==================== decoder_3_8_driver_flat
`src/rtl/decoder_3_8_driver_pkg.sv`:
```
// -----------------------------------------------------------------------------
// decoder_pkg
// Shared types and constants for the sequenced 3-to-8 decoder driver.
//   CODE_W / ONEHOT_W : width of a binary code and of its one-hot pattern
//   dec_state_t       : sequencer states (IDLE, DRIVE, GAP)
//   code_t / onehot_t : bus types used by the interface and the datapath
//   cnt_width()       : width of the shared hold/gap cycle counter
// -----------------------------------------------------------------------------
package decoder_pkg;

    localparam int CODE_W   = 3;
    localparam int ONEHOT_W = 8;

    typedef enum logic [1:0] {
        IDLE  = 2'd0,
        DRIVE = 2'd1,
        GAP   = 2'd2
    } dec_state_t;

    typedef logic [CODE_W-1:0]   code_t;
    typedef logic [ONEHOT_W-1:0] onehot_t;

    // Highest code; an auto-scan ends after this code's gap.
    localparam code_t LAST_CODE = code_t'(ONEHOT_W - 1);

    // One counter serves both DRIVE and GAP, so it must hold the larger
    // of the two terminal counts.
    function automatic int cnt_width(input int hold_cycles, input int gap_cycles);
        int max_cycles;
        max_cycles = (hold_cycles > gap_cycles) ? hold_cycles : gap_cycles;
        return $clog2(max_cycles + 1);
    endfunction

endpackage

```
`src/rtl/decoder_3_8_driver_if.sv`:
```
// -----------------------------------------------------------------------------
// decoder_3_8_driver_if
// Bundles the code handshake, the scan control and the decoded output bus.
//   in_code/in_valid/in_ready : code transfer, happens when valid && ready
//   scan_start                : one-cycle request for an auto-scan of 0..7
//   out/out_valid/code_out    : one-hot pattern, its qualifier, its code
//   busy/done                 : activity flag and scan-complete pulse
// Modports: master = code/scan source, slave = decoder driver.
// -----------------------------------------------------------------------------
interface decoder_3_8_driver_if;
    import decoder_pkg::*;

    code_t   in_code;
    logic    in_valid;
    logic    in_ready;
    logic    scan_start;
    onehot_t out;
    logic    out_valid;
    code_t   code_out;
    logic    busy;
    logic    done;

    modport master (
        output in_code, in_valid, scan_start,
        input  in_ready, out, out_valid, code_out, busy, done
    );

    modport slave (
        input  in_code, in_valid, scan_start,
        output in_ready, out, out_valid, code_out, busy, done
    );

endinterface

```
`src/rtl/decoder_3_8_driver_core.sv`:
```
// -----------------------------------------------------------------------------
// decoder_3_8_core
// Purely combinational 3-to-8 one-hot decoder with enable.
//   code_i   : binary code to decode
//   en_i     : when low the output is forced to zero
//   onehot_o : 1 << code_i when enabled, otherwise 0
// -----------------------------------------------------------------------------
module decoder_3_8_core
    import decoder_pkg::*;
(
    input  code_t   code_i,
    input  logic    en_i,
    output onehot_t onehot_o
);

    always_comb begin
        // NOTE: every combinational output gets a default before any branch;
        // a path that leaves it unassigned would infer a latch.
        onehot_o = '0;
        if (en_i) begin
            onehot_o[code_i] = 1'b1;
        end
    end

endmodule

```
`src/rtl/decoder_3_8_driver.sv`:
```
// -----------------------------------------------------------------------------
// decoder_3_8_driver
// Sequenced 3-to-8 one-hot decoder. Each accepted code is shown on the
// output bus as a one-hot pattern for HOLD_CYCLES cycles, followed by
// GAP_CYCLES cycles of zero. One code can be buffered while a pattern is in
// progress. A scan_start pulse in IDLE walks codes 0..7 on its own and
// pulses done on the first IDLE cycle after the last gap.
//   clk   : rising-edge clock
//   reset : asynchronous, active-high reset
//   bus   : decoder_3_8_driver_if.slave (handshake, scan control, outputs)
// Parameters:
//   HOLD_CYCLES : cycles each pattern is held (>= 1)
//   GAP_CYCLES  : zero cycles after each pattern (>= 0)
// -----------------------------------------------------------------------------
module decoder_3_8_driver
    import decoder_pkg::*;
#(
    parameter int HOLD_CYCLES = 4,
    parameter int GAP_CYCLES  = 2
) (
    input  logic                 clk,
    input  logic                 reset,
    decoder_3_8_driver_if.slave  bus
);

    localparam int CNT_W = cnt_width(HOLD_CYCLES, GAP_CYCLES);

    typedef logic [CNT_W-1:0] cnt_t;

    localparam cnt_t HOLD_LAST = cnt_t'(HOLD_CYCLES - 1);
    // With no gap the GAP state is never entered, so its terminal count
    // only needs to be a legal value.
    localparam cnt_t GAP_LAST  = cnt_t'((GAP_CYCLES > 0) ? GAP_CYCLES - 1 : 0);

    // ---------------------------------------------------------------- state
    dec_state_t state_q,       state_d;
    cnt_t       cnt_q,         cnt_d;
    code_t      code_q,        code_d;
    logic       pend_valid_q,  pend_valid_d;
    code_t      pend_code_q,   pend_code_d;
    logic       scan_active_q, scan_active_d;
    code_t      scan_idx_q,    scan_idx_d;
    logic       done_q,        done_d;

    logic       in_ready;
    logic       accept;
    logic       pattern_end;

    // A new code is refused only while the buffer is full or a scan owns
    // the output.
    assign in_ready = !pend_valid_q && !scan_active_q;
    assign accept   = bus.in_valid && in_ready;

    // ------------------------------------------------------- state register
    always_ff @(posedge clk or posedge reset) begin
        // NOTE: sequential state uses non-blocking assignments only, and the
        // asynchronous reset returns every register to a known value.
        if (reset) begin
            state_q       <= IDLE;
            cnt_q         <= '0;
            code_q        <= '0;
            pend_valid_q  <= 1'b0;
            pend_code_q   <= '0;
            scan_active_q <= 1'b0;
            scan_idx_q    <= '0;
            done_q        <= 1'b0;
        end else begin
            state_q       <= state_d;
            cnt_q         <= cnt_d;
            code_q        <= code_d;
            pend_valid_q  <= pend_valid_d;
            pend_code_q   <= pend_code_d;
            scan_active_q <= scan_active_d;
            scan_idx_q    <= scan_idx_d;
            done_q        <= done_d;
        end
    end

    // ------------------------------------------------ next-state decisions
    always_comb begin
        state_d       = state_q;
        cnt_d         = cnt_q + cnt_t'(1);
        code_d        = code_q;
        pend_valid_d  = pend_valid_q;
        pend_code_d   = pend_code_q;
        scan_active_d = scan_active_q;
        scan_idx_d    = scan_idx_q;
        done_d        = 1'b0;
        pattern_end   = 1'b0;

        unique case (state_q)
            IDLE: begin
                cnt_d = '0;
                // A real code transfer takes priority over a scan request.
                if (accept) begin
                    state_d = DRIVE;
                    code_d  = bus.in_code;
                end else if (bus.scan_start) begin
                    state_d       = DRIVE;
                    code_d        = '0;
                    scan_active_d = 1'b1;
                    scan_idx_d    = '0;
                end
            end

            DRIVE: begin
                if (cnt_q == HOLD_LAST) begin
                    if (GAP_CYCLES > 0) begin
                        state_d = GAP;
                        cnt_d   = '0;
                    end else begin
                        pattern_end = 1'b1;
                    end
                end
            end

            GAP: begin
                if (cnt_q == GAP_LAST) begin
                    pattern_end = 1'b1;
                end
            end

            default: begin
                state_d = IDLE;
                cnt_d   = '0;
            end
        endcase

        // A code arriving mid-pattern is parked until the pattern finishes.
        if ((state_q != IDLE) && accept && !pattern_end) begin
            pend_valid_d = 1'b1;
            pend_code_d  = bus.in_code;
        end

        // End of a pattern: continue the scan, replay the parked code, or
        // take a code offered on this very edge, so that back-to-back codes
        // never see an idle cycle between them.
        if (pattern_end) begin
            cnt_d = '0;
            if (scan_active_q) begin
                if (scan_idx_q != LAST_CODE) begin
                    state_d    = DRIVE;
                    scan_idx_d = scan_idx_q + code_t'(1);
                    code_d     = scan_idx_q + code_t'(1);
                end else begin
                    state_d       = IDLE;
                    scan_active_d = 1'b0;
                    scan_idx_d    = '0;
                    done_d        = 1'b1;
                end
            end else if (pend_valid_q) begin
                state_d      = DRIVE;
                code_d       = pend_code_q;
                pend_valid_d = 1'b0;
            end else if (accept) begin
                state_d = DRIVE;
                code_d  = bus.in_code;
            end else begin
                state_d = IDLE;
            end
        end
    end

    // -------------------------------------------------------------- outputs
    decoder_3_8_core u_core (
        .code_i   (code_q),
        .en_i     (state_q == DRIVE),
        .onehot_o (bus.out)
    );

    assign bus.in_ready  = in_ready;
    assign bus.out_valid = (state_q == DRIVE);
    assign bus.code_out  = code_q;
    assign bus.busy      = (state_q != IDLE) || scan_active_q;
    assign bus.done      = done_q;

endmodule

```
`src/flat_wrapper.sv`:
```
// flat-port wrapper written by rule: the top's interface ports become plain ports
module decoder_3_8_driver_flat import decoder_pkg::*;
#(
    parameter int HOLD_CYCLES = 4,
    parameter int GAP_CYCLES  = 2
)
  (clk, reset, bus_in_code, bus_in_valid, bus_scan_start, bus_in_ready, bus_out, bus_out_valid, bus_code_out, bus_busy, bus_done);
  decoder_3_8_driver_if bus_i ();
  input  logic clk;
  input  logic reset;
  input wire logic [$bits(bus_i.in_code)-1:0] bus_in_code;
  input wire logic [$bits(bus_i.in_valid)-1:0] bus_in_valid;
  input wire logic [$bits(bus_i.scan_start)-1:0] bus_scan_start;
  output wire logic [$bits(bus_i.in_ready)-1:0] bus_in_ready;
  output wire logic [$bits(bus_i.out)-1:0] bus_out;
  output wire logic [$bits(bus_i.out_valid)-1:0] bus_out_valid;
  output wire logic [$bits(bus_i.code_out)-1:0] bus_code_out;
  output wire logic [$bits(bus_i.busy)-1:0] bus_busy;
  output wire logic [$bits(bus_i.done)-1:0] bus_done;
  assign bus_i.in_code = bus_in_code;
  assign bus_i.in_valid = bus_in_valid;
  assign bus_i.scan_start = bus_scan_start;
  assign bus_in_ready = bus_i.in_ready;
  assign bus_out = bus_i.out;
  assign bus_out_valid = bus_i.out_valid;
  assign bus_code_out = bus_i.code_out;
  assign bus_busy = bus_i.busy;
  assign bus_done = bus_i.done;
  decoder_3_8_driver #(.HOLD_CYCLES(HOLD_CYCLES), .GAP_CYCLES(GAP_CYCLES)) u_core (.clk(clk), .reset(reset), .bus(bus_i));
endmodule
```
`config.mk`:
```
export PLATFORM = sky130hd
export DESIGN_NAME = decoder_3_8_driver_flat
export DESIGN_NICKNAME = d
export VERILOG_FILES = /design/src/rtl/decoder_3_8_driver_pkg.sv /design/src/rtl/decoder_3_8_driver_if.sv /design/src/rtl/decoder_3_8_driver_core.sv /design/src/rtl/decoder_3_8_driver.sv /design/src/flat_wrapper.sv
export SDC_FILE = /design/constraint.sdc
export NUM_CORES = 1
export LEC_CHECK = 0
export CORE_UTILIZATION = 45
export CTS_BUF_LIST = sky130_fd_sc_hd__clkbuf_8
export CTS_CLUSTER_DIAMETER = 100
export DETAILED_ROUTE_END_ITERATION = 8
export GPL_ROUTABILITY_DRIVEN = 0
export GPL_TIMING_DRIVEN = 0
export PLACE_DENSITY = 0.67
export SLEW_MARGIN = 20
export SYNTH_ARGS = -nofsm -noshare
export SYNTH_HDL_FRONTEND = slang
export SYNTH_SLANG_ARGS = --single-unit
```
`constraint.sdc`:
```
create_clock -name clk -period 5.7 [get_ports clk]
set_clock_uncertainty 0.15 [all_clocks]
set_input_delay 1.425 -clock clk [delete_from_list [all_inputs] [get_ports clk]]
set_output_delay 1.425 -clock clk [all_outputs]
set_load 0.005 [all_outputs]
```
Fig. 1: decoder_3_8_driver_flat, local utilization
Scale: 8 px per µm. The die is cut into 10 by 10 equal tiles; dark blue is low, red is high, 0 to 100% covered.
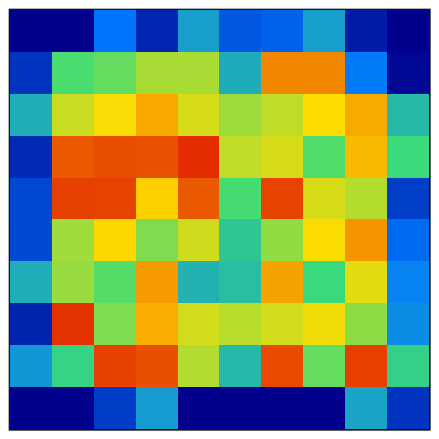
The densest ninth of the die: middle. 24% of the tiles are over 75% full. The mean over all tiles is 51%. 10% of the tiles are nearly empty. The fullest tile reaches 95%.

Fig. 2: decoder_3_8_driver_flat, clock wires, drivers and flops
Scale: 8 px per µm.
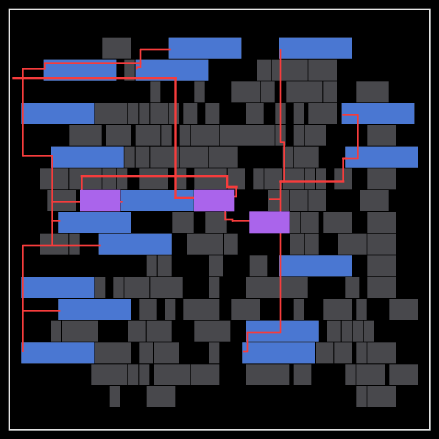
Key: purple = cells driving clock nets [count 3]; red = clock wires [length 221 µm]; blue = flip-flops [count 17]
There are 4 routed clock nets. Position of the flops: spread over the die.

==> ci_impl_report.md <==
## Synthesis and layout report

| Metric | Value |
|---|---|
| Syn Std Cell Area | 0.00114 mm² |
| Worst R2R Path Depth | 6 |
| Post-synth regs | 17 |
| Fraction of registers with async set/reset | 100% |
| WS Path Type | reg2out |
| Place WS | 2.43 ns |
| Starting DRT DRC Count | 25 |
| Worst setup margin | 2.26 ns |
| Most numerous logic cells after layout | clkdlybuf4s50_1 (21), nor2_1 (20), dfrtp_1 (17) |
| Clock Latency Late Sink | 0.25 ns |
| Power per cell area | 342 mW/mm² |
| Min Tclk post-route | 3.44 ns |
| Cells after DPL | 171 |
| FP Rows | 17 |
| Commonest flop | dfrtp_1 |
| Routed wl met2 | 1.09 mm |
| First-pass GRT wire length | 3.91 mm |
| Yosys stat area | 0.00114 mm² |
| Max_cap viols | 0 |
| ANT cells | 0 |
| Normalized max-slew margin | 57.5% |
| Hold Violations, Final | 0 |
| Pin count of the biggest net entering global routing | 18 |
| Synth cell count leaders | nor2_1 (20), dfrtp_1 (17), nand2_1 (11), ha_1 (9), inv_1 (8) |
| Number of enable flip-flop cells | 0 |
| Clock Tree Buf Depth | 2 |
| M1 wire length | 1.08 mm |
| Leak | 0.675 nW |
| CP required | 4.12 ns |
| Worst setup SP type | flop |
| Status | complete, no violations |
| Nature of the critical path endpoint | output port |
| Max Freq | 0.291 GHz |
| Critical Path Sink | bus_out[0] |
| Yosys cell count | 122 |
| Final Util | 62.5% |
| Final ANT Viol Nets | 0 |
| Via density | 5.57 |
## report_power, final
part	internal (mW)	switching, mW
clock network	0.0492	0.0426
registers	0.149	0.0246
logic	0.109	0.116
## registers in the layout, summed over array words and instances (netlist names)
name and flops:
u_core.bus.code_out 3, u_core.bus.done 1, u_core.cnt_q 3, u_core.pend_code_q 3, u_core.pend_valid_q 1, u_core.scan_active_q 1
u_core.scan_idx_q 3, u_core.state_q 2
## cells by family (layout without fill, tap and decap cells)
group | after synthesis | in the layout | share of synthesized area (%)
simple gates | 51 | 51 | 23.3
compound gates | 24 | 24 | 16.0
flops | 17 | 17 | 37.2
buf+inv | 12 | 37 | 4.93
fa+ha+maj | 9 | 9 | 9.86
mux | 9 | 9 | 8.65
## layout make-up
type / instances / share of cell area, %
plain buffers: 4 / 1.83
flip-flops and latches: 17 / 29.6
clock inverters: 1 / 0.523
inverters: 8 / 2.09
multi-input cells: 93 / 46.0
repair buffers: 21 / 14.6
well taps: 28 / 2.44
clock buffers: 3 / 2.87
## critical path, cell delays in order (launching register included)
cell and delay (ns):
dfrtp_1 0.40, inv_1 0.09, ha_1 0.27, nand2b_1 0.15
nor3_1 0.17, clkdlybuf4s50_1 0.54

==================== arch_state
Fig. 3: arch_state, track usage over the die
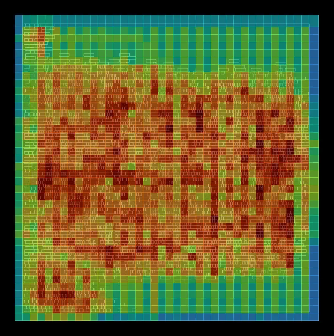
$ cat src/rtl/pika_pkg.sv
// Shared PikaCPU types and constants: register file geometry, word type,
// CPSR flag positions and the PC step helper used by the architectural state.
package pika_pkg;

    localparam int REG_NUM_W = 4;
    localparam int NUM_REGS  = 16;
    localparam int WORD_W    = 32;
    localparam int PC_STEP   = 4;

    localparam int CPSR_N = 31;
    localparam int CPSR_Z = 30;
    localparam int CPSR_C = 29;
    localparam int CPSR_V = 28;

    localparam int PEND_W = 2;

    typedef logic [WORD_W-1:0]    word_t;
    typedef logic [REG_NUM_W-1:0] reg_num_t;
    typedef logic [PEND_W-1:0]    pend_cnt_t;

    // Sequential fetch address; wraps modulo 2^32 by construction.
    function automatic word_t pc_increment(input word_t pc);
        return pc + word_t'(PC_STEP);
    endfunction

endpackage

$ cat src/rtl/pending_counter.sv
// Per-register outstanding-write counter: saturating 2-bit up/down count
// with synchronous clear and a combinational underflow indication.
module pending_counter
    import pika_pkg::*;
(
    input  logic      clk,
    input  logic      rst,
    input  logic      inc,
    input  logic      dec,
    input  logic      clr,
    output pend_cnt_t count,
    output logic      underflow
);

    localparam pend_cnt_t CNT_MAX  = 2'd3;
    localparam pend_cnt_t CNT_ZERO = 2'd0;

    pend_cnt_t count_q;
    pend_cnt_t count_d;

    // Next count: clear wins, simultaneous inc/dec cancel, both ends saturate.
    always_comb begin
        count_d   = count_q;
        underflow = dec & ~inc & (count_q == CNT_ZERO);
        if (clr) begin
            count_d = CNT_ZERO;
        end else if (inc & ~dec) begin
            if (count_q == CNT_MAX) begin
                count_d = count_q;
            end else begin
                count_d = count_q + 2'd1;
            end
        end else if (dec & ~inc) begin
            if (count_q == CNT_ZERO) begin
                count_d = count_q;
            end else begin
                count_d = count_q - 2'd1;
            end
        end else begin
            count_d = count_q;
        end
    end

    // Count register.
    always_ff @(posedge clk or posedge rst) begin
        if (rst) begin
            count_q <= CNT_ZERO;
        end else begin
            count_q <= count_d;
        end
    end

    assign count = count_q;

endmodule

$ cat src/rtl/arch_state.sv
// PikaCPU architectural state: general registers, CPSR and PC updated from
// writeback, bypassed decode read ports and the RAW/WAW pending-write scoreboard.
module arch_state
    import pika_pkg::*;
#(
    parameter logic [31:0] RESET_PC    = 32'h0000_0000,
    parameter int          MAX_PENDING = 3
) (
    input  logic        clk,
    input  logic        rst,
    input  logic [3:0]  wb_reg_num,
    input  logic [31:0] wb_reg_value,
    input  logic        wb_reg_write_en,
    input  logic [31:0] wb_cpsr_value,
    input  logic        wb_cpsr_write_en,
    input  logic [31:0] wb_pc_value,
    input  logic        wb_pc_write_en,
    input  logic        pc_advance,
    output logic [31:0] pc_out,
    output logic [31:0] cpsr_out,
    input  logic [3:0]  rs_num,
    input  logic [3:0]  rt_num,
    output logic [31:0] rs_value,
    output logic [31:0] rt_value,
    input  logic        issue_valid,
    input  logic        issue_writes_rd,
    input  logic [3:0]  issue_rd_num,
    output logic        issue_stall,
    input  logic        flush,
    output logic        wb_underflow
);

    localparam pend_cnt_t CNT_LIMIT = pend_cnt_t'(MAX_PENDING);

    word_t     regs_q [NUM_REGS];
    word_t     regs_d [NUM_REGS];
    word_t     cpsr_q;
    word_t     cpsr_d;
    word_t     pc_q;
    word_t     pc_d;
    logic      underflow_q;
    logic      underflow_d;

    pend_cnt_t          count_s [NUM_REGS];
    logic [NUM_REGS-1:0] inc_s;
    logic [NUM_REGS-1:0] dec_s;
    logic [NUM_REGS-1:0] uf_s;
    logic [NUM_REGS-1:0] busy_s;
    logic                issue_accept_s;

    // Writeback register, CPSR and PC updates; jumps take priority over advance.
    always_comb begin
        regs_d = regs_q;
        cpsr_d = cpsr_q;
        pc_d   = pc_q;
        if (wb_reg_write_en) begin
            regs_d[wb_reg_num] = wb_reg_value;
        end else begin
            regs_d = regs_q;
        end
        if (wb_cpsr_write_en) begin
            cpsr_d = wb_cpsr_value;
        end else begin
            cpsr_d = cpsr_q;
        end
        if (wb_pc_write_en) begin
            pc_d = wb_pc_value;
        end else if (pc_advance) begin
            pc_d = pc_increment(pc_q);
        end else begin
            pc_d = pc_q;
        end
    end

    // Architectural storage.
    always_ff @(posedge clk or posedge rst) begin
        if (rst) begin
            for (int i = 0; i < NUM_REGS; i++) begin
                regs_q[i] <= 32'h0000_0000;
            end
            cpsr_q <= 32'h0000_0000;
            pc_q   <= RESET_PC;
        end else begin
            regs_q <= regs_d;
            cpsr_q <= cpsr_d;
            pc_q   <= pc_d;
        end
    end

    // Read ports forward a same-cycle writeback so decode never sees stale data.
    always_comb begin
        rs_value = regs_q[rs_num];
        rt_value = regs_q[rt_num];
        if (wb_reg_write_en && (wb_reg_num == rs_num)) begin
            rs_value = wb_reg_value;
        end else begin
            rs_value = regs_q[rs_num];
        end
        if (wb_reg_write_en && (wb_reg_num == rt_num)) begin
            rt_value = wb_reg_value;
        end else begin
            rt_value = regs_q[rt_num];
        end
    end

    // Busy excludes a last outstanding write that is retiring right now.
    always_comb begin
        busy_s = '0;
        for (int i = 0; i < NUM_REGS; i++) begin
            if ((count_s[i] == 2'd1) && dec_s[i]) begin
                busy_s[i] = 1'b0;
            end else begin
                busy_s[i] = (count_s[i] != 2'd0);
            end
        end
    end

    // Hazard detection and scoreboard strobes.
    always_comb begin
        issue_stall = issue_valid &
                      (busy_s[rs_num] | busy_s[rt_num] |
                       (issue_writes_rd & (count_s[issue_rd_num] == CNT_LIMIT)));
        issue_accept_s = issue_valid & issue_writes_rd & ~issue_stall & ~flush;
        inc_s = '0;
        dec_s = '0;
        for (int i = 0; i < NUM_REGS; i++) begin
            inc_s[i] = issue_accept_s & (issue_rd_num == reg_num_t'(i));
            dec_s[i] = wb_reg_write_en & (wb_reg_num == reg_num_t'(i));
        end
    end

    for (genvar g = 0; g < NUM_REGS; g++) begin : g_pend
        pending_counter u_cnt (
            .clk       (clk),
            .rst       (rst),
            .inc       (inc_s[g]),
            .dec       (dec_s[g]),
            .clr       (flush),
            .count     (count_s[g]),
            .underflow (uf_s[g])
        );
    end

    // Sticky underflow; only reset clears it.
    always_comb begin
        if (|uf_s) begin
            underflow_d = 1'b1;
        end else begin
            underflow_d = underflow_q;
        end
    end

    // Underflow flag register.
    always_ff @(posedge clk or posedge rst) begin
        if (rst) begin
            underflow_q <= 1'b0;
        end else begin
            underflow_q <= underflow_d;
        end
    end

    assign pc_out       = pc_q;
    assign cpsr_out     = cpsr_q;
    assign wb_underflow = underflow_q;

endmodule

$ cat config.mk
export PLATFORM = sky130hd
export DESIGN_NAME = arch_state
export DESIGN_NICKNAME = d
export VERILOG_FILES = /design/src/rtl/pika_pkg.sv /design/src/rtl/pending_counter.sv /design/src/rtl/arch_state.sv
export SDC_FILE = /design/constraint.sdc
export NUM_CORES = 2
export LEC_CHECK = 0
export ABC_AREA = 1
export CORE_AREA = 8 8 270 272
export CTS_CLUSTER_SIZE = 40
export DETAILED_ROUTE_END_ITERATION = 10
export DIE_AREA = 0 0 278 280
export PLACE_DENSITY = 0.8
export SYNTH_ARGS = -nofsm -noshare
export SYNTH_HDL_FRONTEND = slang
export SYNTH_SLANG_ARGS = --single-unit
$ cat constraint.sdc
create_clock -name clk -period 61.1 [get_ports clk]
set_input_delay 9.165 -clock clk [delete_from_list [all_inputs] [get_ports clk]]
set_output_delay 9.165 -clock clk [all_outputs]
set_load 0.02 [all_outputs]
==> ci_impl_report.md <==
## Synthesis and layout report

| Metric | Value |
|---|---|
| NonClk Buf Share | 7.25% |
| Postcts setup bufs | 0 |
| Chip area | 0.0778 mm² |
| Via density | 6.38 |
| Inverter count | 257 |
| Syn Std Cell Area | 0.0345 mm² |
| DP Area | 0.0371 mm² |
| Max Freq | 0.0436 GHz |
| Worst-margin pin slew | 1.14 ns |
| Sw Share | 33.0% |
| Max Slew Vio Count | 0 |
| Layout Nets | 4,787 |
| Core area | 0.0689 mm² |
| Crit path buf inv count | 5 |
| Synth Seq Share | 44.2% |
| CP dominant cell by count | buf_4 |
| Final setup TNS | 0 ns |
| Flop count | 609 |
| Hold Violations, Final | 0 |
| HP Start | pc_out[1] |
| Clock buf count | 103 |
| Top cells by area | dfrtp_1 (44%), o21ai_0 (15%), nand2_1 (8.5%), nor2_1 (6.8%), clkbuf_1 (3.9%) |
| Status | complete, no violations |
| Fraction of registers with async set/reset | 100% |
| Post-synth cell types | 39 |
| Detailed Place HPWL | 71.4 mm |
| Seq area share | 38.6% |
| Comb area share | 42.8% |
| RD Place Congestion | 0.925 |
| CP max-delay cell | buf_4 |
| Yosys cell count | 4,632 |
| M1 wire length | 47.1 mm |
| Signal buffers | 298 |
| Cell count after synthesis | 4,632 |
| Commonest flop | dfrtp_1 |
| Post-route cell area | 0.0395 mm² |
| FP Rows | 97 |
| Worst R2R Path Depth | 19 |
| Residual DRC | 0 |
| Crit path max-delay family | buffers and inverters |
| Top cell category | multi-input combinational cells |
| Clock power share | 34.3% |
| RSZ-0062 raised after global routing | false |
| Starting DRT DRC Count | 5,829 |
| Synth warn | 0 |
| Worst setup SP type | primary input |
| Total routed wirelength | 126 mm |
| Syn nets | 4,802 |
| Sink Count | 609 |
| Reg power frac | 43.4% |
| Internal | 841 µW |
| Init Core Util | 50.0% |
| Yosys stat area | 0.0345 mm² |
| Htree depth | 3 |
| R2R Setup Slk | 57.94 ns |
| DR pass1 iterations | 7 |
| Vias in the first global route | 33,200 |
| Port bufs | 250 |
| Min-Delay Path Depth | 2 |
## Picture notes: Fig. 3
Final Util: 57.3%
total track usage: 31.1%
met3 usage in global routing: 9.85%
met2 usage: 45.6%
most crowded layer after global routing: met2

[kinds of logic (layout without fill, tap and decap cells)]
| logic type | Yosys count | in the layout | share of synthesized area, % |
|---|---|---|---|
| AND-OR/OR-AND | 1557 | 1557 | 25.1 |
| XOR/XNOR | 27 | 27 | 0.686 |
| adder cells (fa/ha/maj) | 49 | 49 | 1.78 |
| buffers and inverters | 642 | 677 | 7.02 |
| flip-flops | 609 | 609 | 44.2 |
| multiplexers | 32 | 32 | 1.04 |
| other | 0 | 8 | 0 |
| AND/OR/NAND/NOR | 1716 | 1716 | 20.1 |
[synthesized netlist by cell type (all sizes together), types with 4 or more instances]
cell       n
nor3       5
nor2     630
o221ai   121
o21ai   1071
mux2      32
nand2    782
inv      253
nand3b     7
nand3    250
or2        4
o22ai     44
a22oi     16
clkbuf   356
xnor2      8
a31oi     65
clkinv     4
buf       29
ha        49
nand4     30
o211ai    84
nor4       7
a21oi    147
dfrtp    609
xor2      19
[registers in the layout (all words and copies together) (netlist names)]
name                cells
g_pend.u_cnt.count     32
pc_out                 32
wb_underflow            1
regs_q                512
cpsr_out               32

==================== multicycle_controller_flat
**config.mk**
```make
export PLATFORM = sky130hd
export DESIGN_NAME = multicycle_controller_flat
export DESIGN_NICKNAME = d
export VERILOG_FILES = /design/src/rtl/multicycle_controller_if.sv /design/src/rtl/multicycle_controller.sv /design/src/flat_wrapper.sv
export SDC_FILE = /design/constraint.sdc
export NUM_CORES = 1
export LEC_CHECK = 0
export CAP_MARGIN = 10
export CORE_ASPECT_RATIO = 1.1
export CORE_MARGIN = 8
export CORE_UTILIZATION = 51
export DETAILED_ROUTE_END_ITERATION = 6
export HOLD_SLACK_MARGIN = 0.1
export PLACE_DENSITY = 0.91
export SLEW_MARGIN = 20
export SYNTH_ARGS = -nofsm -noshare
export SYNTH_HDL_FRONTEND = slang
export SYNTH_SLANG_ARGS = --single-unit
```
**constraint.sdc**
```tcl
create_clock -name clk -period 4.1 [get_ports clk]
set_input_delay 0.82 -clock clk [delete_from_list [all_inputs] [get_ports clk]]
set_output_delay 0.82 -clock clk [all_outputs]
set_load 0.01 [all_outputs]
```
**src/rtl/multicycle_controller_if.sv**
```systemverilog
// Control bundle between the multicycle controller and the shared-memory MIPS datapath.
// The controller drives the control word; the datapath supplies opcode and memory ready.
interface multicycle_controller_if #(
  parameter int OP_W    = 6,
  parameter int ALUOP_W = 4
);
  logic [OP_W-1:0]    op;
  logic               mem_ready;
  logic               mem_req;
  logic               IorD;
  logic               MemWrite;
  logic               IRWrite;
  logic               PCWrite;
  logic               Branch;
  logic [1:0]         PCSrc;
  logic               AluSrcA;
  logic [1:0]         AluSrcB;
  logic [ALUOP_W-1:0] AluOp;
  logic               RegDst;
  logic               MemtoReg;
  logic               RegWrite;
  logic               instr_done;
  logic               illegal_op;
  logic [3:0]         state;

  modport master (
    input  op, mem_ready,
    output mem_req, IorD, MemWrite, IRWrite, PCWrite, Branch, PCSrc, AluSrcA,
           AluSrcB, AluOp, RegDst, MemtoReg, RegWrite, instr_done, illegal_op, state
  );

  modport slave (
    output op, mem_ready,
    input  mem_req, IorD, MemWrite, IRWrite, PCWrite, Branch, PCSrc, AluSrcA,
           AluSrcB, AluOp, RegDst, MemtoReg, RegWrite, instr_done, illegal_op, state
  );
endinterface

```
**src/rtl/multicycle_controller.sv**
```systemverilog
// Moore control FSM sequencing the multicycle MIPS datapath, with memory-ready stalls.
// The per-state control word is registered on entry; only ready/opcode-qualified strobes are combinational.
module multicycle_controller #(
  parameter int OP_W    = 6,
  parameter int ALUOP_W = 4
) (
  input  logic                   clk,
  input  logic                   reset,
  multicycle_controller_if.master bus
);
  typedef enum logic [3:0] {
    S_FETCH   = 4'd0,  S_DECODE  = 4'd1,  S_MEMADR = 4'd2,  S_MEMRD = 4'd3,
    S_MEMWB   = 4'd4,  S_MEMWR   = 4'd5,  S_RTYPEEX = 4'd6, S_RTYPEWB = 4'd7,
    S_IEX     = 4'd8,  S_IWB     = 4'd9,  S_BEQEX  = 4'd10, S_JEX   = 4'd11
  } state_t;

  typedef struct packed {
    logic               mem_req;
    logic               iord;
    logic               mem_write;
    logic               pc_write;
    logic               branch;
    logic [1:0]         pc_src;
    logic               alu_src_a;
    logic [1:0]         alu_src_b;
    logic [ALUOP_W-1:0] alu_op;
    logic               reg_dst;
    logic               mem_to_reg;
    logic               reg_write;
    logic               done;
  } ctl_t;

  localparam logic [ALUOP_W-1:0] ALU_AND = ALUOP_W'(4'b0000);
  localparam logic [ALUOP_W-1:0] ALU_OR  = ALUOP_W'(4'b0001);
  localparam logic [ALUOP_W-1:0] ALU_ADD = ALUOP_W'(4'b0010);
  localparam logic [ALUOP_W-1:0] ALU_SUB = ALUOP_W'(4'b0110);
  localparam logic [ALUOP_W-1:0] ALU_SLT = ALUOP_W'(4'b0111);
  localparam logic [ALUOP_W-1:0] ALU_R   = ALUOP_W'(4'b1111);

  localparam logic [OP_W-1:0] OP_R    = OP_W'(6'b000000);
  localparam logic [OP_W-1:0] OP_J    = OP_W'(6'b000010);
  localparam logic [OP_W-1:0] OP_BEQ  = OP_W'(6'b000100);
  localparam logic [OP_W-1:0] OP_ADDI = OP_W'(6'b001000);
  localparam logic [OP_W-1:0] OP_SLTI = OP_W'(6'b001010);
  localparam logic [OP_W-1:0] OP_ANDI = OP_W'(6'b001100);
  localparam logic [OP_W-1:0] OP_ORI  = OP_W'(6'b001101);
  localparam logic [OP_W-1:0] OP_LW   = OP_W'(6'b100011);
  localparam logic [OP_W-1:0] OP_SW   = OP_W'(6'b101011);

  function automatic logic legal_op(input logic [OP_W-1:0] o);
    case (o)
      OP_R, OP_J, OP_BEQ, OP_ADDI, OP_SLTI, OP_ANDI, OP_ORI, OP_LW, OP_SW: legal_op = 1'b1;
      default: legal_op = 1'b0;
    endcase
  endfunction

  function automatic state_t next_of(input state_t s, input logic [OP_W-1:0] o, input logic rdy);
    next_of = S_FETCH;
    case (s)
      S_FETCH:  next_of = rdy ? S_DECODE : S_FETCH;
      S_DECODE:
        case (o)
          OP_R:                             next_of = S_RTYPEEX;
          OP_LW, OP_SW:                     next_of = S_MEMADR;
          OP_BEQ:                           next_of = S_BEQEX;
          OP_J:                             next_of = S_JEX;
          OP_ADDI, OP_SLTI, OP_ANDI, OP_ORI: next_of = S_IEX;
          default:                          next_of = S_FETCH;
        endcase
      S_MEMADR:  next_of = (o == OP_LW) ? S_MEMRD : (o == OP_SW) ? S_MEMWR : S_FETCH;
      S_MEMRD:   next_of = rdy ? S_MEMWB : S_MEMRD;
      S_MEMWR:   next_of = rdy ? S_FETCH : S_MEMWR;
      S_RTYPEEX: next_of = S_RTYPEWB;
      S_IEX:     next_of = S_IWB;
      default:   next_of = S_FETCH;
    endcase
  endfunction

  // Control word for a state; IEX picks its ALU op from the already-latched opcode.
  function automatic ctl_t ctl_of(input state_t s, input logic [OP_W-1:0] o);
    ctl_of = '0;
    case (s)
      S_FETCH:   begin ctl_of.mem_req = 1'b1; ctl_of.alu_src_b = 2'b01; ctl_of.alu_op = ALU_ADD; end
      S_DECODE:  begin ctl_of.alu_src_b = 2'b11; ctl_of.alu_op = ALU_ADD; end
      S_MEMADR:  begin ctl_of.alu_src_a = 1'b1; ctl_of.alu_src_b = 2'b10; ctl_of.alu_op = ALU_ADD; end
      S_MEMRD:   begin ctl_of.mem_req = 1'b1; ctl_of.iord = 1'b1; end
      S_MEMWB:   begin ctl_of.reg_write = 1'b1; ctl_of.mem_to_reg = 1'b1; ctl_of.done = 1'b1; end
      S_MEMWR:   begin ctl_of.mem_req = 1'b1; ctl_of.iord = 1'b1; ctl_of.mem_write = 1'b1; end
      S_RTYPEEX: begin ctl_of.alu_src_a = 1'b1; ctl_of.alu_op = ALU_R; end
      S_RTYPEWB: begin ctl_of.reg_write = 1'b1; ctl_of.reg_dst = 1'b1; ctl_of.done = 1'b1; end
      S_IEX: begin
        ctl_of.alu_src_a = 1'b1;
        ctl_of.alu_src_b = 2'b10;
        case (o)
          OP_SLTI: ctl_of.alu_op = ALU_SLT;
          OP_ANDI: ctl_of.alu_op = ALU_AND;
          OP_ORI:  ctl_of.alu_op = ALU_OR;
          default: ctl_of.alu_op = ALU_ADD;
        endcase
      end
      S_IWB:     begin ctl_of.reg_write = 1'b1; ctl_of.done = 1'b1; end
      S_BEQEX: begin
        ctl_of.alu_src_a = 1'b1;
        ctl_of.alu_op    = ALU_SUB;
        ctl_of.branch    = 1'b1;
        ctl_of.pc_src    = 2'b01;
        ctl_of.done      = 1'b1;
      end
      S_JEX:     begin ctl_of.pc_write = 1'b1; ctl_of.pc_src = 2'b10; ctl_of.done = 1'b1; end
      default:   ctl_of = '0;
    endcase
  endfunction

  state_t st;
  ctl_t   ctl;

  always_ff @(posedge clk or posedge reset) begin
    if (reset) begin
      st  <= S_FETCH;
      ctl <= ctl_of(S_FETCH, '0);
    end else begin
      st  <= next_of(st, bus.op, bus.mem_ready);
      ctl <= ctl_of(next_of(st, bus.op, bus.mem_ready), bus.op);
    end
  end

  // Opcode is not yet in the IR when DECODE is entered, so the illegal check stays combinational.
  logic live, is_fetch, illegal;
  assign live     = ~reset;
  assign is_fetch = (st == S_FETCH);
  assign illegal  = (st == S_DECODE) && !legal_op(bus.op);

  assign bus.mem_req    = live & ctl.mem_req;
  assign bus.IorD       = live & ctl.iord;
  assign bus.MemWrite   = live & ctl.mem_write;
  assign bus.IRWrite    = live & is_fetch & bus.mem_ready;
  assign bus.PCWrite    = live & (ctl.pc_write | (is_fetch & bus.mem_ready));
  assign bus.Branch     = live & ctl.branch;
  assign bus.PCSrc      = {2{live}} & ctl.pc_src;
  assign bus.AluSrcA    = live & ctl.alu_src_a;
  assign bus.AluSrcB    = {2{live}} & ctl.alu_src_b;
  assign bus.AluOp      = {ALUOP_W{live}} & ctl.alu_op;
  assign bus.RegDst     = live & ctl.reg_dst;
  assign bus.MemtoReg   = live & ctl.mem_to_reg;
  assign bus.RegWrite   = live & ctl.reg_write;
  assign bus.instr_done = live & (ctl.done | ((st == S_MEMWR) & bus.mem_ready) | illegal);
  assign bus.illegal_op = live & illegal;
  assign bus.state      = {4{live}} & st;
endmodule

```
**src/flat_wrapper.sv**
```systemverilog
// flat-port wrapper written by rule: the top's interface ports become plain ports
module multicycle_controller_flat 
#(
  parameter int OP_W    = 6,
  parameter int ALUOP_W = 4
)
  (clk, reset, bus_op, bus_mem_ready, bus_mem_req, bus_IorD, bus_MemWrite, bus_IRWrite, bus_PCWrite, bus_Branch, bus_PCSrc, bus_AluSrcA, bus_AluSrcB, bus_AluOp, bus_RegDst, bus_MemtoReg, bus_RegWrite, bus_instr_done, bus_illegal_op, bus_state);
  multicycle_controller_if #(.OP_W(OP_W), .ALUOP_W(ALUOP_W)) bus_i ();
  input  logic clk;
  input  logic reset;
  input wire logic [$bits(bus_i.op)-1:0] bus_op;
  input wire logic [$bits(bus_i.mem_ready)-1:0] bus_mem_ready;
  output wire logic [$bits(bus_i.mem_req)-1:0] bus_mem_req;
  output wire logic [$bits(bus_i.IorD)-1:0] bus_IorD;
  output wire logic [$bits(bus_i.MemWrite)-1:0] bus_MemWrite;
  output wire logic [$bits(bus_i.IRWrite)-1:0] bus_IRWrite;
  output wire logic [$bits(bus_i.PCWrite)-1:0] bus_PCWrite;
  output wire logic [$bits(bus_i.Branch)-1:0] bus_Branch;
  output wire logic [$bits(bus_i.PCSrc)-1:0] bus_PCSrc;
  output wire logic [$bits(bus_i.AluSrcA)-1:0] bus_AluSrcA;
  output wire logic [$bits(bus_i.AluSrcB)-1:0] bus_AluSrcB;
  output wire logic [$bits(bus_i.AluOp)-1:0] bus_AluOp;
  output wire logic [$bits(bus_i.RegDst)-1:0] bus_RegDst;
  output wire logic [$bits(bus_i.MemtoReg)-1:0] bus_MemtoReg;
  output wire logic [$bits(bus_i.RegWrite)-1:0] bus_RegWrite;
  output wire logic [$bits(bus_i.instr_done)-1:0] bus_instr_done;
  output wire logic [$bits(bus_i.illegal_op)-1:0] bus_illegal_op;
  output wire logic [$bits(bus_i.state)-1:0] bus_state;
  assign bus_i.op = bus_op;
  assign bus_i.mem_ready = bus_mem_ready;
  assign bus_mem_req = bus_i.mem_req;
  assign bus_IorD = bus_i.IorD;
  assign bus_MemWrite = bus_i.MemWrite;
  assign bus_IRWrite = bus_i.IRWrite;
  assign bus_PCWrite = bus_i.PCWrite;
  assign bus_Branch = bus_i.Branch;
  assign bus_PCSrc = bus_i.PCSrc;
  assign bus_AluSrcA = bus_i.AluSrcA;
  assign bus_AluSrcB = bus_i.AluSrcB;
  assign bus_AluOp = bus_i.AluOp;
  assign bus_RegDst = bus_i.RegDst;
  assign bus_MemtoReg = bus_i.MemtoReg;
  assign bus_RegWrite = bus_i.RegWrite;
  assign bus_instr_done = bus_i.instr_done;
  assign bus_illegal_op = bus_i.illegal_op;
  assign bus_state = bus_i.state;
  multicycle_controller #(.OP_W(OP_W), .ALUOP_W(ALUOP_W)) u_core (.clk(clk), .reset(reset), .bus(bus_i));
endmodule
```
Fig. 4: multicycle_controller_flat, track usage over the die
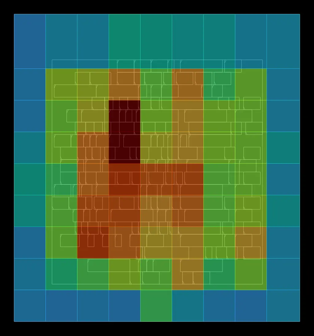
most crowded layer after global routing: met2
Final Util: 69.3%
Routed WL per cell: 14.9 µm

Fig. 5: multicycle_controller_flat, clock wires, drivers and flops
Scale: 6 px per µm.
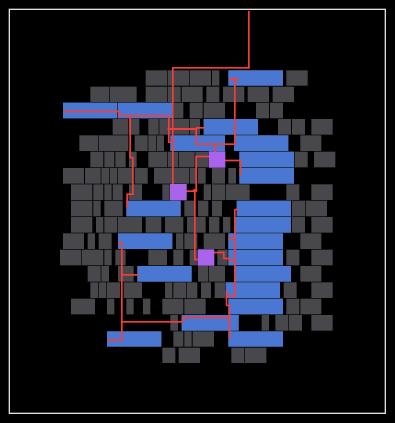
Key: purple = cells driving clock nets [count 3]; red = clock wires [length 217 µm]; blue = flip-flops [count 21]
There are 4 routed clock nets.
clk pwr: 96.4 µW
Setup Skew: 0.00208 ns
Clock Latency Late Sink: 0.30 ns
clock power share: 16.6%

==> ci_impl_report.md <==
## Synthesis and layout report

| Metric | Value |
|---|---|
| Vias in the first global route | 1,076 |
| Final setup TNS | 0 ns |
| Synth Seq Share | 43.7% |
| WL met3 | 186 µm |
| Biggest consumer | registers |
| Die W | 62.4 µm |
| Via density | 5.66 |
| Hold WC Path Type | reg2reg |
| RSZ-0062 raised after global routing | false |
| Leak | 0.676 nW |
| XOR/XNOR Area Share | 0.724% |
| Cell taking the most area after synthesis | dfrtp_1 |
| Place WS | 0.639 ns |
| Top area contributor share | 37.2% |
| CP max FO | 5 |
| Inverter count | 11 |
| CP cell instances | clkdlybuf4s50_1, nor2_1, nand2_1, a21oi_1, nor2_1, o21ai_0, a21oi_1, clkdlybuf4s50_1 |
| Post-synth cell types | 49 |
| Status | complete, no violations |
| Internal | 390 µW |
| DR pass1 iterations | 4 |
| Most numerous logic cells after layout | clkdlybuf4s50_1 (32), nor2b_1 (22), dfrtp_1 (18) |
| Tcrit/Tclk final | 85.4% |
| M1 wire length | 1.11 mm |
| Setup violators final | 0 |
| Yosys cell count | 134 |
| Syn Std Cell Area | 0.00121 mm² |
| Synth mux share | 0.827% |
| Crit path buf inv count | 2 |
| Flop count | 21 |
| Signal buffers | 32 |
| Commonest flop | dfrtp_1 |
| Met2 usage | 25.9% |
| FP Rows | 18 |
| Logic pwr share | 36.9% |
| Worst setup SP type | primary input |
| Hold Violations, Final | 0 |
| Met1 usage | 15.8% |
| GR Overflow Total | 0 |
| Chip area | 0.00419 mm² |
| Min Tclk post-route | 3.50 ns |
| Initial antenna violation count | 0 |
| CTS clk-pin slew, worst paths | 0.11 ns |
| Clock root buffer | clkbuf_4 |
| Comb area share | 38.7% |
| Normalized max-slew margin | 49.9% |
| Post-cts resize count | 0 |
| Clock buf count | 3 |
| Worst setup margin | 0.599 ns |
| Fraction of registers with async set/reset | 100% |
| TritonCTS buffer count | 3 |
| Clock Tree Buf Depth | 2 |
| Power per cell area | 373 mW/mm² |
| Max layer used | met4 |
| Starting DRT DRC Count | 70 |
| Synth Area in Adders | 0% |
| Detailed Place HPWL | 2.19 mm |
| Switching power | 192 µW |
Fig. 6: multicycle_controller_flat, signal wires on met3
Scale: 8 px per µm.
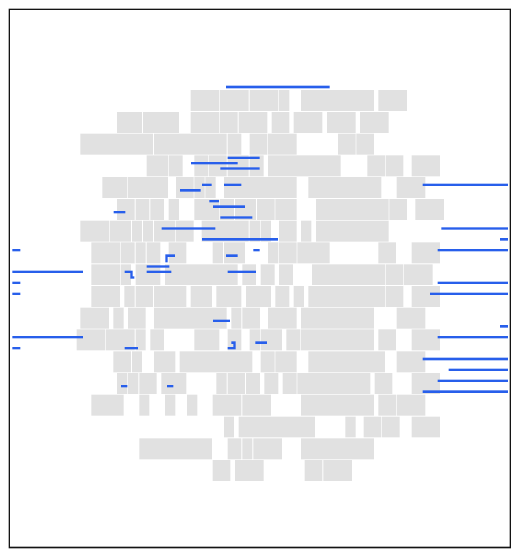
37 nets have wire on it. The layer holds 6.5% of the routed length. The layer carries 187 µm of wire. The wires run mostly horizontal. The longest straight run is 12.6 µm.
total routed wirelength: 2.88 mm
via count: 1,093
met3 usage in global routing: 3.36%

## path summary, 6_finish.rpt
kind	slack, ns	to	start	depth (start not counted)
worst min-delay path	0.76	u_core.ctl[3]	u_core.st[2]	2
min in group asynchronous	1.56	u_core.st[3]	reset	2
worst max register to register	1.80	u_core.ctl[9]	u_core.st[0]	7
max in group asynchronous	2.08	u_core.ctl[14]	reset	2
worst min register to register	0.76	u_core.ctl[3]	u_core.st[2]	2
worst max-delay path	0.60	bus_instr_done	bus_op[4]	8
## through the flow
stage | hold WS [ns] | total power [mW] | instance area, µm² | utilization [%] | instances
after global placement | 0.700 | 0.479 | 1530 | 68.1 | 189
after global routing | 0.794 | 0.622 | 1560 | 69.3 | 193
after detailed placement | 0.736 | 0.488 | 1530 | 68.1 | 189
after floorplan | 0.619 | 0.406 | 1210 | - | 134
final | 0.762 | 0.582 | 1560 | 69.3 | 193
after CTS | 0.752 | 0.583 | 1560 | 69.3 | 193
## flip-flops by register name, indices dropped and copies added (netlist names)
register	flops
u_core.st	4
u_core.ctl	17

==================== enable_period_checker_sat_counter
==> config.mk <==
export PLATFORM = sky130hd
export DESIGN_NAME = enable_period_checker_sat_counter
export DESIGN_NICKNAME = d
export VERILOG_FILES = /design/src/rtl/enable_period_checker_sat_counter.sv
export SDC_FILE = /design/constraint.sdc
export NUM_CORES = 1
export LEC_CHECK = 0
export CAP_MARGIN = 20
export CORE_AREA = 2 2 39 41
export CTS_CLUSTER_SIZE = 25
export DETAILED_ROUTE_END_ITERATION = 6
export DIE_AREA = 0 0 41 43
export GPL_ROUTABILITY_DRIVEN = 1
export MAX_ROUTING_LAYER = met4
export PLACE_DENSITY_LB_ADDON = 0.3
export RECOVER_POWER = 100
export SLEW_MARGIN = 20
export SYNTH_ARGS = -nofsm -noshare
export SYNTH_HDL_FRONTEND = slang
export SYNTH_SLANG_ARGS = --single-unit
==> constraint.sdc <==
create_clock -name clk -period 1.57 [get_ports clk]
set_input_delay 0.314 -clock clk [delete_from_list [all_inputs] [get_ports clk]]
set_output_delay 0.314 -clock clk [all_outputs]
set_load 0.005 [all_outputs]
==> src/rtl/enable_period_checker_sat_counter.sv <==
// Module: enable_period_checker_sat_counter
// Purpose: gap counter for the period checker. Loads 1 on a strobe edge,
//          otherwise counts up and sticks at its all-ones value.
// Ports:
//   clk          in   rising-edge clock
//   i_rst_n      in   asynchronous active-low reset
//   i_sclr       in   synchronous clear, wins over i_load1
//   i_load1      in   strobe; counter restarts at 1
//   o_cnt        out  current gap count (WIDTH bits)
//   o_at_max_m1  out  count is one below saturation
module enable_period_checker_sat_counter #(
    parameter int WIDTH = 4
) (
    input  logic             clk,
    input  logic             i_rst_n,
    input  logic             i_sclr,
    input  logic             i_load1,
    output logic [WIDTH-1:0] o_cnt,
    output logic             o_at_max_m1
);

    localparam logic [WIDTH-1:0] CNT_MAX    = {WIDTH{1'b1}};
    localparam logic [WIDTH-1:0] CNT_MAX_M1 = CNT_MAX - 1'b1;

    // The strobe edge itself counts as the first cycle of the new gap,
    // so a strobe restarts at 1 and the value seen at the next strobe is
    // the period directly.
    always_ff @(posedge clk or negedge i_rst_n) begin
        if (!i_rst_n) begin
            o_cnt <= '0;
        end else if (i_sclr) begin
            o_cnt <= '0;
        end else if (i_load1) begin
            o_cnt <= {{(WIDTH-1){1'b0}}, 1'b1};
        end else if (o_cnt != CNT_MAX) begin
            o_cnt <= o_cnt + 1'b1;
        end
    end

    // Flags the edge on which the counter would reach saturation.
    assign o_at_max_m1 = (o_cnt == CNT_MAX_M1);

endmodule

==> ci_impl_report.md <==
## Synthesis and layout report

| Metric | Value |
|---|---|
| Top cells by area | dfrtp_1 (46%), ha_1 (12%), a2111oi_2 (6.9%), inv_1 (5.2%), a2111oi_1 (4.6%) |
| Post-synth cell types | 13 |
| DR pass1 iterations | 2 |
| Cell count after synthesis | 21 |
| Status | complete, no violations |
| Post-cts resize count | 2 |
| Leak | 0.156 nW |
| Syn Std Cell Area | 216 µm² |
| Non-Filler Instances | 50 |
| Top cell category | multi-input combinational cells |
| FP Rows | 14 |
| Critical Path Sink | o_cnt[0] |
| Nature of the critical path endpoint | output port |
| Synth Seq Share | 46.2% |
| CTS clk-pin slew, worst paths | 0.04 ns |
| Post-synth regs | 4 |
| Clk pwr | 122 µW |
| Worst setup SP type | flop |
| Sw Share | 20.3% |
| Hold WC Path Type | in2async |
| XOR/XNOR Area Share | 4.05% |
| Final hold slack | 0.352 ns |
| Reg power frac | 40.8% |
| Port bufs | 8 |
| Max Slew Vio Count | 0 |
| Cell taking the most area after synthesis | dfrtp_1 |
| Setup Skew | 0.00280 ns |
| RSZ-0062 raised after global routing | false |
| Max Freq | 0.660 GHz |
| Vias in the first global route | 202 |
| Post-route cell area | 353 µm² |
| CP cell instances | buf_4, clkdlybuf4s50_1 |
| Hold buffer count at CTS | 0 |
| Via density | 4.00 |
| Switching power | 54.5 µW |
| Signal buffers | 10 |
| Seq area share | 28.4% |
| Final setup TNS | 0 ns |
| WP data arrival | 1.20 ns |
| CP max FO | 4 |
| Internal | 213 µW |
| Chip area | 0.00176 mm² |
| Clock power share | 45.4% |
| Area delta synth->final | 63.0% |
| Ao+oa area frac | 19.1% |
## per-layer routing
metal	routed length, µm	vias up	global-route usage [%]
met3	63	0	1.57
met1	237	88	9.15
li1	-	101	-
met4	0	0	6.00
met5	0	-	-
met2	216	11	8.44
## metrics by stage
step	total power, mW	worst slack, ns
4_1_cts	0.278	0.0375
2_1_floorplan	0.122	0.297
3_3_place_gp	0.147	0.0663
3_5_place_dp	0.148	0.0371
6_report	0.268	0.0538
5_1_grt	0.284	0.0109
## synthesized netlist by cell type
library cell	instances
xnor2_1	1
dfrtp_1	4
nand3_1	2
o21ai_0	1
nor2_1	2
a2111oi_1	1
a21oi_1	1
inv_1	3
ha_1	2
a31oi_1	1
and3_2	1
nor3_1	1
a2111oi_2	1
## cell usage in the layout, fill, tap and decap left out
cell	instances
clkdlybuf4s50_1	6
dfrtp_1	4
inv_1	3
clkbuf_4	3
nor2_1	2
nand3_1	2
ha_1	2
buf_4	2
and3_2	1
o21ai_0	1
a31oi_1	1
a2111oi_2	1
xnor2_1	1
a21oi_1	1
nor3_1	1
a2111oi_0	1
dlygate4sd3_1	1
clkdlybuf4s15_1	1
Fig. 7: enable_period_checker_sat_counter, signal wires on met3
Scale: 12 px per µm.
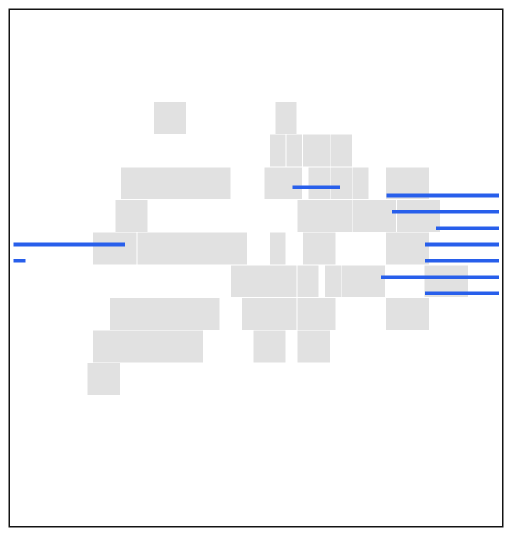
The longest straight run is 9.50 µm. The layer holds 12% of the routed length.
met3 usage in global routing: 1.57%
total routed wirelength: 516 µm

Fig. 8: enable_period_checker_sat_counter, local utilization
Scale: 8 px per µm. The die is cut into 8 by 9 equal tiles; dark blue is low, red is high, 0 to 100% covered.
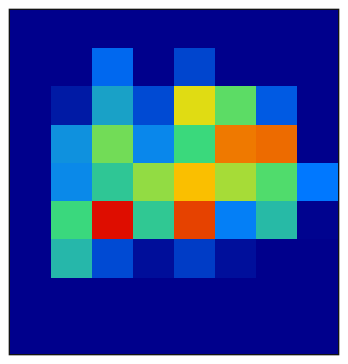
6.9% of the tiles are over 75% full. The densest ninth of the die: middle. The emptiest ninth of the die: bottom right. The fullest tile reaches 99%.
Init Core Util: 15.6%
Final Util: 25.5%
core area: 0.00138 mm²


==================== maze_move_controller_flat
File: config.mk
export PLATFORM = sky130hd
export DESIGN_NAME = maze_move_controller_flat
export DESIGN_NICKNAME = d
export VERILOG_FILES = /design/src/rtl/maze_move_controller_if.sv /design/src/rtl/maze_move_controller.sv /design/src/flat_wrapper.sv
export SDC_FILE = /design/constraint.sdc
export NUM_CORES = 1
export LEC_CHECK = 0
export ABC_AREA = 1
export CAP_MARGIN = 0
export CORE_UTILIZATION = 39
export DETAILED_ROUTE_END_ITERATION = 6
export GPL_TIMING_DRIVEN = 0
export PLACE_DENSITY = 0.9
export REMOVE_ABC_BUFFERS = 1
export SLEW_MARGIN = 40
export SYNTH_ARGS = -nofsm -noshare
export SYNTH_HDL_FRONTEND = slang
export SYNTH_SLANG_ARGS = --single-unit
File: constraint.sdc
create_clock -name CLK -period 4.2 [get_ports CLK]
set_clock_uncertainty 0.2 [all_clocks]
set_input_delay 0.63 -clock CLK [delete_from_list [all_inputs] [get_ports CLK]]
set_output_delay 0.63 -clock CLK [all_outputs]
set_load 0.005 [all_outputs]
File: src/rtl/maze_move_controller_if.sv
`default_nettype none
// ---------------------------------------------------------------------------
// maze_move_controller_if : button/maze inputs and player-position outputs
// Rev 1.0
// ---------------------------------------------------------------------------
interface maze_move_controller_if #(
  parameter int COLS = 18,
  parameter int ROWS = 11
);
  localparam int CELLS = COLS * ROWS;

  logic             tick;
  logic             btn_up;
  logic             btn_down;
  logic             btn_left;
  logic             btn_right;
  logic             btn_ctrl;
  logic             pause;
  logic [CELLS-1:0] maze_state;

  logic [7:0]       pos;
  logic [3:0]       row;
  logic [4:0]       col;
  logic [9:0]       move_count;
  logic             at_goal;
  logic             moved;
  logic             bump;

  modport master (
    output tick, btn_up, btn_down, btn_left, btn_right, btn_ctrl, pause, maze_state,
    input  pos, row, col, move_count, at_goal, moved, bump
  );

  modport slave (
    input  tick, btn_up, btn_down, btn_left, btn_right, btn_ctrl, pause, maze_state,
    output pos, row, col, move_count, at_goal, moved, bump
  );
endinterface
`default_nettype wire

File: src/rtl/maze_move_controller.sv
`default_nettype none
// ---------------------------------------------------------------------------
// maze_move_controller : buttons -> player cell with wall checks, auto-repeat
// Rev 1.0
// ---------------------------------------------------------------------------
module maze_move_controller #(
  parameter int COLS         = 18,
  parameter int ROWS         = 11,
  parameter int START_ROW    = 1,
  parameter int START_COL    = 0,
  parameter int GOAL_ROW     = 9,
  parameter int GOAL_COL     = 17,
  parameter int REPEAT_TICKS = 3
) (
  input  logic                  CLK,
  input  logic                  RST,
  maze_move_controller_if.slave mv
);

  localparam int HW = (REPEAT_TICKS > 1) ? $clog2(REPEAT_TICKS) : 1;

  localparam logic [7:0]    START_POS = 8'(START_ROW * COLS + START_COL);
  localparam logic [3:0]    START_R   = 4'(START_ROW);
  localparam logic [4:0]    START_C   = 5'(START_COL);
  localparam logic [3:0]    GOAL_R    = 4'(GOAL_ROW);
  localparam logic [4:0]    GOAL_C    = 5'(GOAL_COL);
  localparam logic [3:0]    LAST_ROW  = 4'(ROWS - 1);
  localparam logic [4:0]    LAST_COL  = 5'(COLS - 1);
  localparam logic [7:0]    COLS_W    = 8'(COLS);
  localparam logic [HW-1:0] HOLD_LAST = HW'(REPEAT_TICKS - 1);
  localparam logic [9:0]    COUNT_MAX = 10'h3FF;

  typedef enum logic [1:0] {IDLE = 2'd0, HELD = 2'd1, DONE = 2'd2} state_t;
  typedef enum logic [1:0] {DIR_UP = 2'd0, DIR_DOWN = 2'd1, DIR_LEFT = 2'd2, DIR_RIGHT = 2'd3} dir_t;

  state_t        state, state_n;
  dir_t          dir, dir_n, att_dir;
  logic [HW-1:0] hold_cnt, hold_n;
  logic [3:0]    row, row_n, tgt_row;
  logic [4:0]    col, col_n, tgt_col;
  logic [7:0]    pos, pos_n, tgt_pos;
  logic [9:0]    move_count, count_n;
  logic          at_goal, goal_n;
  logic          moved, moved_n;
  logic          bump, bump_n;

  logic [3:0]    dir_btn, dir_prev, dir_press, higher_mask, higher_press;
  logic          ctrl_prev, ctrl_press;
  logic          attempt, edge_blocked, blocked;

  // Bit index of dir_btn matches dir_t so the latched button is dir_btn[dir].
  assign dir_btn      = {mv.btn_right, mv.btn_left, mv.btn_down, mv.btn_up};
  assign dir_press    = dir_btn & ~dir_prev;
  assign ctrl_press   = mv.btn_ctrl & ~ctrl_prev;
  assign higher_press = dir_press & higher_mask;

  function automatic dir_t first_dir(input logic [3:0] v);
    if (v[0])      return DIR_UP;
    else if (v[1]) return DIR_DOWN;
    else if (v[2]) return DIR_LEFT;
    else           return DIR_RIGHT;
  endfunction

  always_comb begin
    unique case (dir)
      DIR_UP:    higher_mask = 4'b0000;
      DIR_DOWN:  higher_mask = 4'b0001;
      DIR_LEFT:  higher_mask = 4'b0011;
      DIR_RIGHT: higher_mask = 4'b0111;
      default:   higher_mask = 4'b0000;
    endcase
  end

  always_comb begin
    state_n      = state;
    dir_n        = dir;
    hold_n       = hold_cnt;
    row_n        = row;
    col_n        = col;
    pos_n        = pos;
    count_n      = move_count;
    goal_n       = at_goal;
    moved_n      = 1'b0;
    bump_n       = 1'b0;
    attempt      = 1'b0;
    att_dir      = dir;
    edge_blocked = 1'b0;
    blocked      = 1'b0;
    tgt_row      = row;
    tgt_col      = col;
    tgt_pos      = pos;

    if (ctrl_press) begin
      state_n = IDLE;
      hold_n  = '0;
      row_n   = START_R;
      col_n   = START_C;
      pos_n   = START_POS;
      count_n = '0;
      goal_n  = 1'b0;
    end else if (!mv.pause) begin
      unique case (state)
        IDLE: begin
          if (|dir_press) begin
            att_dir = first_dir(dir_press);
            attempt = 1'b1;
            dir_n   = att_dir;
            hold_n  = '0;
            state_n = HELD;
          end
        end
        HELD: begin
          if (!dir_btn[dir]) begin
            state_n = IDLE;
          end else if (|higher_press) begin
            att_dir = first_dir(higher_press);
            attempt = 1'b1;
            dir_n   = att_dir;
            hold_n  = '0;
          end else if (mv.tick) begin
            if (hold_cnt == HOLD_LAST) begin
              attempt = 1'b1;
              hold_n  = '0;
            end else begin
              hold_n = hold_cnt + 1'b1;
            end
          end
        end
        DONE: begin
        end
        default: state_n = IDLE;
      endcase
    end

    unique case (att_dir)
      DIR_UP: begin
        edge_blocked = (row == 4'd0);
        tgt_row      = row - 4'd1;
        tgt_pos      = pos - COLS_W;
      end
      DIR_DOWN: begin
        edge_blocked = (row == LAST_ROW);
        tgt_row      = row + 4'd1;
        tgt_pos      = pos + COLS_W;
      end
      DIR_LEFT: begin
        edge_blocked = (col == 5'd0);
        tgt_col      = col - 5'd1;
        tgt_pos      = pos - 8'd1;
      end
      DIR_RIGHT: begin
        edge_blocked = (col == LAST_COL);
        tgt_col      = col + 5'd1;
        tgt_pos      = pos + 8'd1;
      end
      default: edge_blocked = 1'b1;
    endcase

    // The map is only indexed once the target is known to be on the board.
    blocked = edge_blocked ? 1'b1 : ~mv.maze_state[tgt_pos];

    if (attempt) begin
      if (blocked) begin
        bump_n = 1'b1;
      end else begin
        row_n   = tgt_row;
        col_n   = tgt_col;
        pos_n   = tgt_pos;
        moved_n = 1'b1;
        if (move_count != COUNT_MAX) count_n = move_count + 10'd1;
        if (tgt_row == GOAL_R && tgt_col == GOAL_C) begin
          state_n = DONE;
          goal_n  = 1'b1;
        end
      end
    end
  end

  always_ff @(posedge CLK) begin
    if (RST) begin
      state      <= IDLE;
      dir        <= DIR_UP;
      hold_cnt   <= '0;
      row        <= START_R;
      col        <= START_C;
      pos        <= START_POS;
      move_count <= '0;
      at_goal    <= 1'b0;
      moved      <= 1'b0;
      bump       <= 1'b0;
      dir_prev   <= '1;
      ctrl_prev  <= 1'b1;
    end else begin
      state      <= state_n;
      dir        <= dir_n;
      hold_cnt   <= hold_n;
      row        <= row_n;
      col        <= col_n;
      pos        <= pos_n;
      move_count <= count_n;
      at_goal    <= goal_n;
      moved      <= moved_n;
      bump       <= bump_n;
      dir_prev   <= dir_btn;
      ctrl_prev  <= mv.btn_ctrl;
    end
  end

  assign mv.pos        = pos;
  assign mv.row        = row;
  assign mv.col        = col;
  assign mv.move_count = move_count;
  assign mv.at_goal    = at_goal;
  assign mv.moved      = moved;
  assign mv.bump       = bump;

endmodule
`default_nettype wire

File: src/flat_wrapper.sv
// flat-port wrapper written by rule: the top's interface ports become plain ports
module maze_move_controller_flat 
#(
  parameter int COLS         = 18,
  parameter int ROWS         = 11,
  parameter int START_ROW    = 1,
  parameter int START_COL    = 0,
  parameter int GOAL_ROW     = 9,
  parameter int GOAL_COL     = 17,
  parameter int REPEAT_TICKS = 3
)
  (CLK, RST, mv_tick, mv_btn_up, mv_btn_down, mv_btn_left, mv_btn_right, mv_btn_ctrl, mv_pause, mv_maze_state, mv_pos, mv_row, mv_col, mv_move_count, mv_at_goal, mv_moved, mv_bump);
  maze_move_controller_if #(.COLS(COLS), .ROWS(ROWS)) mv_i ();
  input  logic CLK;
  input  logic RST;
  input wire logic [$bits(mv_i.tick)-1:0] mv_tick;
  input wire logic [$bits(mv_i.btn_up)-1:0] mv_btn_up;
  input wire logic [$bits(mv_i.btn_down)-1:0] mv_btn_down;
  input wire logic [$bits(mv_i.btn_left)-1:0] mv_btn_left;
  input wire logic [$bits(mv_i.btn_right)-1:0] mv_btn_right;
  input wire logic [$bits(mv_i.btn_ctrl)-1:0] mv_btn_ctrl;
  input wire logic [$bits(mv_i.pause)-1:0] mv_pause;
  input wire logic [$bits(mv_i.maze_state)-1:0] mv_maze_state;
  output wire logic [$bits(mv_i.pos)-1:0] mv_pos;
  output wire logic [$bits(mv_i.row)-1:0] mv_row;
  output wire logic [$bits(mv_i.col)-1:0] mv_col;
  output wire logic [$bits(mv_i.move_count)-1:0] mv_move_count;
  output wire logic [$bits(mv_i.at_goal)-1:0] mv_at_goal;
  output wire logic [$bits(mv_i.moved)-1:0] mv_moved;
  output wire logic [$bits(mv_i.bump)-1:0] mv_bump;
  assign mv_i.tick = mv_tick;
  assign mv_i.btn_up = mv_btn_up;
  assign mv_i.btn_down = mv_btn_down;
  assign mv_i.btn_left = mv_btn_left;
  assign mv_i.btn_right = mv_btn_right;
  assign mv_i.btn_ctrl = mv_btn_ctrl;
  assign mv_i.pause = mv_pause;
  assign mv_i.maze_state = mv_maze_state;
  assign mv_pos = mv_i.pos;
  assign mv_row = mv_i.row;
  assign mv_col = mv_i.col;
  assign mv_move_count = mv_i.move_count;
  assign mv_at_goal = mv_i.at_goal;
  assign mv_moved = mv_i.moved;
  assign mv_bump = mv_i.bump;
  maze_move_controller #(.COLS(COLS), .ROWS(ROWS), .START_ROW(START_ROW), .START_COL(START_COL), .GOAL_ROW(GOAL_ROW), .GOAL_COL(GOAL_COL), .REPEAT_TICKS(REPEAT_TICKS)) u_core (.CLK(CLK), .RST(RST), .mv(mv_i));
endmodule
Fig. 9: maze_move_controller_flat, wires at chosen ports, followed through buffers
Scale: 2 px per µm.
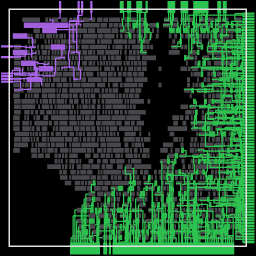
Key: purple = `mv_move_count` [bits 10, direction output, edge 6 left, 4 top, end cells 10, buffers 10, wire 370 µm]; green = `mv_maze_state` [bits 198, direction input, edge 85 bottom, 85 right, 28 top, end cells 198, buffers 198, wire 4,700 µm]

Fig. 10: maze_move_controller_flat, local utilization
Scale: 3 px per µm. The die is cut into 12 by 12 equal tiles; dark blue is low, red is high, 0 to 100% covered.
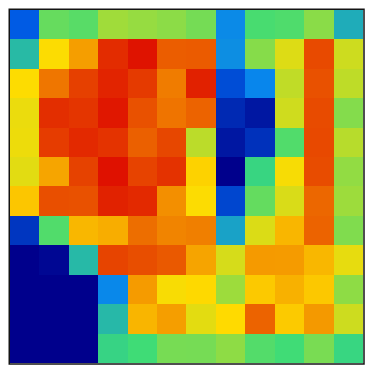
The fullest tile reaches 98%. The mean over all tiles is 64%. The emptiest ninth of the die: bottom left. 8.3% of the tiles are nearly empty.

Fig. 11: maze_move_controller_flat, M4 wires
Scale: 3 px per µm. Supply wires on this layer in grey.
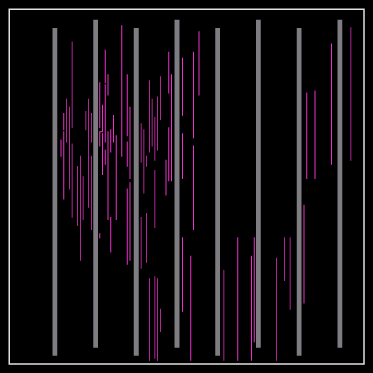
The layer carries 1,490 µm of wire. The wires run mostly vertical. The longest straight run is 44.2 µm.

==> ci_impl_report.md <==
## Synthesis and layout report

| Metric | Value |
|---|---|
| Min Tclk post-route | 4.64 ns |
| Normalized max-slew margin | 43.4% |
| Seq area share | 9.08% |
| Worst setup margin | -0.436 ns |
| Post-route cell area | 0.00909 mm² |
| Detailed Place HPWL | 14.4 mm |
| Area delta synth->final | 74.0% |
| Status | finished with violations |
| Initial antenna violation count | 0 |
| DR pass1 iterations | 7 |
| Total Power Consumption | 4.25 mW |
| Share of post-route cells with drive strength above 1 | 17.9% |
| Top Registers | u_core.mv.move_count x10, u_core.mv.pos x8, u_core.mv.col x5 |
| Failing checks | design-rule violations, negative setup slack |
| Chip area | 0.0139 mm² |
| Init Core Util | 40.8% |
| Max Freq | 0.216 GHz |
| Residual DRC | 39 |
| Post-Syn Area per Cell | 5.40 µm² |
| Storage cell area | 826 µm² |
| Yosys cell count | 967 |
| HP Start | u_core.hold_cnt[0] |
| Cells after DPL | 1,333 |
| CP max stage delay | 0.57 ns |
| Most common cell in the netlist | nand2_1 |
| Most crowded layer after global routing | met2 |
| Inverter count | 121 |
| Setup violators final | 32 |
| XOR/XNOR Area Share | 3.18% |
per-stage QoR:
step                worst slack, ns  util (%)
detailed placement            -2.84      59.7
floorplan                    -0.746         -
global placement              -3.03      58.7
CTS                          -0.182      68.4
finish                       -0.436      70.9
global route                 -0.582      70.9
timing repair:
item | in CTS | in global routing
gates cloned | 7 | 1
setup endpoints to repair | 32 | 32
buffers inserted | 50 | 15
resized | 142 | 63
pin swaps | 56 | 61
power by group:
group	switching, mW	total (mW)	leakage [nW]	internal, mW
Sequential	0.0894	0.536	0.335	0.446
Combinational	1.90	3.32	3.75	1.42
Clock	0.177	0.396	0.0696	0.219
routing by layer:
metal / up-vias / wire length, µm
li1: 3645 / -
met1: 3579 / 9190
met2: 552 / 12200
met3: 150 / 2330
met4: 0 / 1490
met5: - / 0
critical path, delay by kind of cell:
family	cells	cell delay [ns]
buffers and inverters	8	0.94
AND-OR/OR-AND	8	1.13
adder cells (fa/ha/maj)	1	0.57
AND/OR/NAND/NOR	13	1.31

==================== jk_bank_driver
Fig. 12: jk_bank_driver, wires at chosen ports, followed through buffers
Scale: 4 px per µm.
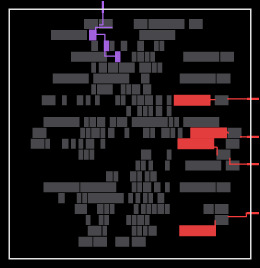
Fig. 13: jk_bank_driver, local utilization
Scale: 6 px per µm. The die is cut into 6 by 6 equal tiles; dark blue is low, red is high, 0 to 100% covered.
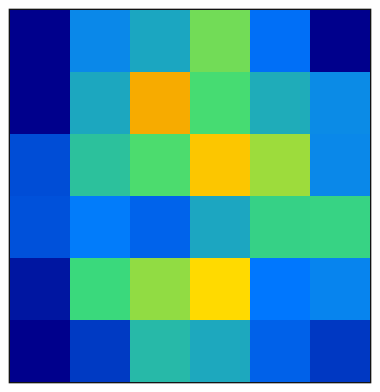
[src/rtl/jk_pkg.sv]
// Shared types and constants for the JK flip-flop bank driver.
// Defines the FSM state encoding and the excitation mode select values.
package jk_pkg;

  typedef enum logic [1:0] {
    IDLE  = 2'd0,
    DRIVE = 2'd1,
    CHECK = 2'd2
  } state_t;

  localparam logic MODE_SR  = 1'b0;
  localparam logic MODE_TGL = 1'b1;

endpackage

[src/rtl/jk_excite.sv]
// One-bit JK excitation: picks the J/K pair that moves q to tq on the next edge.
// In set/reset style a differing bit is driven as set or reset; in toggle style it is toggled.
module jk_excite
  import jk_pkg::*;
(
  input  logic q,
  input  logic tq,
  input  logic mode,
  output logic j,
  output logic k
);

  always_comb begin
    j = 1'b0;
    k = 1'b0;
    if (q != tq) begin
      if (mode == MODE_TGL) begin
        j = 1'b1;
        k = 1'b1;
      end else begin
        j = tq;
        k = ~tq;
      end
    end
  end

endmodule

[src/rtl/jk_bank_driver.sv]
// Drives a bank of JK flip-flops to a requested value: one drive cycle, one check
// cycle, and a bounded number of re-drives before reporting an error.
module jk_bank_driver
  import jk_pkg::*;
#(
  parameter int WIDTH     = 4,
  parameter int MAX_RETRY = 2
) (
  input  logic             clk,
  input  logic             rst,
  input  logic             start,
  input  logic [WIDTH-1:0] target,
  input  logic             mode,
  input  logic [WIDTH-1:0] q_fb,
  output logic [WIDTH-1:0] j,
  output logic [WIDTH-1:0] k,
  output logic             busy,
  output logic             done,
  output logic             err
);

  localparam int RW = (MAX_RETRY > 0) ? $clog2(MAX_RETRY + 1) : 1;
  localparam logic [RW-1:0] RMAX = RW'(MAX_RETRY);

  state_t           state;
  logic [WIDTH-1:0] tgt_l;
  logic             mode_l;
  logic [RW-1:0]    cnt;

  logic [WIDTH-1:0] ex_tgt;
  logic             ex_mode;
  logic [WIDTH-1:0] ex_j;
  logic [WIDTH-1:0] ex_k;

  // In IDLE the excitation must see the incoming request, since it is registered at the start edge.
  assign ex_tgt  = (state == IDLE) ? target : tgt_l;
  assign ex_mode = (state == IDLE) ? mode   : mode_l;

  for (genvar i = 0; i < WIDTH; i++) begin : g_ex
    jk_excite u_ex (
      .q    (q_fb[i]),
      .tq   (ex_tgt[i]),
      .mode (ex_mode),
      .j    (ex_j[i]),
      .k    (ex_k[i])
    );
  end

  always_ff @(posedge clk or negedge rst) begin
    if (!rst) begin
      state  <= IDLE;
      tgt_l  <= '0;
      mode_l <= 1'b0;
      cnt    <= '0;
      j      <= '0;
      k      <= '0;
      busy   <= 1'b0;
      done   <= 1'b0;
      err    <= 1'b0;
    end else begin
      j    <= '0;
      k    <= '0;
      done <= 1'b0;
      err  <= 1'b0;
      case (state)
        IDLE: begin
          if (start) begin
            tgt_l  <= target;
            mode_l <= mode;
            cnt    <= '0;
            j      <= ex_j;
            k      <= ex_k;
            busy   <= 1'b1;
            state  <= DRIVE;
          end
        end
        DRIVE: begin
          state <= CHECK;
        end
        CHECK: begin
          if (q_fb == tgt_l) begin
            done  <= 1'b1;
            busy  <= 1'b0;
            state <= IDLE;
          end else if (cnt < RMAX) begin
            cnt   <= cnt + RW'(1);
            j     <= ex_j;
            k     <= ex_k;
            state <= DRIVE;
          end else begin
            err   <= 1'b1;
            busy  <= 1'b0;
            state <= IDLE;
          end
        end
        default: begin
          busy  <= 1'b0;
          state <= IDLE;
        end
      endcase
    end
  end

endmodule

[config.mk]
export PLATFORM = sky130hd
export DESIGN_NAME = jk_bank_driver
export DESIGN_NICKNAME = d
export VERILOG_FILES = /design/src/rtl/jk_pkg.sv /design/src/rtl/jk_excite.sv /design/src/rtl/jk_bank_driver.sv
export SDC_FILE = /design/constraint.sdc
export NUM_CORES = 1
export LEC_CHECK = 0
export ABC_AREA = 1
export CAP_MARGIN = 40
export CORE_AREA = 2 2 58 60
export DETAILED_ROUTE_END_ITERATION = 10
export DIE_AREA = 0 0 60 62
export PLACE_DENSITY = 0.57
export SYNTH_ARGS = -nofsm -noshare
export SYNTH_HDL_FRONTEND = slang
export SYNTH_SLANG_ARGS = --single-unit
[constraint.sdc]
create_clock -name clk -period 2.31 [get_ports clk]
set_input_delay 0.3465 -clock clk [delete_from_list [all_inputs] [get_ports clk]]
set_output_delay 0.3465 -clock clk [all_outputs]
set_load 0.01 [all_outputs]
==> ci_impl_report.md <==
## Synthesis and layout report

| Metric | Value |
|---|---|
| Max Slew Vio Count | 0 |
| Power per cell area | 1170 mW/mm² |
| First-pass GRT wire length | 3.32 mm |
| Critical Path Sink | busy |
| TritonCTS clock tree | yes |
| # Taps | 46 |
| Starting DRT DRC Count | 15 |
| Max_cap viols | 0 |
| Clock power share | 10.5% |
| Share of post-route cells with drive strength above 1 | 13.0% |
| Sw Share | 43.7% |
| Internal | 869 µW |
| Hold Violations, Final | 0 |
| Met1 usage | 14.8% |
| Worst reg2reg endpoint | k[0] |
| Final ANT Viol Nets | 0 |
| ANT cells | 0 |
| Switching power | 673 µW |
| M1 wire length | 898 µm |
| Logic pwr share | 52.8% |
| Logic area | 434 µm² |
| Cells after DPL | 204 |
| Met3 usage in global routing | 2.48% |
| Synth Seq Share | 48.5% |
| Signal buffers | 23 |
| OpenROAD warnings | 26 |
| Clk pwr | 162 µW |
| Clock root buffer | clkbuf_4 |
| Detailed Place HPWL | 1.59 mm |
| Routed wl met2 | 1.02 mm |
| Routed WL per cell | 9.66 µm |
| Clock Tree Buf Depth | 2 |
| Syn nets | 149 |
| Min Tclk post-route | 1.52 ns |
| Status | complete, no violations |
| WL met3 | 58 µm |
| Max Freq | 0.657 GHz |
| CP cell instances | clkdlybuf4s50_1 |
| Worst R2R Path Depth | 5 |
| Total track usage | 12.2% |
| CP required | 1.96 ns |
| Layout Nets | 175 |
| Fraction of area in clock buffers and inverters | 1.70% |
| CTS clk-pin slew, worst paths | 0.11 ns |
| RD Place Congestion | 0.838 |
| Non-Filler Instances | 207 |
| Pin count of the biggest net entering global routing | 21 |
| Ao+oa area frac | 6.06% |
| Fraction of registers with async set/reset | 100% |
| Clock buf count | 3 |
| Synth cell count leaders | nand2_1 (43), dfrtp_1 (20), inv_1 (18), nand3_1 (14), nor2_1 (13) |
| CP max-delay cell | clkdlybuf4s50_1 |
| Residual DRC | 0 |
| Synth Area in Adders | 0% |
| Yosys cell count | 137 |
| Syn Std Cell Area | 0.00103 mm² |
About Fig. 12:
Key: red = `k` [bits 4, direction output, edge right, end cells 4, buffers 4, wire 25.5 µm]; purple = `start` [bits 1, direction input, edge top, end cells 3, buffers 1, wire 20.7 µm]
Ports: 23
port bufs: 22

About Fig. 13:
The mean over all tiles is 34%. 11% of the tiles are nearly empty. The fullest tile reaches 81%. 8.3% of the tiles are over 75% full.
Final Util: 41.6%
Init Core Util: 32.5%
core area: 0.00318 mm²

==> per-stage QoR <==
step	hold WS (ns)	area, µm²	total power, mW	util, %	setup WS (ns)
floorplan	0.0509	1030	1.15	-	1.17
finish	0.381	1320	1.54	41.6	0.788
detailed placement	0.505	1300	1.40	40.9	0.613
CTS	0.383	1320	1.56	41.6	0.756
global placement	0.486	1300	1.39	40.9	0.629
global route	0.389	1320	1.70	41.6	0.621
==> layout by cell type, fill, tap and decap left out <==
master / Yosys / routed
nand2_1: 43 / 43
clkdlybuf4s50_1: 0 / 22
dfrtp_1: 20 / 20
inv_1: 18 / 18
nand3_1: 14 / 14
nor2_1: 13 / 13
nand2_2: 10 / 10
o21ai_0: 5 / 5
inv_2: 3 / 3
clkbuf_4: 0 / 3
o21ai_2: 2 / 2
o21ai_1: 2 / 2
a21oi_1: 2 / 2
nand2_4: 1 / 1
nor2_4: 1 / 1
nand4_1: 1 / 1
buf_4: 0 / 1
==> sequential cells by signal, indices dropped and copies added, names as in the netlist <==
name,flops
k,4
tgt_l,4
done,1
err,1
cnt,2
busy,1
state,2
j,4
mode_l,1

==================== io_port_unit
`config.mk`:
```
export PLATFORM = sky130hd
export DESIGN_NAME = io_port_unit
export DESIGN_NICKNAME = d
export VERILOG_FILES = /design/src/rtl/io_port_unit_pkg.sv /design/src/rtl/io_port_unit_fifo.sv /design/src/rtl/io_port_unit.sv
export SDC_FILE = /design/constraint.sdc
export NUM_CORES = 1
export LEC_CHECK = 0
export ABC_AREA = 1
export CORE_MARGIN = 2
export CORE_UTILIZATION = 40
export CTS_CLUSTER_SIZE = 14
export DETAILED_ROUTE_END_ITERATION = 6
export PLACE_DENSITY = 0.63
export SYNTH_ARGS = -nofsm -noshare
export SYNTH_HDL_FRONTEND = slang
export SYNTH_SLANG_ARGS = --single-unit
```
`constraint.sdc`:
```
create_clock -name clk -period 3.1 [get_ports clk]
set_input_delay 0.62 -clock clk [delete_from_list [all_inputs] [get_ports clk]]
set_output_delay 0.62 -clock clk [all_outputs]
set_load 0.02 [all_outputs]
```
`src/rtl/io_port_unit_pkg.sv`:
```
// Shared constants for the processor I/O port unit: default data width, FIFO depths
// and the pointer-width helper used by the FIFO instances.
package io_port_unit_pkg;

    localparam int DEFAULT_DATA_W    = 16;
    localparam int DEFAULT_IN_DEPTH  = 4;
    localparam int DEFAULT_OUT_DEPTH = 4;

    // Pointer width for a power-of-two FIFO depth; the count needs one extra bit.
    function automatic int ptrWidth(input int depth);
        return $clog2(depth);
    endfunction

endpackage

```
`src/rtl/io_port_unit_fifo.sv`:
```
// Show-ahead synchronous FIFO used on both sides of the I/O port unit.
// Full/empty come from the registered count only, so flags never depend on same-cycle requests.
module io_port_unit_fifo
    import io_port_unit_pkg::*;
#(
    parameter int W     = DEFAULT_DATA_W,
    parameter int DEPTH = DEFAULT_IN_DEPTH
) (
    input  logic         clk,
    input  logic         reset_n,
    input  logic         push,
    input  logic [W-1:0] wdata,
    input  logic         pop,
    output logic [W-1:0] head,
    output logic         full,
    output logic         empty
);

    localparam int AW = ptrWidth(DEPTH);
    localparam int CW = AW + 1;
    localparam logic [CW-1:0] FULLCOUNT = CW'(DEPTH);

    logic [W-1:0]  mem [DEPTH];
    logic [AW-1:0] rdPtr;
    logic [AW-1:0] wrPtr;
    logic [CW-1:0] count;
    logic          pushEn;
    logic          popEn;

    assign full   = (count == FULLCOUNT);
    assign empty  = (count == '0);
    assign pushEn = push & ~full;
    assign popEn  = pop & ~empty;
    assign head   = empty ? '0 : mem[rdPtr];

    // Pointers wrap naturally because DEPTH is a power of two.
    always_ff @(posedge clk or negedge reset_n) begin
        if (!reset_n) begin
            rdPtr <= '0;
            wrPtr <= '0;
            count <= '0;
            for (int i = 0; i < DEPTH; i++) begin
                mem[i] <= '0;
            end
        end else begin
            if (pushEn) begin
                mem[wrPtr] <= wdata;
                wrPtr      <= wrPtr + AW'(1);
            end
            if (popEn) begin
                rdPtr <= rdPtr + AW'(1);
            end
            case ({pushEn, popEn})
                2'b10:   count <= count + CW'(1);
                2'b01:   count <= count - CW'(1);
                default: count <= count;
            endcase
        end
    end

endmodule

```
`src/rtl/io_port_unit.sv`:
```
// Processor I/O port buffering: external producer -> input FIFO -> IN, and
// writeback OUT -> output FIFO -> external consumer, with stall flags for the hazard unit.
module io_port_unit
    import io_port_unit_pkg::*;
#(
    parameter int DATA_W    = DEFAULT_DATA_W,
    parameter int IN_DEPTH  = DEFAULT_IN_DEPTH,
    parameter int OUT_DEPTH = DEFAULT_OUT_DEPTH
) (
    input  logic              clk,
    input  logic              reset_n,
    input  logic [DATA_W-1:0] ext_in_data,
    input  logic              ext_in_valid,
    output logic              ext_in_ready,
    input  logic              in_req,
    output logic [DATA_W-1:0] in_data,
    output logic              in_stall,
    input  logic              out_req,
    input  logic [DATA_W-1:0] out_wdata,
    output logic              out_stall,
    output logic [DATA_W-1:0] ext_out_data,
    output logic              ext_out_valid,
    input  logic              ext_out_ready,
    output logic              ovf_sticky
);

    logic inFull;
    logic inEmpty;
    logic outFull;
    logic outEmpty;

    io_port_unit_fifo #(.W(DATA_W), .DEPTH(IN_DEPTH)) inFifo (
        .clk   (clk),
        .reset_n(reset_n),
        .push  (ext_in_valid),
        .wdata (ext_in_data),
        .pop   (in_req),
        .head  (in_data),
        .full  (inFull),
        .empty (inEmpty)
    );

    io_port_unit_fifo #(.W(DATA_W), .DEPTH(OUT_DEPTH)) outFifo (
        .clk   (clk),
        .reset_n(reset_n),
        .push  (out_req),
        .wdata (out_wdata),
        .pop   (ext_out_ready),
        .head  (ext_out_data),
        .full  (outFull),
        .empty (outEmpty)
    );

    assign ext_in_ready  = ~inFull;
    assign in_stall      = inEmpty;
    assign out_stall     = outFull;
    assign ext_out_valid = ~outEmpty;

    // An OUT that arrives while the output FIFO is full is lost; remember it until reset.
    always_ff @(posedge clk or negedge reset_n) begin
        if (!reset_n) begin
            ovf_sticky <= 1'b0;
        end else if (out_req && outFull) begin
            ovf_sticky <= 1'b1;
        end
    end

endmodule

```
Fig. 14: io_port_unit, clock wires, drivers and flops
Scale: 2 px per µm.
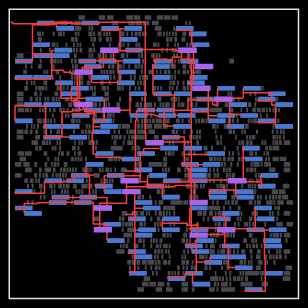
Key: blue = flip-flops [count 143]; red = clock wires [length 2,000 µm]; purple = cells driving clock nets [count 17]
Position of the flops: spread over the die. There are 18 routed clock nets.

Fig. 15: io_port_unit, wires at chosen ports, followed through buffers
Scale: 2 px per µm.
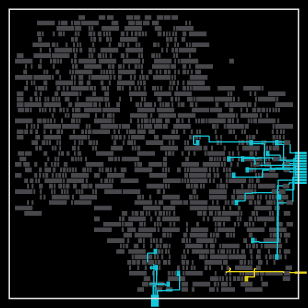
Key: cyan = `ext_out_data` [bits 16, direction output, edge 12 right, 4 bottom, end cells 16, buffers 16, wire 500 µm]; yellow = `ext_out_valid` [bits 1, direction output, edge right, end cells 1, buffers 1, wire 43.9 µm]
port bufs: 74
Ports: 75

==> ci_impl_report.md <==
## Synthesis and layout report

| Metric | Value |
|---|---|
| WP data arrival | 2.39 ns |
| Synth warn | 0 |
| GR Overflow Total | 0 |
| Met2 usage | 35.2% |
| Hold buffer count at CTS | 0 |
| Critical Path Sink | ext_out_data[14] |
| R2R Setup Slk | 1.13 ns |
| Cell taking the most area after synthesis | dfrtp_1 |
| Power per cell area | 1160 mW/mm² |
| M1 wire length | 10.3 mm |
| Setup Skew | 0.0138 ns |
| Signal buffers | 103 |
| Clk pwr | 1.89 mW |
| Status | complete, no violations |
| Top cell category | sequential cells |
| Leak | 4.88 nW |
| Clock power share | 17.6% |
| DP Area | 0.00870 mm² |
| Init Core Util | 40.5% |
| Worst reg2reg endpoint | inFifo.count[2] |
| Logic pwr share | 52.5% |
| Residual DRC | 0 |
| Hold WC Path Type | in2async |
| Inverter count | 153 |
| Non-Filler Instances | 1,375 |
| TritonCTS clock tree | yes |
| Storage cell area | 0.00358 mm² |
| WS Path Type | reg2out |
-- worst min path at each step --
stage	endpoint	startpoint	cells past startpoint	slack, ns
final	outFifo.count[2]	reset_n	1	0.18
after global routing	ovf_sticky	reset_n	1	0.22
after CTS	outFifo.count[2]	reset_n	1	0.20
after detailed placement	ovf_sticky	ovf_sticky	1	0.45
after global placement	ovf_sticky	ovf_sticky	1	0.45
after floorplan	inFifo.count[0]	reset_n	0	0.32
-- synthesized netlist by cell type --
| cell type | n |
|---|---|
| a21o_1 | 1 |
| a21oi_1 | 32 |
| buf_1 | 6 |
| buf_2 | 38 |
| buf_4 | 10 |
| buf_6 | 5 |
| clkbuf_1 | 17 |
| dfrtp_1 | 143 |
| fa_1 | 2 |
| ha_1 | 10 |
| inv_1 | 148 |
| inv_2 | 5 |
| nand2_1 | 412 |
| nand3_1 | 74 |
| nand3_2 | 4 |
| nand3_4 | 6 |
| nand4_1 | 130 |
| o21ai_0 | 4 |
| xnor2_1 | 4 |
-- critical path, delay by kind of cell, from the launching register on --
kind / cells / cell delay [ns]
buffers and inverters: 2 / 1.14
DFF: 1 / 0.37
AOI/OAI and AO/OA: 1 / 0.29
and+or+nand+nor: 1 / 0.16

==================== sap_ctrl_seq
Fig. 16: sap_ctrl_seq, track usage over the die
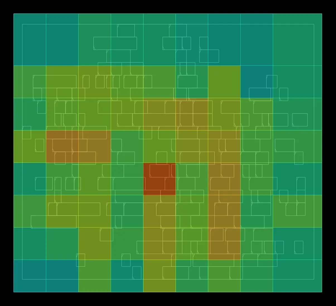
Fig. 17: sap_ctrl_seq, wires at chosen ports, followed through buffers
Scale: 4 px per µm.
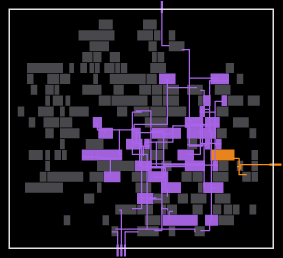
Fig. 18: sap_ctrl_seq, signal wires on met3
Scale: 8 px per µm.
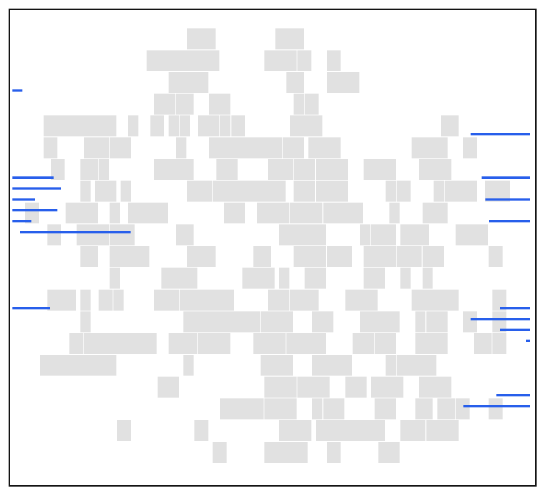
<file path="src/rtl/sap_pkg.sv">
// rtl/sap_pkg.sv - shared SAP opcodes, T-state indices and control-word layout
package sap_pkg;

  // Opcodes are held at the widest legal OPW (8); narrower IR fields are zero-extended before compare.
  localparam int OPW_MAX = 8;

  typedef enum logic [OPW_MAX-1:0] {
    OP_LDA = 8'h00,
    OP_ADD = 8'h01,
    OP_SUB = 8'h02,
    OP_STA = 8'h04,
    OP_LDI = 8'h05,
    OP_JMP = 8'h06,
    OP_JC  = 8'h07,
    OP_JZ  = 8'h08,
    OP_OUT = 8'h0E,
    OP_HLT = 8'h0F
  } opcode_e;

  localparam int TW = 6;
  localparam int T1 = 0;
  localparam int T2 = 1;
  localparam int T3 = 2;
  localparam int T4 = 3;
  localparam int T5 = 4;
  localparam int T6 = 5;

  localparam int CW_PC_INC   = 0;
  localparam int CW_PC_OUT   = 1;
  localparam int CW_PC_LOAD  = 2;
  localparam int CW_MAR_LOAD = 3;
  localparam int CW_RAM_OUT  = 4;
  localparam int CW_RAM_IN   = 5;
  localparam int CW_IR_LOAD  = 6;
  localparam int CW_IR_OUT   = 7;
  localparam int CW_A_LOAD   = 8;
  localparam int CW_A_OUT    = 9;
  localparam int CW_B_LOAD   = 10;
  localparam int CW_ALU_SUB  = 11;
  localparam int CW_ALU_OUT  = 12;
  localparam int CW_OUT_LOAD = 13;
  localparam int CW_W        = 14;

  typedef logic [CW_W-1:0] ctrl_word_t;

endpackage

</file>
<file path="src/rtl/sap_tstate_ring.sv">
// rtl/sap_tstate_ring.sv - one-hot six-step T-state ring with hold and clear-to-T1
import sap_pkg::*;

module sap_tstate_ring (
  input  logic          i_clk,
  input  logic          i_rst,
  input  logic          i_en,
  input  logic          i_hold,
  input  logic          i_clr,
  output logic [TW-1:0] o_t_state
);

  logic [TW-1:0] r_ring;

  // Clear only takes effect on an advancing edge, so a stepped-off ring never skips.
  always_ff @(posedge i_clk or posedge i_rst) begin
    if (i_rst) begin
      r_ring <= TW'(1);
    end else if (i_en && !i_hold) begin
      if (i_clr) begin
        r_ring <= TW'(1);
      end else begin
        r_ring <= {r_ring[TW-2:0], r_ring[TW-1]};
      end
    end
  end

  assign o_t_state = r_ring;

endmodule

</file>
<file path="src/rtl/sap_ctrl_seq.sv">
// rtl/sap_ctrl_seq.sv - SAP controller-sequencer: T-state ring, sticky halt, control-word decode
import sap_pkg::*;

module sap_ctrl_seq #(
  parameter int OPW       = 4,
  parameter int EARLY_END = 1
) (
  input  logic           clk,
  input  logic           rst,
  input  logic           step_en,
  input  logic [OPW-1:0] opcode,
  input  logic           flag_c,
  input  logic           flag_z,
  output logic [TW-1:0]  t_state,
  output logic           pc_inc,
  output logic           pc_out,
  output logic           pc_load,
  output logic           mar_load,
  output logic           ram_out,
  output logic           ram_in,
  output logic           ir_load,
  output logic           ir_out,
  output logic           a_load,
  output logic           a_out,
  output logic           b_load,
  output logic           alu_sub,
  output logic           alu_out,
  output logic           out_load,
  output logic           halted
);

  logic [OPW_MAX-1:0] w_op;
  ctrl_word_t         w_cw;
  logic               w_last;
  logic               w_halt_set;
  logic               r_halted;

  assign w_op = OPW_MAX'(opcode);

  sap_tstate_ring u_ring (
    .i_clk     (clk),
    .i_rst     (rst),
    .i_en      (step_en),
    .i_hold    (r_halted),
    .i_clr     ((EARLY_END != 0) && w_last),
    .o_t_state (t_state)
  );

  // HLT's T4 is deliberately not a last step, so the ring lands on T5 as halt takes hold.
  assign w_halt_set = step_en && !r_halted && t_state[T4] && (w_op == OP_HLT);

  always_ff @(posedge clk or posedge rst) begin
    if (rst) begin
      r_halted <= 1'b0;
    end else if (w_halt_set) begin
      r_halted <= 1'b1;
    end
  end

  always_comb begin
    w_cw   = '0;
    w_last = 1'b0;
    if (!r_halted) begin
      if (t_state[T1]) begin
        w_cw[CW_PC_OUT]   = 1'b1;
        w_cw[CW_MAR_LOAD] = 1'b1;
      end
      if (t_state[T2]) begin
        w_cw[CW_PC_INC] = 1'b1;
      end
      if (t_state[T3]) begin
        w_cw[CW_RAM_OUT] = 1'b1;
        w_cw[CW_IR_LOAD] = 1'b1;
      end
      if (t_state[T4]) begin
        case (w_op)
          OP_LDA, OP_ADD, OP_SUB, OP_STA: begin
            w_cw[CW_IR_OUT]   = 1'b1;
            w_cw[CW_MAR_LOAD] = 1'b1;
          end
          OP_LDI: begin
            w_cw[CW_IR_OUT] = 1'b1;
            w_cw[CW_A_LOAD] = 1'b1;
            w_last          = 1'b1;
          end
          OP_JMP: begin
            w_cw[CW_IR_OUT]  = 1'b1;
            w_cw[CW_PC_LOAD] = 1'b1;
            w_last           = 1'b1;
          end
          OP_JC: begin
            w_cw[CW_IR_OUT]  = flag_c;
            w_cw[CW_PC_LOAD] = flag_c;
            w_last           = 1'b1;
          end
          OP_JZ: begin
            w_cw[CW_IR_OUT]  = flag_z;
            w_cw[CW_PC_LOAD] = flag_z;
            w_last           = 1'b1;
          end
          OP_OUT: begin
            w_cw[CW_A_OUT]    = 1'b1;
            w_cw[CW_OUT_LOAD] = 1'b1;
            w_last            = 1'b1;
          end
          OP_HLT: begin
          end
          default: begin
            w_last = 1'b1;
          end
        endcase
      end
      if (t_state[T5]) begin
        case (w_op)
          OP_LDA: begin
            w_cw[CW_RAM_OUT] = 1'b1;
            w_cw[CW_A_LOAD]  = 1'b1;
            w_last           = 1'b1;
          end
          OP_ADD, OP_SUB: begin
            w_cw[CW_RAM_OUT] = 1'b1;
            w_cw[CW_B_LOAD]  = 1'b1;
            w_cw[CW_ALU_SUB] = (w_op == OP_SUB);
          end
          OP_STA: begin
            w_cw[CW_A_OUT]  = 1'b1;
            w_cw[CW_RAM_IN] = 1'b1;
            w_last          = 1'b1;
          end
          default: begin
          end
        endcase
      end
      if (t_state[T6]) begin
        if ((w_op == OP_ADD) || (w_op == OP_SUB)) begin
          w_cw[CW_ALU_OUT] = 1'b1;
          w_cw[CW_A_LOAD]  = 1'b1;
          w_cw[CW_ALU_SUB] = (w_op == OP_SUB);
          w_last           = 1'b1;
        end
      end
    end
  end

  assign pc_inc   = w_cw[CW_PC_INC];
  assign pc_out   = w_cw[CW_PC_OUT];
  assign pc_load  = w_cw[CW_PC_LOAD];
  assign mar_load = w_cw[CW_MAR_LOAD];
  assign ram_out  = w_cw[CW_RAM_OUT];
  assign ram_in   = w_cw[CW_RAM_IN];
  assign ir_load  = w_cw[CW_IR_LOAD];
  assign ir_out   = w_cw[CW_IR_OUT];
  assign a_load   = w_cw[CW_A_LOAD];
  assign a_out    = w_cw[CW_A_OUT];
  assign b_load   = w_cw[CW_B_LOAD];
  assign alu_sub  = w_cw[CW_ALU_SUB];
  assign alu_out  = w_cw[CW_ALU_OUT];
  assign out_load = w_cw[CW_OUT_LOAD];
  assign halted   = r_halted;

endmodule

</file>
<file path="config.mk">
export PLATFORM = sky130hd
export DESIGN_NAME = sap_ctrl_seq
export DESIGN_NICKNAME = d
export VERILOG_FILES = /design/src/rtl/sap_pkg.sv /design/src/rtl/sap_tstate_ring.sv /design/src/rtl/sap_ctrl_seq.sv
export SDC_FILE = /design/constraint.sdc
export NUM_CORES = 1
export LEC_CHECK = 0
export CELL_PAD_IN_SITES_DETAIL_PLACEMENT = 0
export CELL_PAD_IN_SITES_GLOBAL_PLACEMENT = 2
export CORE_ASPECT_RATIO = 0.9
export CORE_MARGIN = 1.5
export CORE_UTILIZATION = 18
export DETAILED_ROUTE_END_ITERATION = 10
export MAX_ROUTING_LAYER = met4
export PLACE_DENSITY_LB_ADDON = 0.2
export SLEW_MARGIN = 5
export SYNTH_ARGS = -nofsm -noshare
export SYNTH_HDL_FRONTEND = slang
export SYNTH_SLANG_ARGS = --single-unit
</file>
<file path="constraint.sdc">
create_clock -name clk -period 1.2 [get_ports clk]
set_input_delay 0.24 -clock clk [delete_from_list [all_inputs] [get_ports clk]]
set_output_delay 0.24 -clock clk [all_outputs]
set_load 0.01 [all_outputs]
</file>
==> ci_impl_report.md <==
## Synthesis and layout report

| Metric | Value |
|---|---|
| Post-synth regs | 7 |
| Core area | 0.00338 mm² |
| Min Tclk post-route | 1.57 ns |
| Worst setup SP type | flop |
| Port bufs | 29 |
| CP max stage delay | 0.39 ns |
| Leak | 0.693 nW |
| Status | finished with violations |
| Biggest consumer | clock |
| Failing checks | negative setup slack |
| RD Place Congestion | 0.785 |
| DP Area | 0.00120 mm² |
| XOR/XNOR Area Share | 1.38% |
| Total Power Consumption | 752 µW |
| Hold buffer count at CTS | 0 |
| First-pass GRT wire length | 3.89 mm |
| Logic area | 614 µm² |
| Fraction of area in clock buffers and inverters | 3.13% |
| Starting DRT DRC Count | 39 |
| Clock Tree Buf Depth | 2 |
| Pin count of the biggest net entering global routing | 11 |
| Storage cell area | 178 µm² |
| Final setup TNS | -4.63 ns |
| Syn nets | 99 |
| Synth warn | 0 |
| Worst setup margin | -0.366 ns |
| Init Core Util | 18.8% |
| CTS clk-pin slew, worst paths | 0.04 ns |
| Logic power comb | 181 µW |
| Setup Skew | 0.00319 ns |
| Normalized max-slew margin | 80.0% |
| Setup violators final | 21 |
Notes on Fig. 16 above:
Routed WL per cell: 12.1 µm
most crowded layer after global routing: met2
total track usage: 13.4%
met3 usage in global routing: 1.71%

Notes on Fig. 17 above:
Key: purple = `opcode` [bits 4, direction input, edge 3 bottom, 1 top, end cells 32, buffers 12, wire 497 µm]; orange = `out_load` [bits 1, direction output, edge right, end cells 1, buffers 1, wire 16.1 µm]

Notes on Fig. 18 above:
The wires run mostly horizontal. The longest straight run is 13.6 µm. 17 nets have wire on it.
total routed wirelength: 2.39 mm
via count: 851

## flip-flops by register name, indices dropped and copies added (netlist names)
name              count
u_ring.o_t_state      6
halted                1
## Yosys cell counts, types with 2 or more instances
cell       n  area share, %
nand2_1   17             10
inv_1      2            1.2
nor2_1    15            8.9
a21oi_1    8            6.3
nand2b_1   5            4.9
o21ai_1    5            3.9
buf_2      3            2.4
nor2b_1    5            4.9
dfrtp_1    6             24
nor3_1     2            1.6
clkbuf_1   2            1.2
## metal layers
metal / up-vias / wire length (µm) / GRT usage [%] / share of wire [%]
li1: 430 / - / - / -
met2: 17 / 1170 / 21.6 / 49
met1: 402 / 1120 / 17.8 / 47
met5: - / 0 / - / 0
met3: 2 / 88 / 1.71 / 3.7
met4: 0 / 17 / 3.57 / 0.71
## cell usage in the layout (no fill, tap or decap), types with 5 or more instances in the layout
cell,synthesis,routed
buf_6,0,18
nor2_4,0,5
buf_4,1,21
dfrtp_1,6,5
nand2_1,17,16
buf_2,3,19
a21oi_2,0,6
nand2b_4,0,5
nor2_1,15,6
## logic make-up after synthesis
group | count (synthesis)
fa+ha+maj | 1
simple gates | 51
compound gates | 21
mux | 1
xor+xnor | 1
flops | 7
buf+inv | 8

==================== mem_stage_lsu_flat
Fig. 19: mem_stage_lsu_flat, wires at chosen ports, followed through buffers
Scale: 2 px per µm.
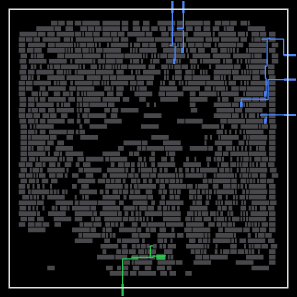
Fig. 20: mem_stage_lsu_flat, clock wires, drivers and flops
Scale: 3 px per µm.
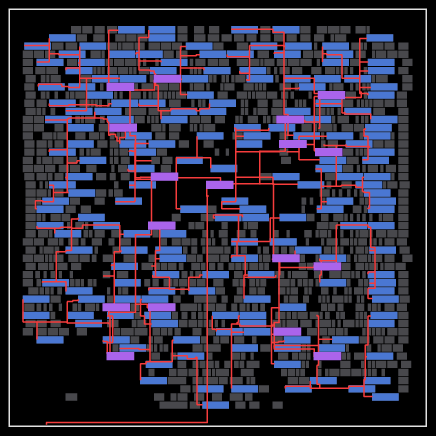
Fig. 21: mem_stage_lsu_flat, local utilization
Scale: 3 px per µm. The die is cut into 14 by 14 equal tiles; dark blue is low, red is high, 0 to 100% covered.
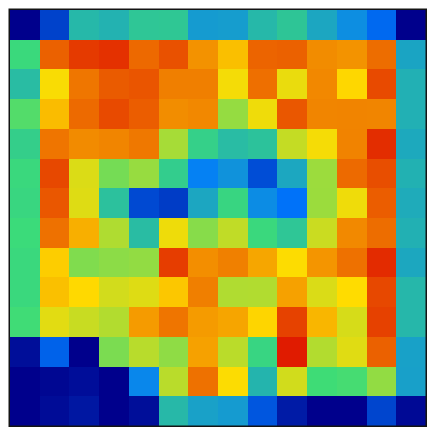
<file path="config.mk">
export PLATFORM = sky130hd
export DESIGN_NAME = mem_stage_lsu_flat
export DESIGN_NICKNAME = d
export VERILOG_FILES = /design/src/rtl/mem_stage_lsu_if.sv /design/src/rtl/mem_stage_lsu.sv /design/src/flat_wrapper.sv
export SDC_FILE = /design/constraint.sdc
export NUM_CORES = 1
export LEC_CHECK = 0
export CAP_MARGIN = 0
export CORE_MARGIN = 4
export CORE_UTILIZATION = 50
export DETAILED_ROUTE_END_ITERATION = 7
export HOLD_SLACK_MARGIN = 0.15
export PLACE_DENSITY = 0.94
export SYNTH_ARGS = -nofsm -noshare
export SYNTH_HDL_FRONTEND = slang
export SYNTH_SLANG_ARGS = --single-unit
</file>
<file path="constraint.sdc">
create_clock -name clk -period 5.23 [get_ports clk]
set_input_delay 0.523 -clock clk [delete_from_list [all_inputs] [get_ports clk]]
set_output_delay 0.523 -clock clk [all_outputs]
set_load 0.02 [all_outputs]
</file>
<file path="src/rtl/mem_stage_lsu_if.sv">
// Data bus between the MEM stage LSU and the memory subsystem.
// master = LSU side (drives request fields), slave = memory side (drives grant/response).
// Request fields stay stable from mem_req rise until mem_gnt; mem_rvalid returns read data.
interface mem_stage_lsu_if #(
  parameter int ADDR_W = 32
);
  logic              mem_req;
  logic              mem_we;
  logic [ADDR_W-1:0] mem_addr;
  logic [31:0]       mem_wdata;
  logic [3:0]        mem_wstrb;
  logic              mem_gnt;
  logic              mem_rvalid;
  logic [31:0]       mem_rdata;

  modport master (
    output mem_req, mem_we, mem_addr, mem_wdata, mem_wstrb,
    input  mem_gnt, mem_rvalid, mem_rdata
  );

  modport slave (
    input  mem_req, mem_we, mem_addr, mem_wdata, mem_wstrb,
    output mem_gnt, mem_rvalid, mem_rdata
  );
endinterface

</file>
<file path="src/rtl/mem_stage_lsu.sv">
// MEM stage: registers EX results into the MEM/WB slot and runs loads/stores on the data bus.
// Latency: ALU ops 1 cycle; stores 1 cycle after mem_gnt; loads 1 cycle after mem_rvalid (or timeout).
// Backpressure: ex_ready only in IDLE with a free/draining WB slot; the slot holds until wb_ready.
// Optional feature macro: LSU_MISALIGN_CHECK_EN (misaligned half/word accesses fault instead of using the bus).
module mem_stage_lsu #(
  parameter int ADDR_W  = 32,
  parameter int RESP_TO = 64
) (
  input  logic                 clk,
  input  logic                 rst,
  input  logic                 ex_valid,
  output logic                 ex_ready,
  input  logic [31:0]          ex_alu_result,
  input  logic [31:0]          ex_store_data,
  input  logic [4:0]           ex_rd,
  input  logic                 ex_reg_wen,
  input  logic                 ex_mem_wen,
  input  logic                 ex_mem_ren,
  input  logic [2:0]           ex_mem_type,
  input  logic                 ex_mem_unsigned,
  input  logic [1:0]           ex_wb_sel,
  mem_stage_lsu_if.master      mem,
  output logic                 wb_valid,
  input  logic                 wb_ready,
  output logic [4:0]           wb_rd,
  output logic                 wb_reg_wen,
  output logic [1:0]           wb_sel,
  output logic [31:0]          wb_alu_result,
  output logic [31:0]          wb_load_data,
  output logic                 bus_timeout
`ifdef LSU_MISALIGN_CHECK_EN
  ,
  output logic                 misalign_fault,
  output logic [31:0]          misalign_addr
`endif
);

  typedef enum logic [1:0] {IDLE, REQ, WAIT, DONE} state_t;

  state_t            state, state_nxt;
  logic              xfer, is_mem, is_store, misalign;
  logic              complete, rsp_hit, to_hit;
  logic [ADDR_W-1:0] acc_addr;
  logic              acc_store, acc_unsigned;
  logic [2:0]        acc_type;
  logic [31:0]       acc_wdata;
  logic [3:0]        acc_wstrb;
  logic [31:0]       to_cnt;
  logic [31:0]       st_wdata, load_ext;
  logic [3:0]        st_wstrb;
  logic [7:0]        ld_byte;
  logic [15:0]       ld_half;

  assign ex_ready = (state == IDLE) && (!wb_valid || wb_ready);
  assign xfer     = ex_valid && ex_ready;
  assign is_mem   = ex_mem_wen || ex_mem_ren;
  // A store flag wins when both enables are set.
  assign is_store = ex_mem_wen;

`ifdef LSU_MISALIGN_CHECK_EN
  // Half needs addr[0]==0; word (including unused type codes) needs addr[1:0]==0.
  always_comb begin
    misalign = 1'b0;
    if (is_mem) begin
      if (ex_mem_type == 3'b001)
        misalign = ex_alu_result[0];
      else if (ex_mem_type != 3'b000)
        misalign = (ex_alu_result[1:0] != 2'b00);
    end
  end
`else
  assign misalign = 1'b0;
`endif

  // Request fields are held in registers so they stay stable while waiting for grant.
  assign mem.mem_req   = (state == REQ);
  assign mem.mem_we    = acc_store;
  assign mem.mem_addr  = {acc_addr[ADDR_W-1:2], 2'b00};
  assign mem.mem_wdata = acc_wdata;
  assign mem.mem_wstrb = acc_wstrb;

  // Store lane placement from the EX-side address offset.
  always_comb begin
    st_wstrb = 4'hF;
    st_wdata = ex_store_data;
    case (ex_mem_type)
      3'b000: begin
        st_wstrb = 4'b0001 << ex_alu_result[1:0];
        st_wdata = {4{ex_store_data[7:0]}};
      end
      3'b001: begin
        st_wstrb = ex_alu_result[1] ? 4'b1100 : 4'b0011;
        st_wdata = {2{ex_store_data[15:0]}};
      end
      default: ;
    endcase
  end

  // Load lane extraction and sign/zero extension using the latched access attributes.
  always_comb begin
    ld_byte  = mem.mem_rdata[{acc_addr[1:0], 3'b000} +: 8];
    ld_half  = mem.mem_rdata[{acc_addr[1], 4'b0000} +: 16];
    load_ext = mem.mem_rdata;
    case (acc_type)
      3'b000:  load_ext = {{24{~acc_unsigned & ld_byte[7]}}, ld_byte};
      3'b001:  load_ext = {{16{~acc_unsigned & ld_half[15]}}, ld_half};
      default: ;
    endcase
  end

  // FSM state register.
  always_ff @(posedge clk or negedge rst) begin
    if (!rst) state <= IDLE;
    else      state <= state_nxt;
  end

  // FSM next state and completion strobes.
  always_comb begin
    state_nxt = state;
    complete  = 1'b0;
    rsp_hit   = 1'b0;
    to_hit    = 1'b0;
    case (state)
      IDLE: begin
        if (xfer && is_mem) state_nxt = misalign ? DONE : REQ;
      end
      REQ: begin
        if (mem.mem_gnt) begin
          if (acc_store) begin
            state_nxt = DONE;
            complete  = 1'b1;
          end else if (mem.mem_rvalid) begin
            state_nxt = DONE;
            rsp_hit   = 1'b1;
            complete  = 1'b1;
          end else begin
            state_nxt = WAIT;
          end
        end
      end
      WAIT: begin
        if (mem.mem_rvalid) begin
          state_nxt = DONE;
          rsp_hit   = 1'b1;
          complete  = 1'b1;
        end else if (RESP_TO != 0 && to_cnt == 32'(RESP_TO - 1)) begin
          state_nxt = DONE;
          to_hit    = 1'b1;
          complete  = 1'b1;
        end
      end
      DONE:    state_nxt = IDLE;
      default: state_nxt = IDLE;
    endcase
  end

  // MEM/WB slot, access latch and response-timeout counter.
  always_ff @(posedge clk or negedge rst) begin
    if (!rst) begin
      wb_valid      <= 1'b0;
      wb_rd         <= '0;
      wb_reg_wen    <= 1'b0;
      wb_sel        <= '0;
      wb_alu_result <= '0;
      wb_load_data  <= '0;
      bus_timeout   <= 1'b0;
      acc_addr      <= '0;
      acc_store     <= 1'b0;
      acc_unsigned  <= 1'b0;
      acc_type      <= '0;
      acc_wdata     <= '0;
      acc_wstrb     <= '0;
      to_cnt        <= '0;
`ifdef LSU_MISALIGN_CHECK_EN
      misalign_fault <= 1'b0;
      misalign_addr  <= '0;
`endif
    end else begin
      bus_timeout <= to_hit;
      to_cnt      <= (state == WAIT) ? to_cnt + 32'd1 : 32'd0;

      if ((xfer && (!is_mem || misalign)) || complete)
        wb_valid <= 1'b1;
      else if (wb_ready)
        wb_valid <= 1'b0;

      if (xfer) begin
        wb_rd         <= ex_rd;
        wb_reg_wen    <= ex_reg_wen & ~misalign;
        wb_sel        <= ex_wb_sel;
        wb_alu_result <= ex_alu_result;
        wb_load_data  <= '0;
`ifdef LSU_MISALIGN_CHECK_EN
        misalign_fault <= misalign;
        misalign_addr  <= ex_alu_result;
`endif
      end else if (rsp_hit) begin
        wb_load_data <= load_ext;
      end

      if (xfer && is_mem && !misalign) begin
        acc_addr     <= ex_alu_result[ADDR_W-1:0];
        acc_store    <= is_store;
        acc_unsigned <= ex_mem_unsigned;
        acc_type     <= ex_mem_type;
        acc_wdata    <= is_store ? st_wdata : 32'd0;
        acc_wstrb    <= is_store ? st_wstrb : 4'd0;
      end
    end
  end

endmodule
</file>
<file path="src/flat_wrapper.sv">
// flat-port wrapper written by rule: the top's interface ports become plain ports
module mem_stage_lsu_flat 
#(
  parameter int ADDR_W  = 32,
  parameter int RESP_TO = 64
)
  (clk, rst, ex_valid, ex_ready, ex_alu_result, ex_store_data, ex_rd, ex_reg_wen, ex_mem_wen, ex_mem_ren, ex_mem_type, ex_mem_unsigned, ex_wb_sel, wb_valid, wb_ready, wb_rd, wb_reg_wen, wb_sel, wb_alu_result, wb_load_data, bus_timeout, mem_mem_req, mem_mem_we, mem_mem_addr, mem_mem_wdata, mem_mem_wstrb, mem_mem_gnt, mem_mem_rvalid, mem_mem_rdata);
  mem_stage_lsu_if #(.ADDR_W(ADDR_W)) mem_i ();
  input  logic clk;
  input  logic rst;
  input  logic ex_valid;
  output logic ex_ready;
  input  logic [31:0] ex_alu_result;
  input  logic [31:0] ex_store_data;
  input  logic [4:0] ex_rd;
  input  logic ex_reg_wen;
  input  logic ex_mem_wen;
  input  logic ex_mem_ren;
  input  logic [2:0] ex_mem_type;
  input  logic ex_mem_unsigned;
  input  logic [1:0] ex_wb_sel;
  output logic wb_valid;
  input  logic wb_ready;
  output logic [4:0] wb_rd;
  output logic wb_reg_wen;
  output logic [1:0] wb_sel;
  output logic [31:0] wb_alu_result;
  output logic [31:0] wb_load_data;
  output logic bus_timeout;
  output wire logic [$bits(mem_i.mem_req)-1:0] mem_mem_req;
  output wire logic [$bits(mem_i.mem_we)-1:0] mem_mem_we;
  output wire logic [$bits(mem_i.mem_addr)-1:0] mem_mem_addr;
  output wire logic [$bits(mem_i.mem_wdata)-1:0] mem_mem_wdata;
  output wire logic [$bits(mem_i.mem_wstrb)-1:0] mem_mem_wstrb;
  input wire logic [$bits(mem_i.mem_gnt)-1:0] mem_mem_gnt;
  input wire logic [$bits(mem_i.mem_rvalid)-1:0] mem_mem_rvalid;
  input wire logic [$bits(mem_i.mem_rdata)-1:0] mem_mem_rdata;
  assign mem_mem_req = mem_i.mem_req;
  assign mem_mem_we = mem_i.mem_we;
  assign mem_mem_addr = mem_i.mem_addr;
  assign mem_mem_wdata = mem_i.mem_wdata;
  assign mem_mem_wstrb = mem_i.mem_wstrb;
  assign mem_i.mem_gnt = mem_mem_gnt;
  assign mem_i.mem_rvalid = mem_mem_rvalid;
  assign mem_i.mem_rdata = mem_mem_rdata;
  mem_stage_lsu #(.ADDR_W(ADDR_W), .RESP_TO(RESP_TO)) u_core (.clk(clk), .rst(rst), .ex_valid(ex_valid), .ex_ready(ex_ready), .ex_alu_result(ex_alu_result), .ex_store_data(ex_store_data), .ex_rd(ex_rd), .ex_reg_wen(ex_reg_wen), .ex_mem_wen(ex_mem_wen), .ex_mem_ren(ex_mem_ren), .ex_mem_type(ex_mem_type), .ex_mem_unsigned(ex_mem_unsigned), .ex_wb_sel(ex_wb_sel), .mem(mem_i), .wb_valid(wb_valid), .wb_ready(wb_ready), .wb_rd(wb_rd), .wb_reg_wen(wb_reg_wen), .wb_sel(wb_sel), .wb_alu_result(wb_alu_result), .wb_load_data(wb_load_data), .bus_timeout(bus_timeout));
endmodule
</file>
==> ci_impl_report.md <==
## Synthesis and layout report

| Metric | Value |
|---|---|
| Post-synth cell types | 56 |
| Normalized max-slew margin | 19.2% |
| Worst R2R Path Depth | 6 |
| Sink Count | 181 |
| R2R Setup Slk | 2.29 ns |
| Storage cell area | 0.00453 mm² |
| Synth Area in Adders | 0.735% |
| Routed WL per cell | 18.4 µm |
| Layout Nets | 1,180 |
| Starting DRT DRC Count | 483 |
| Total routed wirelength | 23.7 mm |
| Yosys stat area | 0.00852 mm² |
| Die Y | 139 µm |
| Most frequent logic cell in the layout | clkdlybuf4s50_1 |
| Top cells by area | dfrtp_1 (53%), nand2_1 (9.5%), mux2_2 (5.7%), o21ai_0 (3.6%), mux2i_1 (3.1%) |
| FP Rows | 47 |
| Max Slew Vio Count | 0 |
| Crit path max-delay family | adder cells |
| Routed wl met2 | 12.0 mm |
| Chip area | 0.0192 mm² |
| Synth Seq Share | 53.2% |
| Number of enable flip-flop cells | 0 |
| Initial antenna violation count | 0 |
| Flop count | 181 |
| Htree depth | 4 |
| DR pass1 iterations | 5 |
| Met2 usage | 42.5% |
| Place WS | 2.06 ns |
| Max layer used | met4 |
| Max_cap viols | 0 |
| Syn Std Cell Area | 0.00852 mm² |
| WL met3 | 1.79 mm |
| XOR/XNOR Area Share | 2.67% |
| RSZ-0062 raised after global routing | false |
| VDD IR max | 0.000306 V |
| Commonest flop | dfrtp_1 |
| Clock root buffer | clkbuf_16 |
| Top area contributor share | 53.2% |
| M1 wire length | 9.20 mm |
| Signal buffers | 263 |
| Postcts setup bufs | 0 |
| TritonCTS buffer count | 17 |
| CP max FO | 37 |
| Worst setup margin | 2.29 ns |
| Synth warn | 0 |
| Hold Violations, Final | 0 |
| Pin count of the biggest net entering global routing | 86 |
| Clock Tree Buf Depth | 2 |
| CP required | 5.55 ns |
| Status | complete, no violations |
| Vias in the first global route | 7,175 |
| Nature of the critical path endpoint | flop |
| Most numerous logic cells after layout | clkdlybuf4s50_1 (257), nand2_1 (216), dfrtp_1 (181) |
| Worst setup SP type | flop |
| Post-cts resize count | 0 |
| Core area | 0.0166 mm² |
| Final ANT Viol Nets | 0 |
| CP max stage delay | 0.87 ns |
| Setup violators final | 0 |
About Fig. 19:
Key: green = `mem_mem_req` [bits 1, direction output, edge bottom, end cells 1, buffers 1, wire 47.1 µm]; blue = `ex_rd` [bits 5, direction input, edge 3 right, 2 top, end cells 5, buffers 5, wire 152 µm]
port bufs: 258
Ports: 261

About Fig. 20:
Key: red = clock wires [length 2,100 µm]; purple = cells driving clock nets [count 17]; blue = flip-flops [count 181]
Position of the flops: spread over the die. There are 18 routed clock nets.
clock power share: 18.8%
Clock Latency Late Sink: 0.42 ns
Setup Skew: 0.00747 ns
clk pwr: 1.23 mW

About Fig. 21:
37% of the tiles are over 75% full. The emptiest ninth of the die: bottom left. 5.6% of the tiles are nearly empty. The mean over all tiles is 59%.

how the worst max path moves through the flow:
stage / end / slack (ns) / cells past startpoint / from
6_report: u_core.wb_load_data[23] / 2.29 / 6 / u_core.state[0]
5_1_grt: u_core.wb_load_data[23] / 2.04 / 6 / u_core.state[0]
4_1_cts: u_core.wb_load_data[23] / 2.26 / 6 / u_core.state[0]
3_5_place_dp: u_core.mem.mem_wdata[16] / 2.06 / 5 / wb_ready
3_3_place_gp: u_core.mem.mem_wdata[20] / 2.22 / 5 / wb_ready
2_1_floorplan: u_core.wb_load_data[10] / 3.39 / 8 / u_core.state[1]
flip-flops by register name, indices dropped and copies added (netlist names):
name,flops
u_core.mem.mem_wdata,32
u_core.wb_reg_wen,1
u_core.acc_addr,32
u_core.wb_alu_result,32
u_core.wb_load_data,32
u_core.mem.mem_wstrb,4
u_core.acc_type,3
u_core.bus_timeout,1
u_core.state,2
u_core.wb_rd,5
u_core.acc_unsigned,1
u_core.wb_valid,1
u_core.wb_sel,2
u_core.to_cnt,32
u_core.mem.mem_we,1
report_power, final:
part | leakage, nW | switching [mW] | internal (mW)
clock network | 0.279 | 0.577 | 0.650
logic | 2.61 | 1.63 | 1.39
registers | 2.33 | 0.361 | 1.93

==================== icache_nway
Fig. 22: icache_nway, M4 wires
Scale: 1 px per µm. Supply wires on this layer in grey.
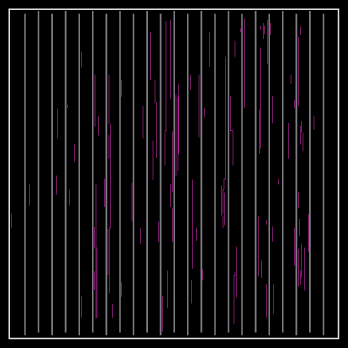
Fig. 23: icache_nway, wires at chosen ports, followed through buffers
Scale: 1 px per µm.
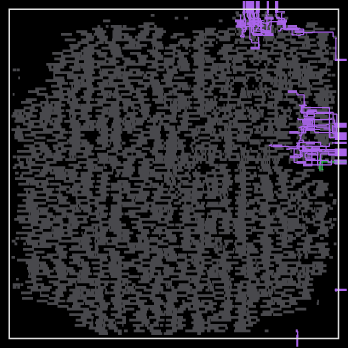
Fig. 24: icache_nway, clock wires, drivers and flops
Scale: 1 px per µm.
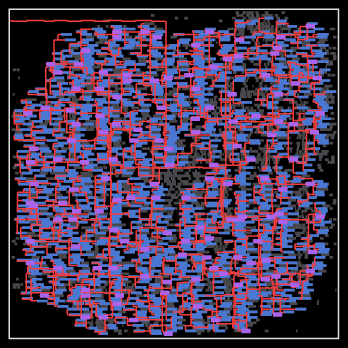
## config.mk

```make
export PLATFORM = sky130hd
export DESIGN_NAME = icache_nway
export DESIGN_NICKNAME = d
export VERILOG_FILES = /design/src/rtl/icache_nway.sv
export SDC_FILE = /design/constraint.sdc
export NUM_CORES = 2
export LEC_CHECK = 0
export CORE_UTILIZATION = 50
export CTS_CLUSTER_SIZE = 30
export DETAILED_ROUTE_END_ITERATION = 10
export PLACE_DENSITY = 0.64
export SLEW_MARGIN = 20
export SYNTH_ARGS = -nofsm -noshare
export SYNTH_HDL_FRONTEND = slang
export SYNTH_SLANG_ARGS = --single-unit
```

## constraint.sdc

```tcl
create_clock -name clk -period 5.4 [get_ports clk]
set_input_delay 1.08 -clock clk [delete_from_list [all_inputs] [get_ports clk]]
set_output_delay 1.08 -clock clk [all_outputs]
set_load 0.02 [all_outputs]
```

## src/rtl/icache_nway.sv

```systemverilog
// N-way set-associative instruction cache with word-serial block refill.
// Define ICACHE_STATS_EN to add the stat_hits/stat_misses counters.
module icache_nway #(
    parameter int BLOCKSIZE = 4,
    parameter int ASSOC     = 2,
    parameter int SETS      = 2
) (
    input  logic        clk,
    input  logic        reset,
    input  logic        req,
    input  logic [31:0] address,
    output logic [31:0] data,
    output logic        hit,
    output logic        stall,
    input  logic        invalidate,
    output logic        mem_req,
    output logic [31:0] mem_addr,
    input  logic [31:0] mem_data,
    input  logic        mem_ack
`ifdef ICACHE_STATS_EN
    ,
    output logic [31:0] stat_hits,
    output logic [31:0] stat_misses
`endif
);

    localparam int WORDS = 1 << (BLOCKSIZE - 2);
    localparam int NSETS = 1 << SETS;
    localparam int TW    = 32 - BLOCKSIZE - SETS;
    localparam int WW    = (BLOCKSIZE > 2) ? BLOCKSIZE - 2 : 1;
    localparam int SW    = (SETS > 0) ? SETS : 1;
    localparam int AW    = (ASSOC > 1) ? $clog2(ASSOC) : 1;

    localparam logic [WW-1:0] LAST  = WW'(WORDS - 1);
    localparam logic [31:0]   BMASK = ~((32'd1 << BLOCKSIZE) - 32'd1);

    typedef enum logic [1:0] {IDLE, REFILL, RESPOND} state_t;

    state_t state;

    logic [31:0]   dmem    [NSETS][ASSOC][WORDS];
    logic [TW-1:0] tag_mem [NSETS][ASSOC];

    logic [NSETS-1:0][ASSOC-1:0] valid;
    logic [NSETS-1:0][AW-1:0]    rr;

    logic [WW-1:0] cnt;
    logic [AW-1:0] way_r;
    logic          inv_pend;

    logic [TW-1:0] a_tag;
    logic [SW-1:0] a_set;
    logic [WW-1:0] a_word;
    logic          unused;

    assign a_tag  = address[31 -: TW];
    assign a_set  = address[BLOCKSIZE +: SW];
    assign a_word = (WORDS > 1) ? address[2 +: WW] : '0;
    assign unused = ^address[1:0];

    logic          match;
    logic [AW-1:0] hit_way;
    logic [AW-1:0] victim;
    logic          all_valid;

    // Descending scan so the lowest-index invalid way wins.
    always_comb begin
        match   = 1'b0;
        hit_way = '0;
        victim  = rr[a_set];
        for (int w = ASSOC - 1; w >= 0; w--) begin
            if (!valid[a_set][w])
                victim = AW'(w);
            if (valid[a_set][w] && tag_mem[a_set][w] == a_tag) begin
                match   = 1'b1;
                hit_way = AW'(w);
            end
        end
        all_valid = &valid[a_set];
    end

    logic wr;
    logic last;

    assign wr   = (state == REFILL) && mem_req && mem_ack;
    assign last = wr && (cnt == LAST);

    always_ff @(posedge clk) begin
        if (wr)
            dmem[a_set][way_r][cnt] <= mem_data;
        if (last)
            tag_mem[a_set][way_r] <= a_tag;
    end

    always_ff @(posedge clk or negedge reset) begin
        if (!reset) begin
            state    <= IDLE;
            cnt      <= '0;
            way_r    <= '0;
            inv_pend <= 1'b0;
            hit      <= 1'b0;
            stall    <= 1'b0;
            data     <= '0;
            mem_req  <= 1'b0;
            mem_addr <= '0;
            valid    <= '0;
            rr       <= '0;
`ifdef ICACHE_STATS_EN
            stat_hits   <= '0;
            stat_misses <= '0;
`endif
        end else begin
            unique case (state)
                IDLE: begin
                    hit   <= 1'b0;
                    stall <= 1'b0;
                    if (invalidate) begin
                        valid <= '0;
                    end else if (req) begin
                        if (match) begin
                            hit  <= 1'b1;
                            data <= dmem[a_set][hit_way][a_word];
`ifdef ICACHE_STATS_EN
                            stat_hits <= stat_hits + 32'd1;
`endif
                        end else begin
                            stall    <= 1'b1;
                            state    <= REFILL;
                            way_r    <= victim;
                            cnt      <= '0;
                            mem_addr <= address & BMASK;
                            if (ASSOC > 1 && all_valid)
                                rr[a_set] <= rr[a_set] + AW'(1);
`ifdef ICACHE_STATS_EN
                            stat_misses <= stat_misses + 32'd1;
`endif
                        end
                    end
                end
                REFILL: begin
                    if (invalidate)
                        inv_pend <= 1'b1;
                    if (!mem_req) begin
                        mem_req <= 1'b1;
                    end else if (mem_ack) begin
                        mem_addr <= mem_addr + 32'd4;
                        cnt      <= cnt + 1'b1;
                        if (cnt == LAST) begin
                            cnt                <= '0;
                            mem_req            <= 1'b0;
                            valid[a_set][way_r] <= 1'b1;
                            stall              <= 1'b0;
                            hit                <= 1'b1;
                            state              <= RESPOND;
                            // The final beat is not in the array yet.
                            data <= (a_word == cnt) ? mem_data
                                                    : dmem[a_set][way_r][a_word];
                        end
                    end
                end
                RESPOND: begin
                    hit      <= 1'b0;
                    state    <= IDLE;
                    inv_pend <= 1'b0;
                    if (inv_pend || invalidate)
                        valid <= '0;
                end
                default: state <= IDLE;
            endcase
        end
    end

endmodule
```

==> ci_impl_report.md <==
## Synthesis and layout report

| Metric | Value |
|---|---|
| Most crowded layer after global routing | met2 |
| R2R Setup Slk | 1.44 ns |
| VDD IR max | 0.000335 V |
| Status | complete, no violations |
| HP Start | rr[0] |
| Critical path origin | address[4] |
| Max Slew Vio Count | 0 |
| Reg power frac | 47.7% |
| Total track usage | 25.0% |
| Met3 usage in global routing | 4.06% |
| Sw Share | 25.4% |
| Number of enable flip-flop cells | 1,232 |
| Routed WL per cell | 30.3 µm |
| Die W | 328 µm |
| WS Path Type | in2reg |
About Fig. 22:
The wires run mostly vertical. 60 nets have wire on it. The layer holds 2.5% of the routed length. The layer carries 3,360 µm of wire.

About Fig. 23:
Key: green = `req` [bits 1, direction input, edge right, end cells 1, buffers 1, wire 39.1 µm]; purple = `mem_addr` [bits 32, direction output, edge 18 right, 13 top, 1 bottom, end cells 32, buffers 30, wire 1,740 µm]

About Fig. 24:
Key: red = clock wires [length 14,800 µm]; purple = cells driving clock nets [count 138]; blue = flip-flops [count 1,315]
Position of the flops: spread over the die.
clock power share: 38.1%
Clock Latency Late Sink: 0.75 ns
clk pwr: 9.42 mW

-- critical path: cells and delay by family --
kind	cells	cell delay, ns
AOI/OAI and AO/OA	3	1.02
muxes	1	0.59
and+or+nand+nor	4	1.53
buffers and inverters	1	0.45
xor gates and xnor gates	1	0.15
-- sequential cells by signal (all words and copies together) (netlist names) --
register,cells
mem_addr,30
valid,8
rr,4
hit,1
inv_pend,1
way_r,1
tag_mem,208
dmem,1024
state,2
cnt,2
mem_req,1
stall,1
data,32
-- area by class of cell --
type	count	area (µm²)
Fill cell	7584	43800
Sequential cell	1315	39100
Multi-Input combinational cell	1115	13400
Clock buffer	182	3820
Timing Repair Buffer	254	2580
Tap cell	1391	1740
Clock inverter	69	693
Inverter	39	146
Antenna cell	1	2.50
-- cells in the final DEF (no fill, tap or decap), drive strengths merged, types with 32 or more instances in the layout --
master	Yosys	routed
edfxtp	1232	1232
mux4	344	344
clkbuf	78	182
mux2i	141	141
buf	70	132
clkdlybuf4s50	0	122
nor2	118	118
nand2	87	87
dfrtp	83	83
a21oi	55	55
clkinv	1	48
o21ai	45	45
inv	38	45
xnor2	41	41
o211ai	32	32


## Gallery

Wires at chosen ports, followed through buffers.
shot_01.png
Scale: 4 px per µm.
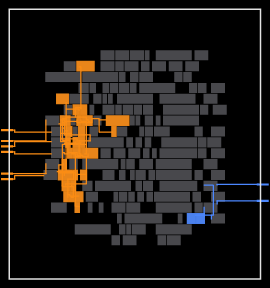
shot_02.png
Scale: 6 px per µm.
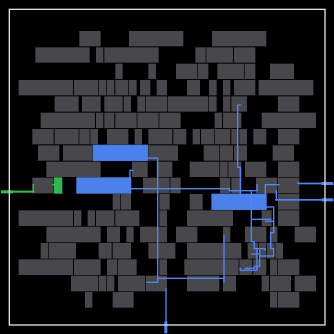
shot_03.png
Scale: 1 px per µm.
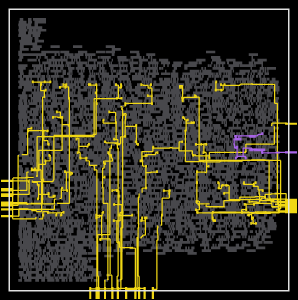
shot_04.png
Scale: 6 px per µm.
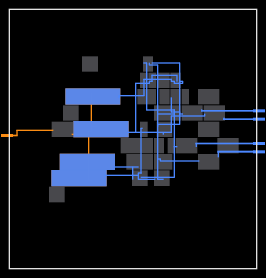
For decoder_3_8_driver_flat, see shot_02.png.
For arch_state, see shot_03.png.
For multicycle_controller_flat, see shot_01.png.
For enable_period_checker_sat_counter, see shot_04.png.
Of these, most cells: shot_03.png
Of these, largest die: shot_03.png


==> gallery <==
M4 wires.
Plate I
Scale: 1.5 px per µm. Supply wires on this layer in grey.
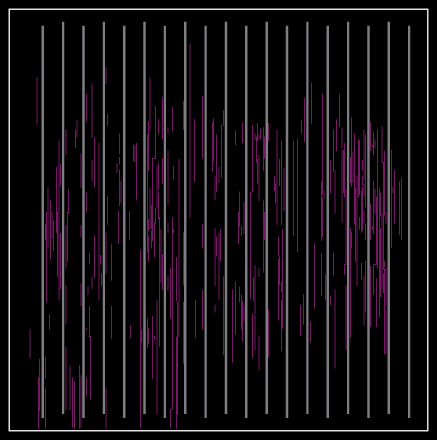
Plate II
Scale: 3 px per µm. Supply wires on this layer in grey.
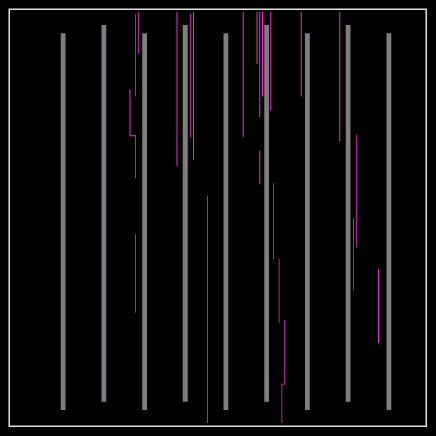
Plate III
Scale: 2 px per µm. Supply wires on this layer in grey.
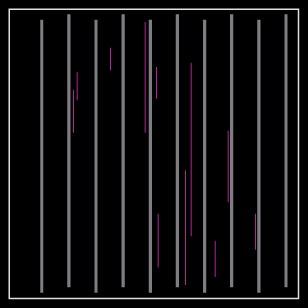
Plate II comes from mem_stage_lsu_flat.
Plate I comes from arch_state.
Plate III comes from io_port_unit.
Of these, largest die: Plate I

Key to Plate I:
The wires run mostly vertical. 135 nets have wire on it. The longest straight run is 128 µm. The layer carries 7,510 µm of wire.

Power and IR drop assume default switching activity.
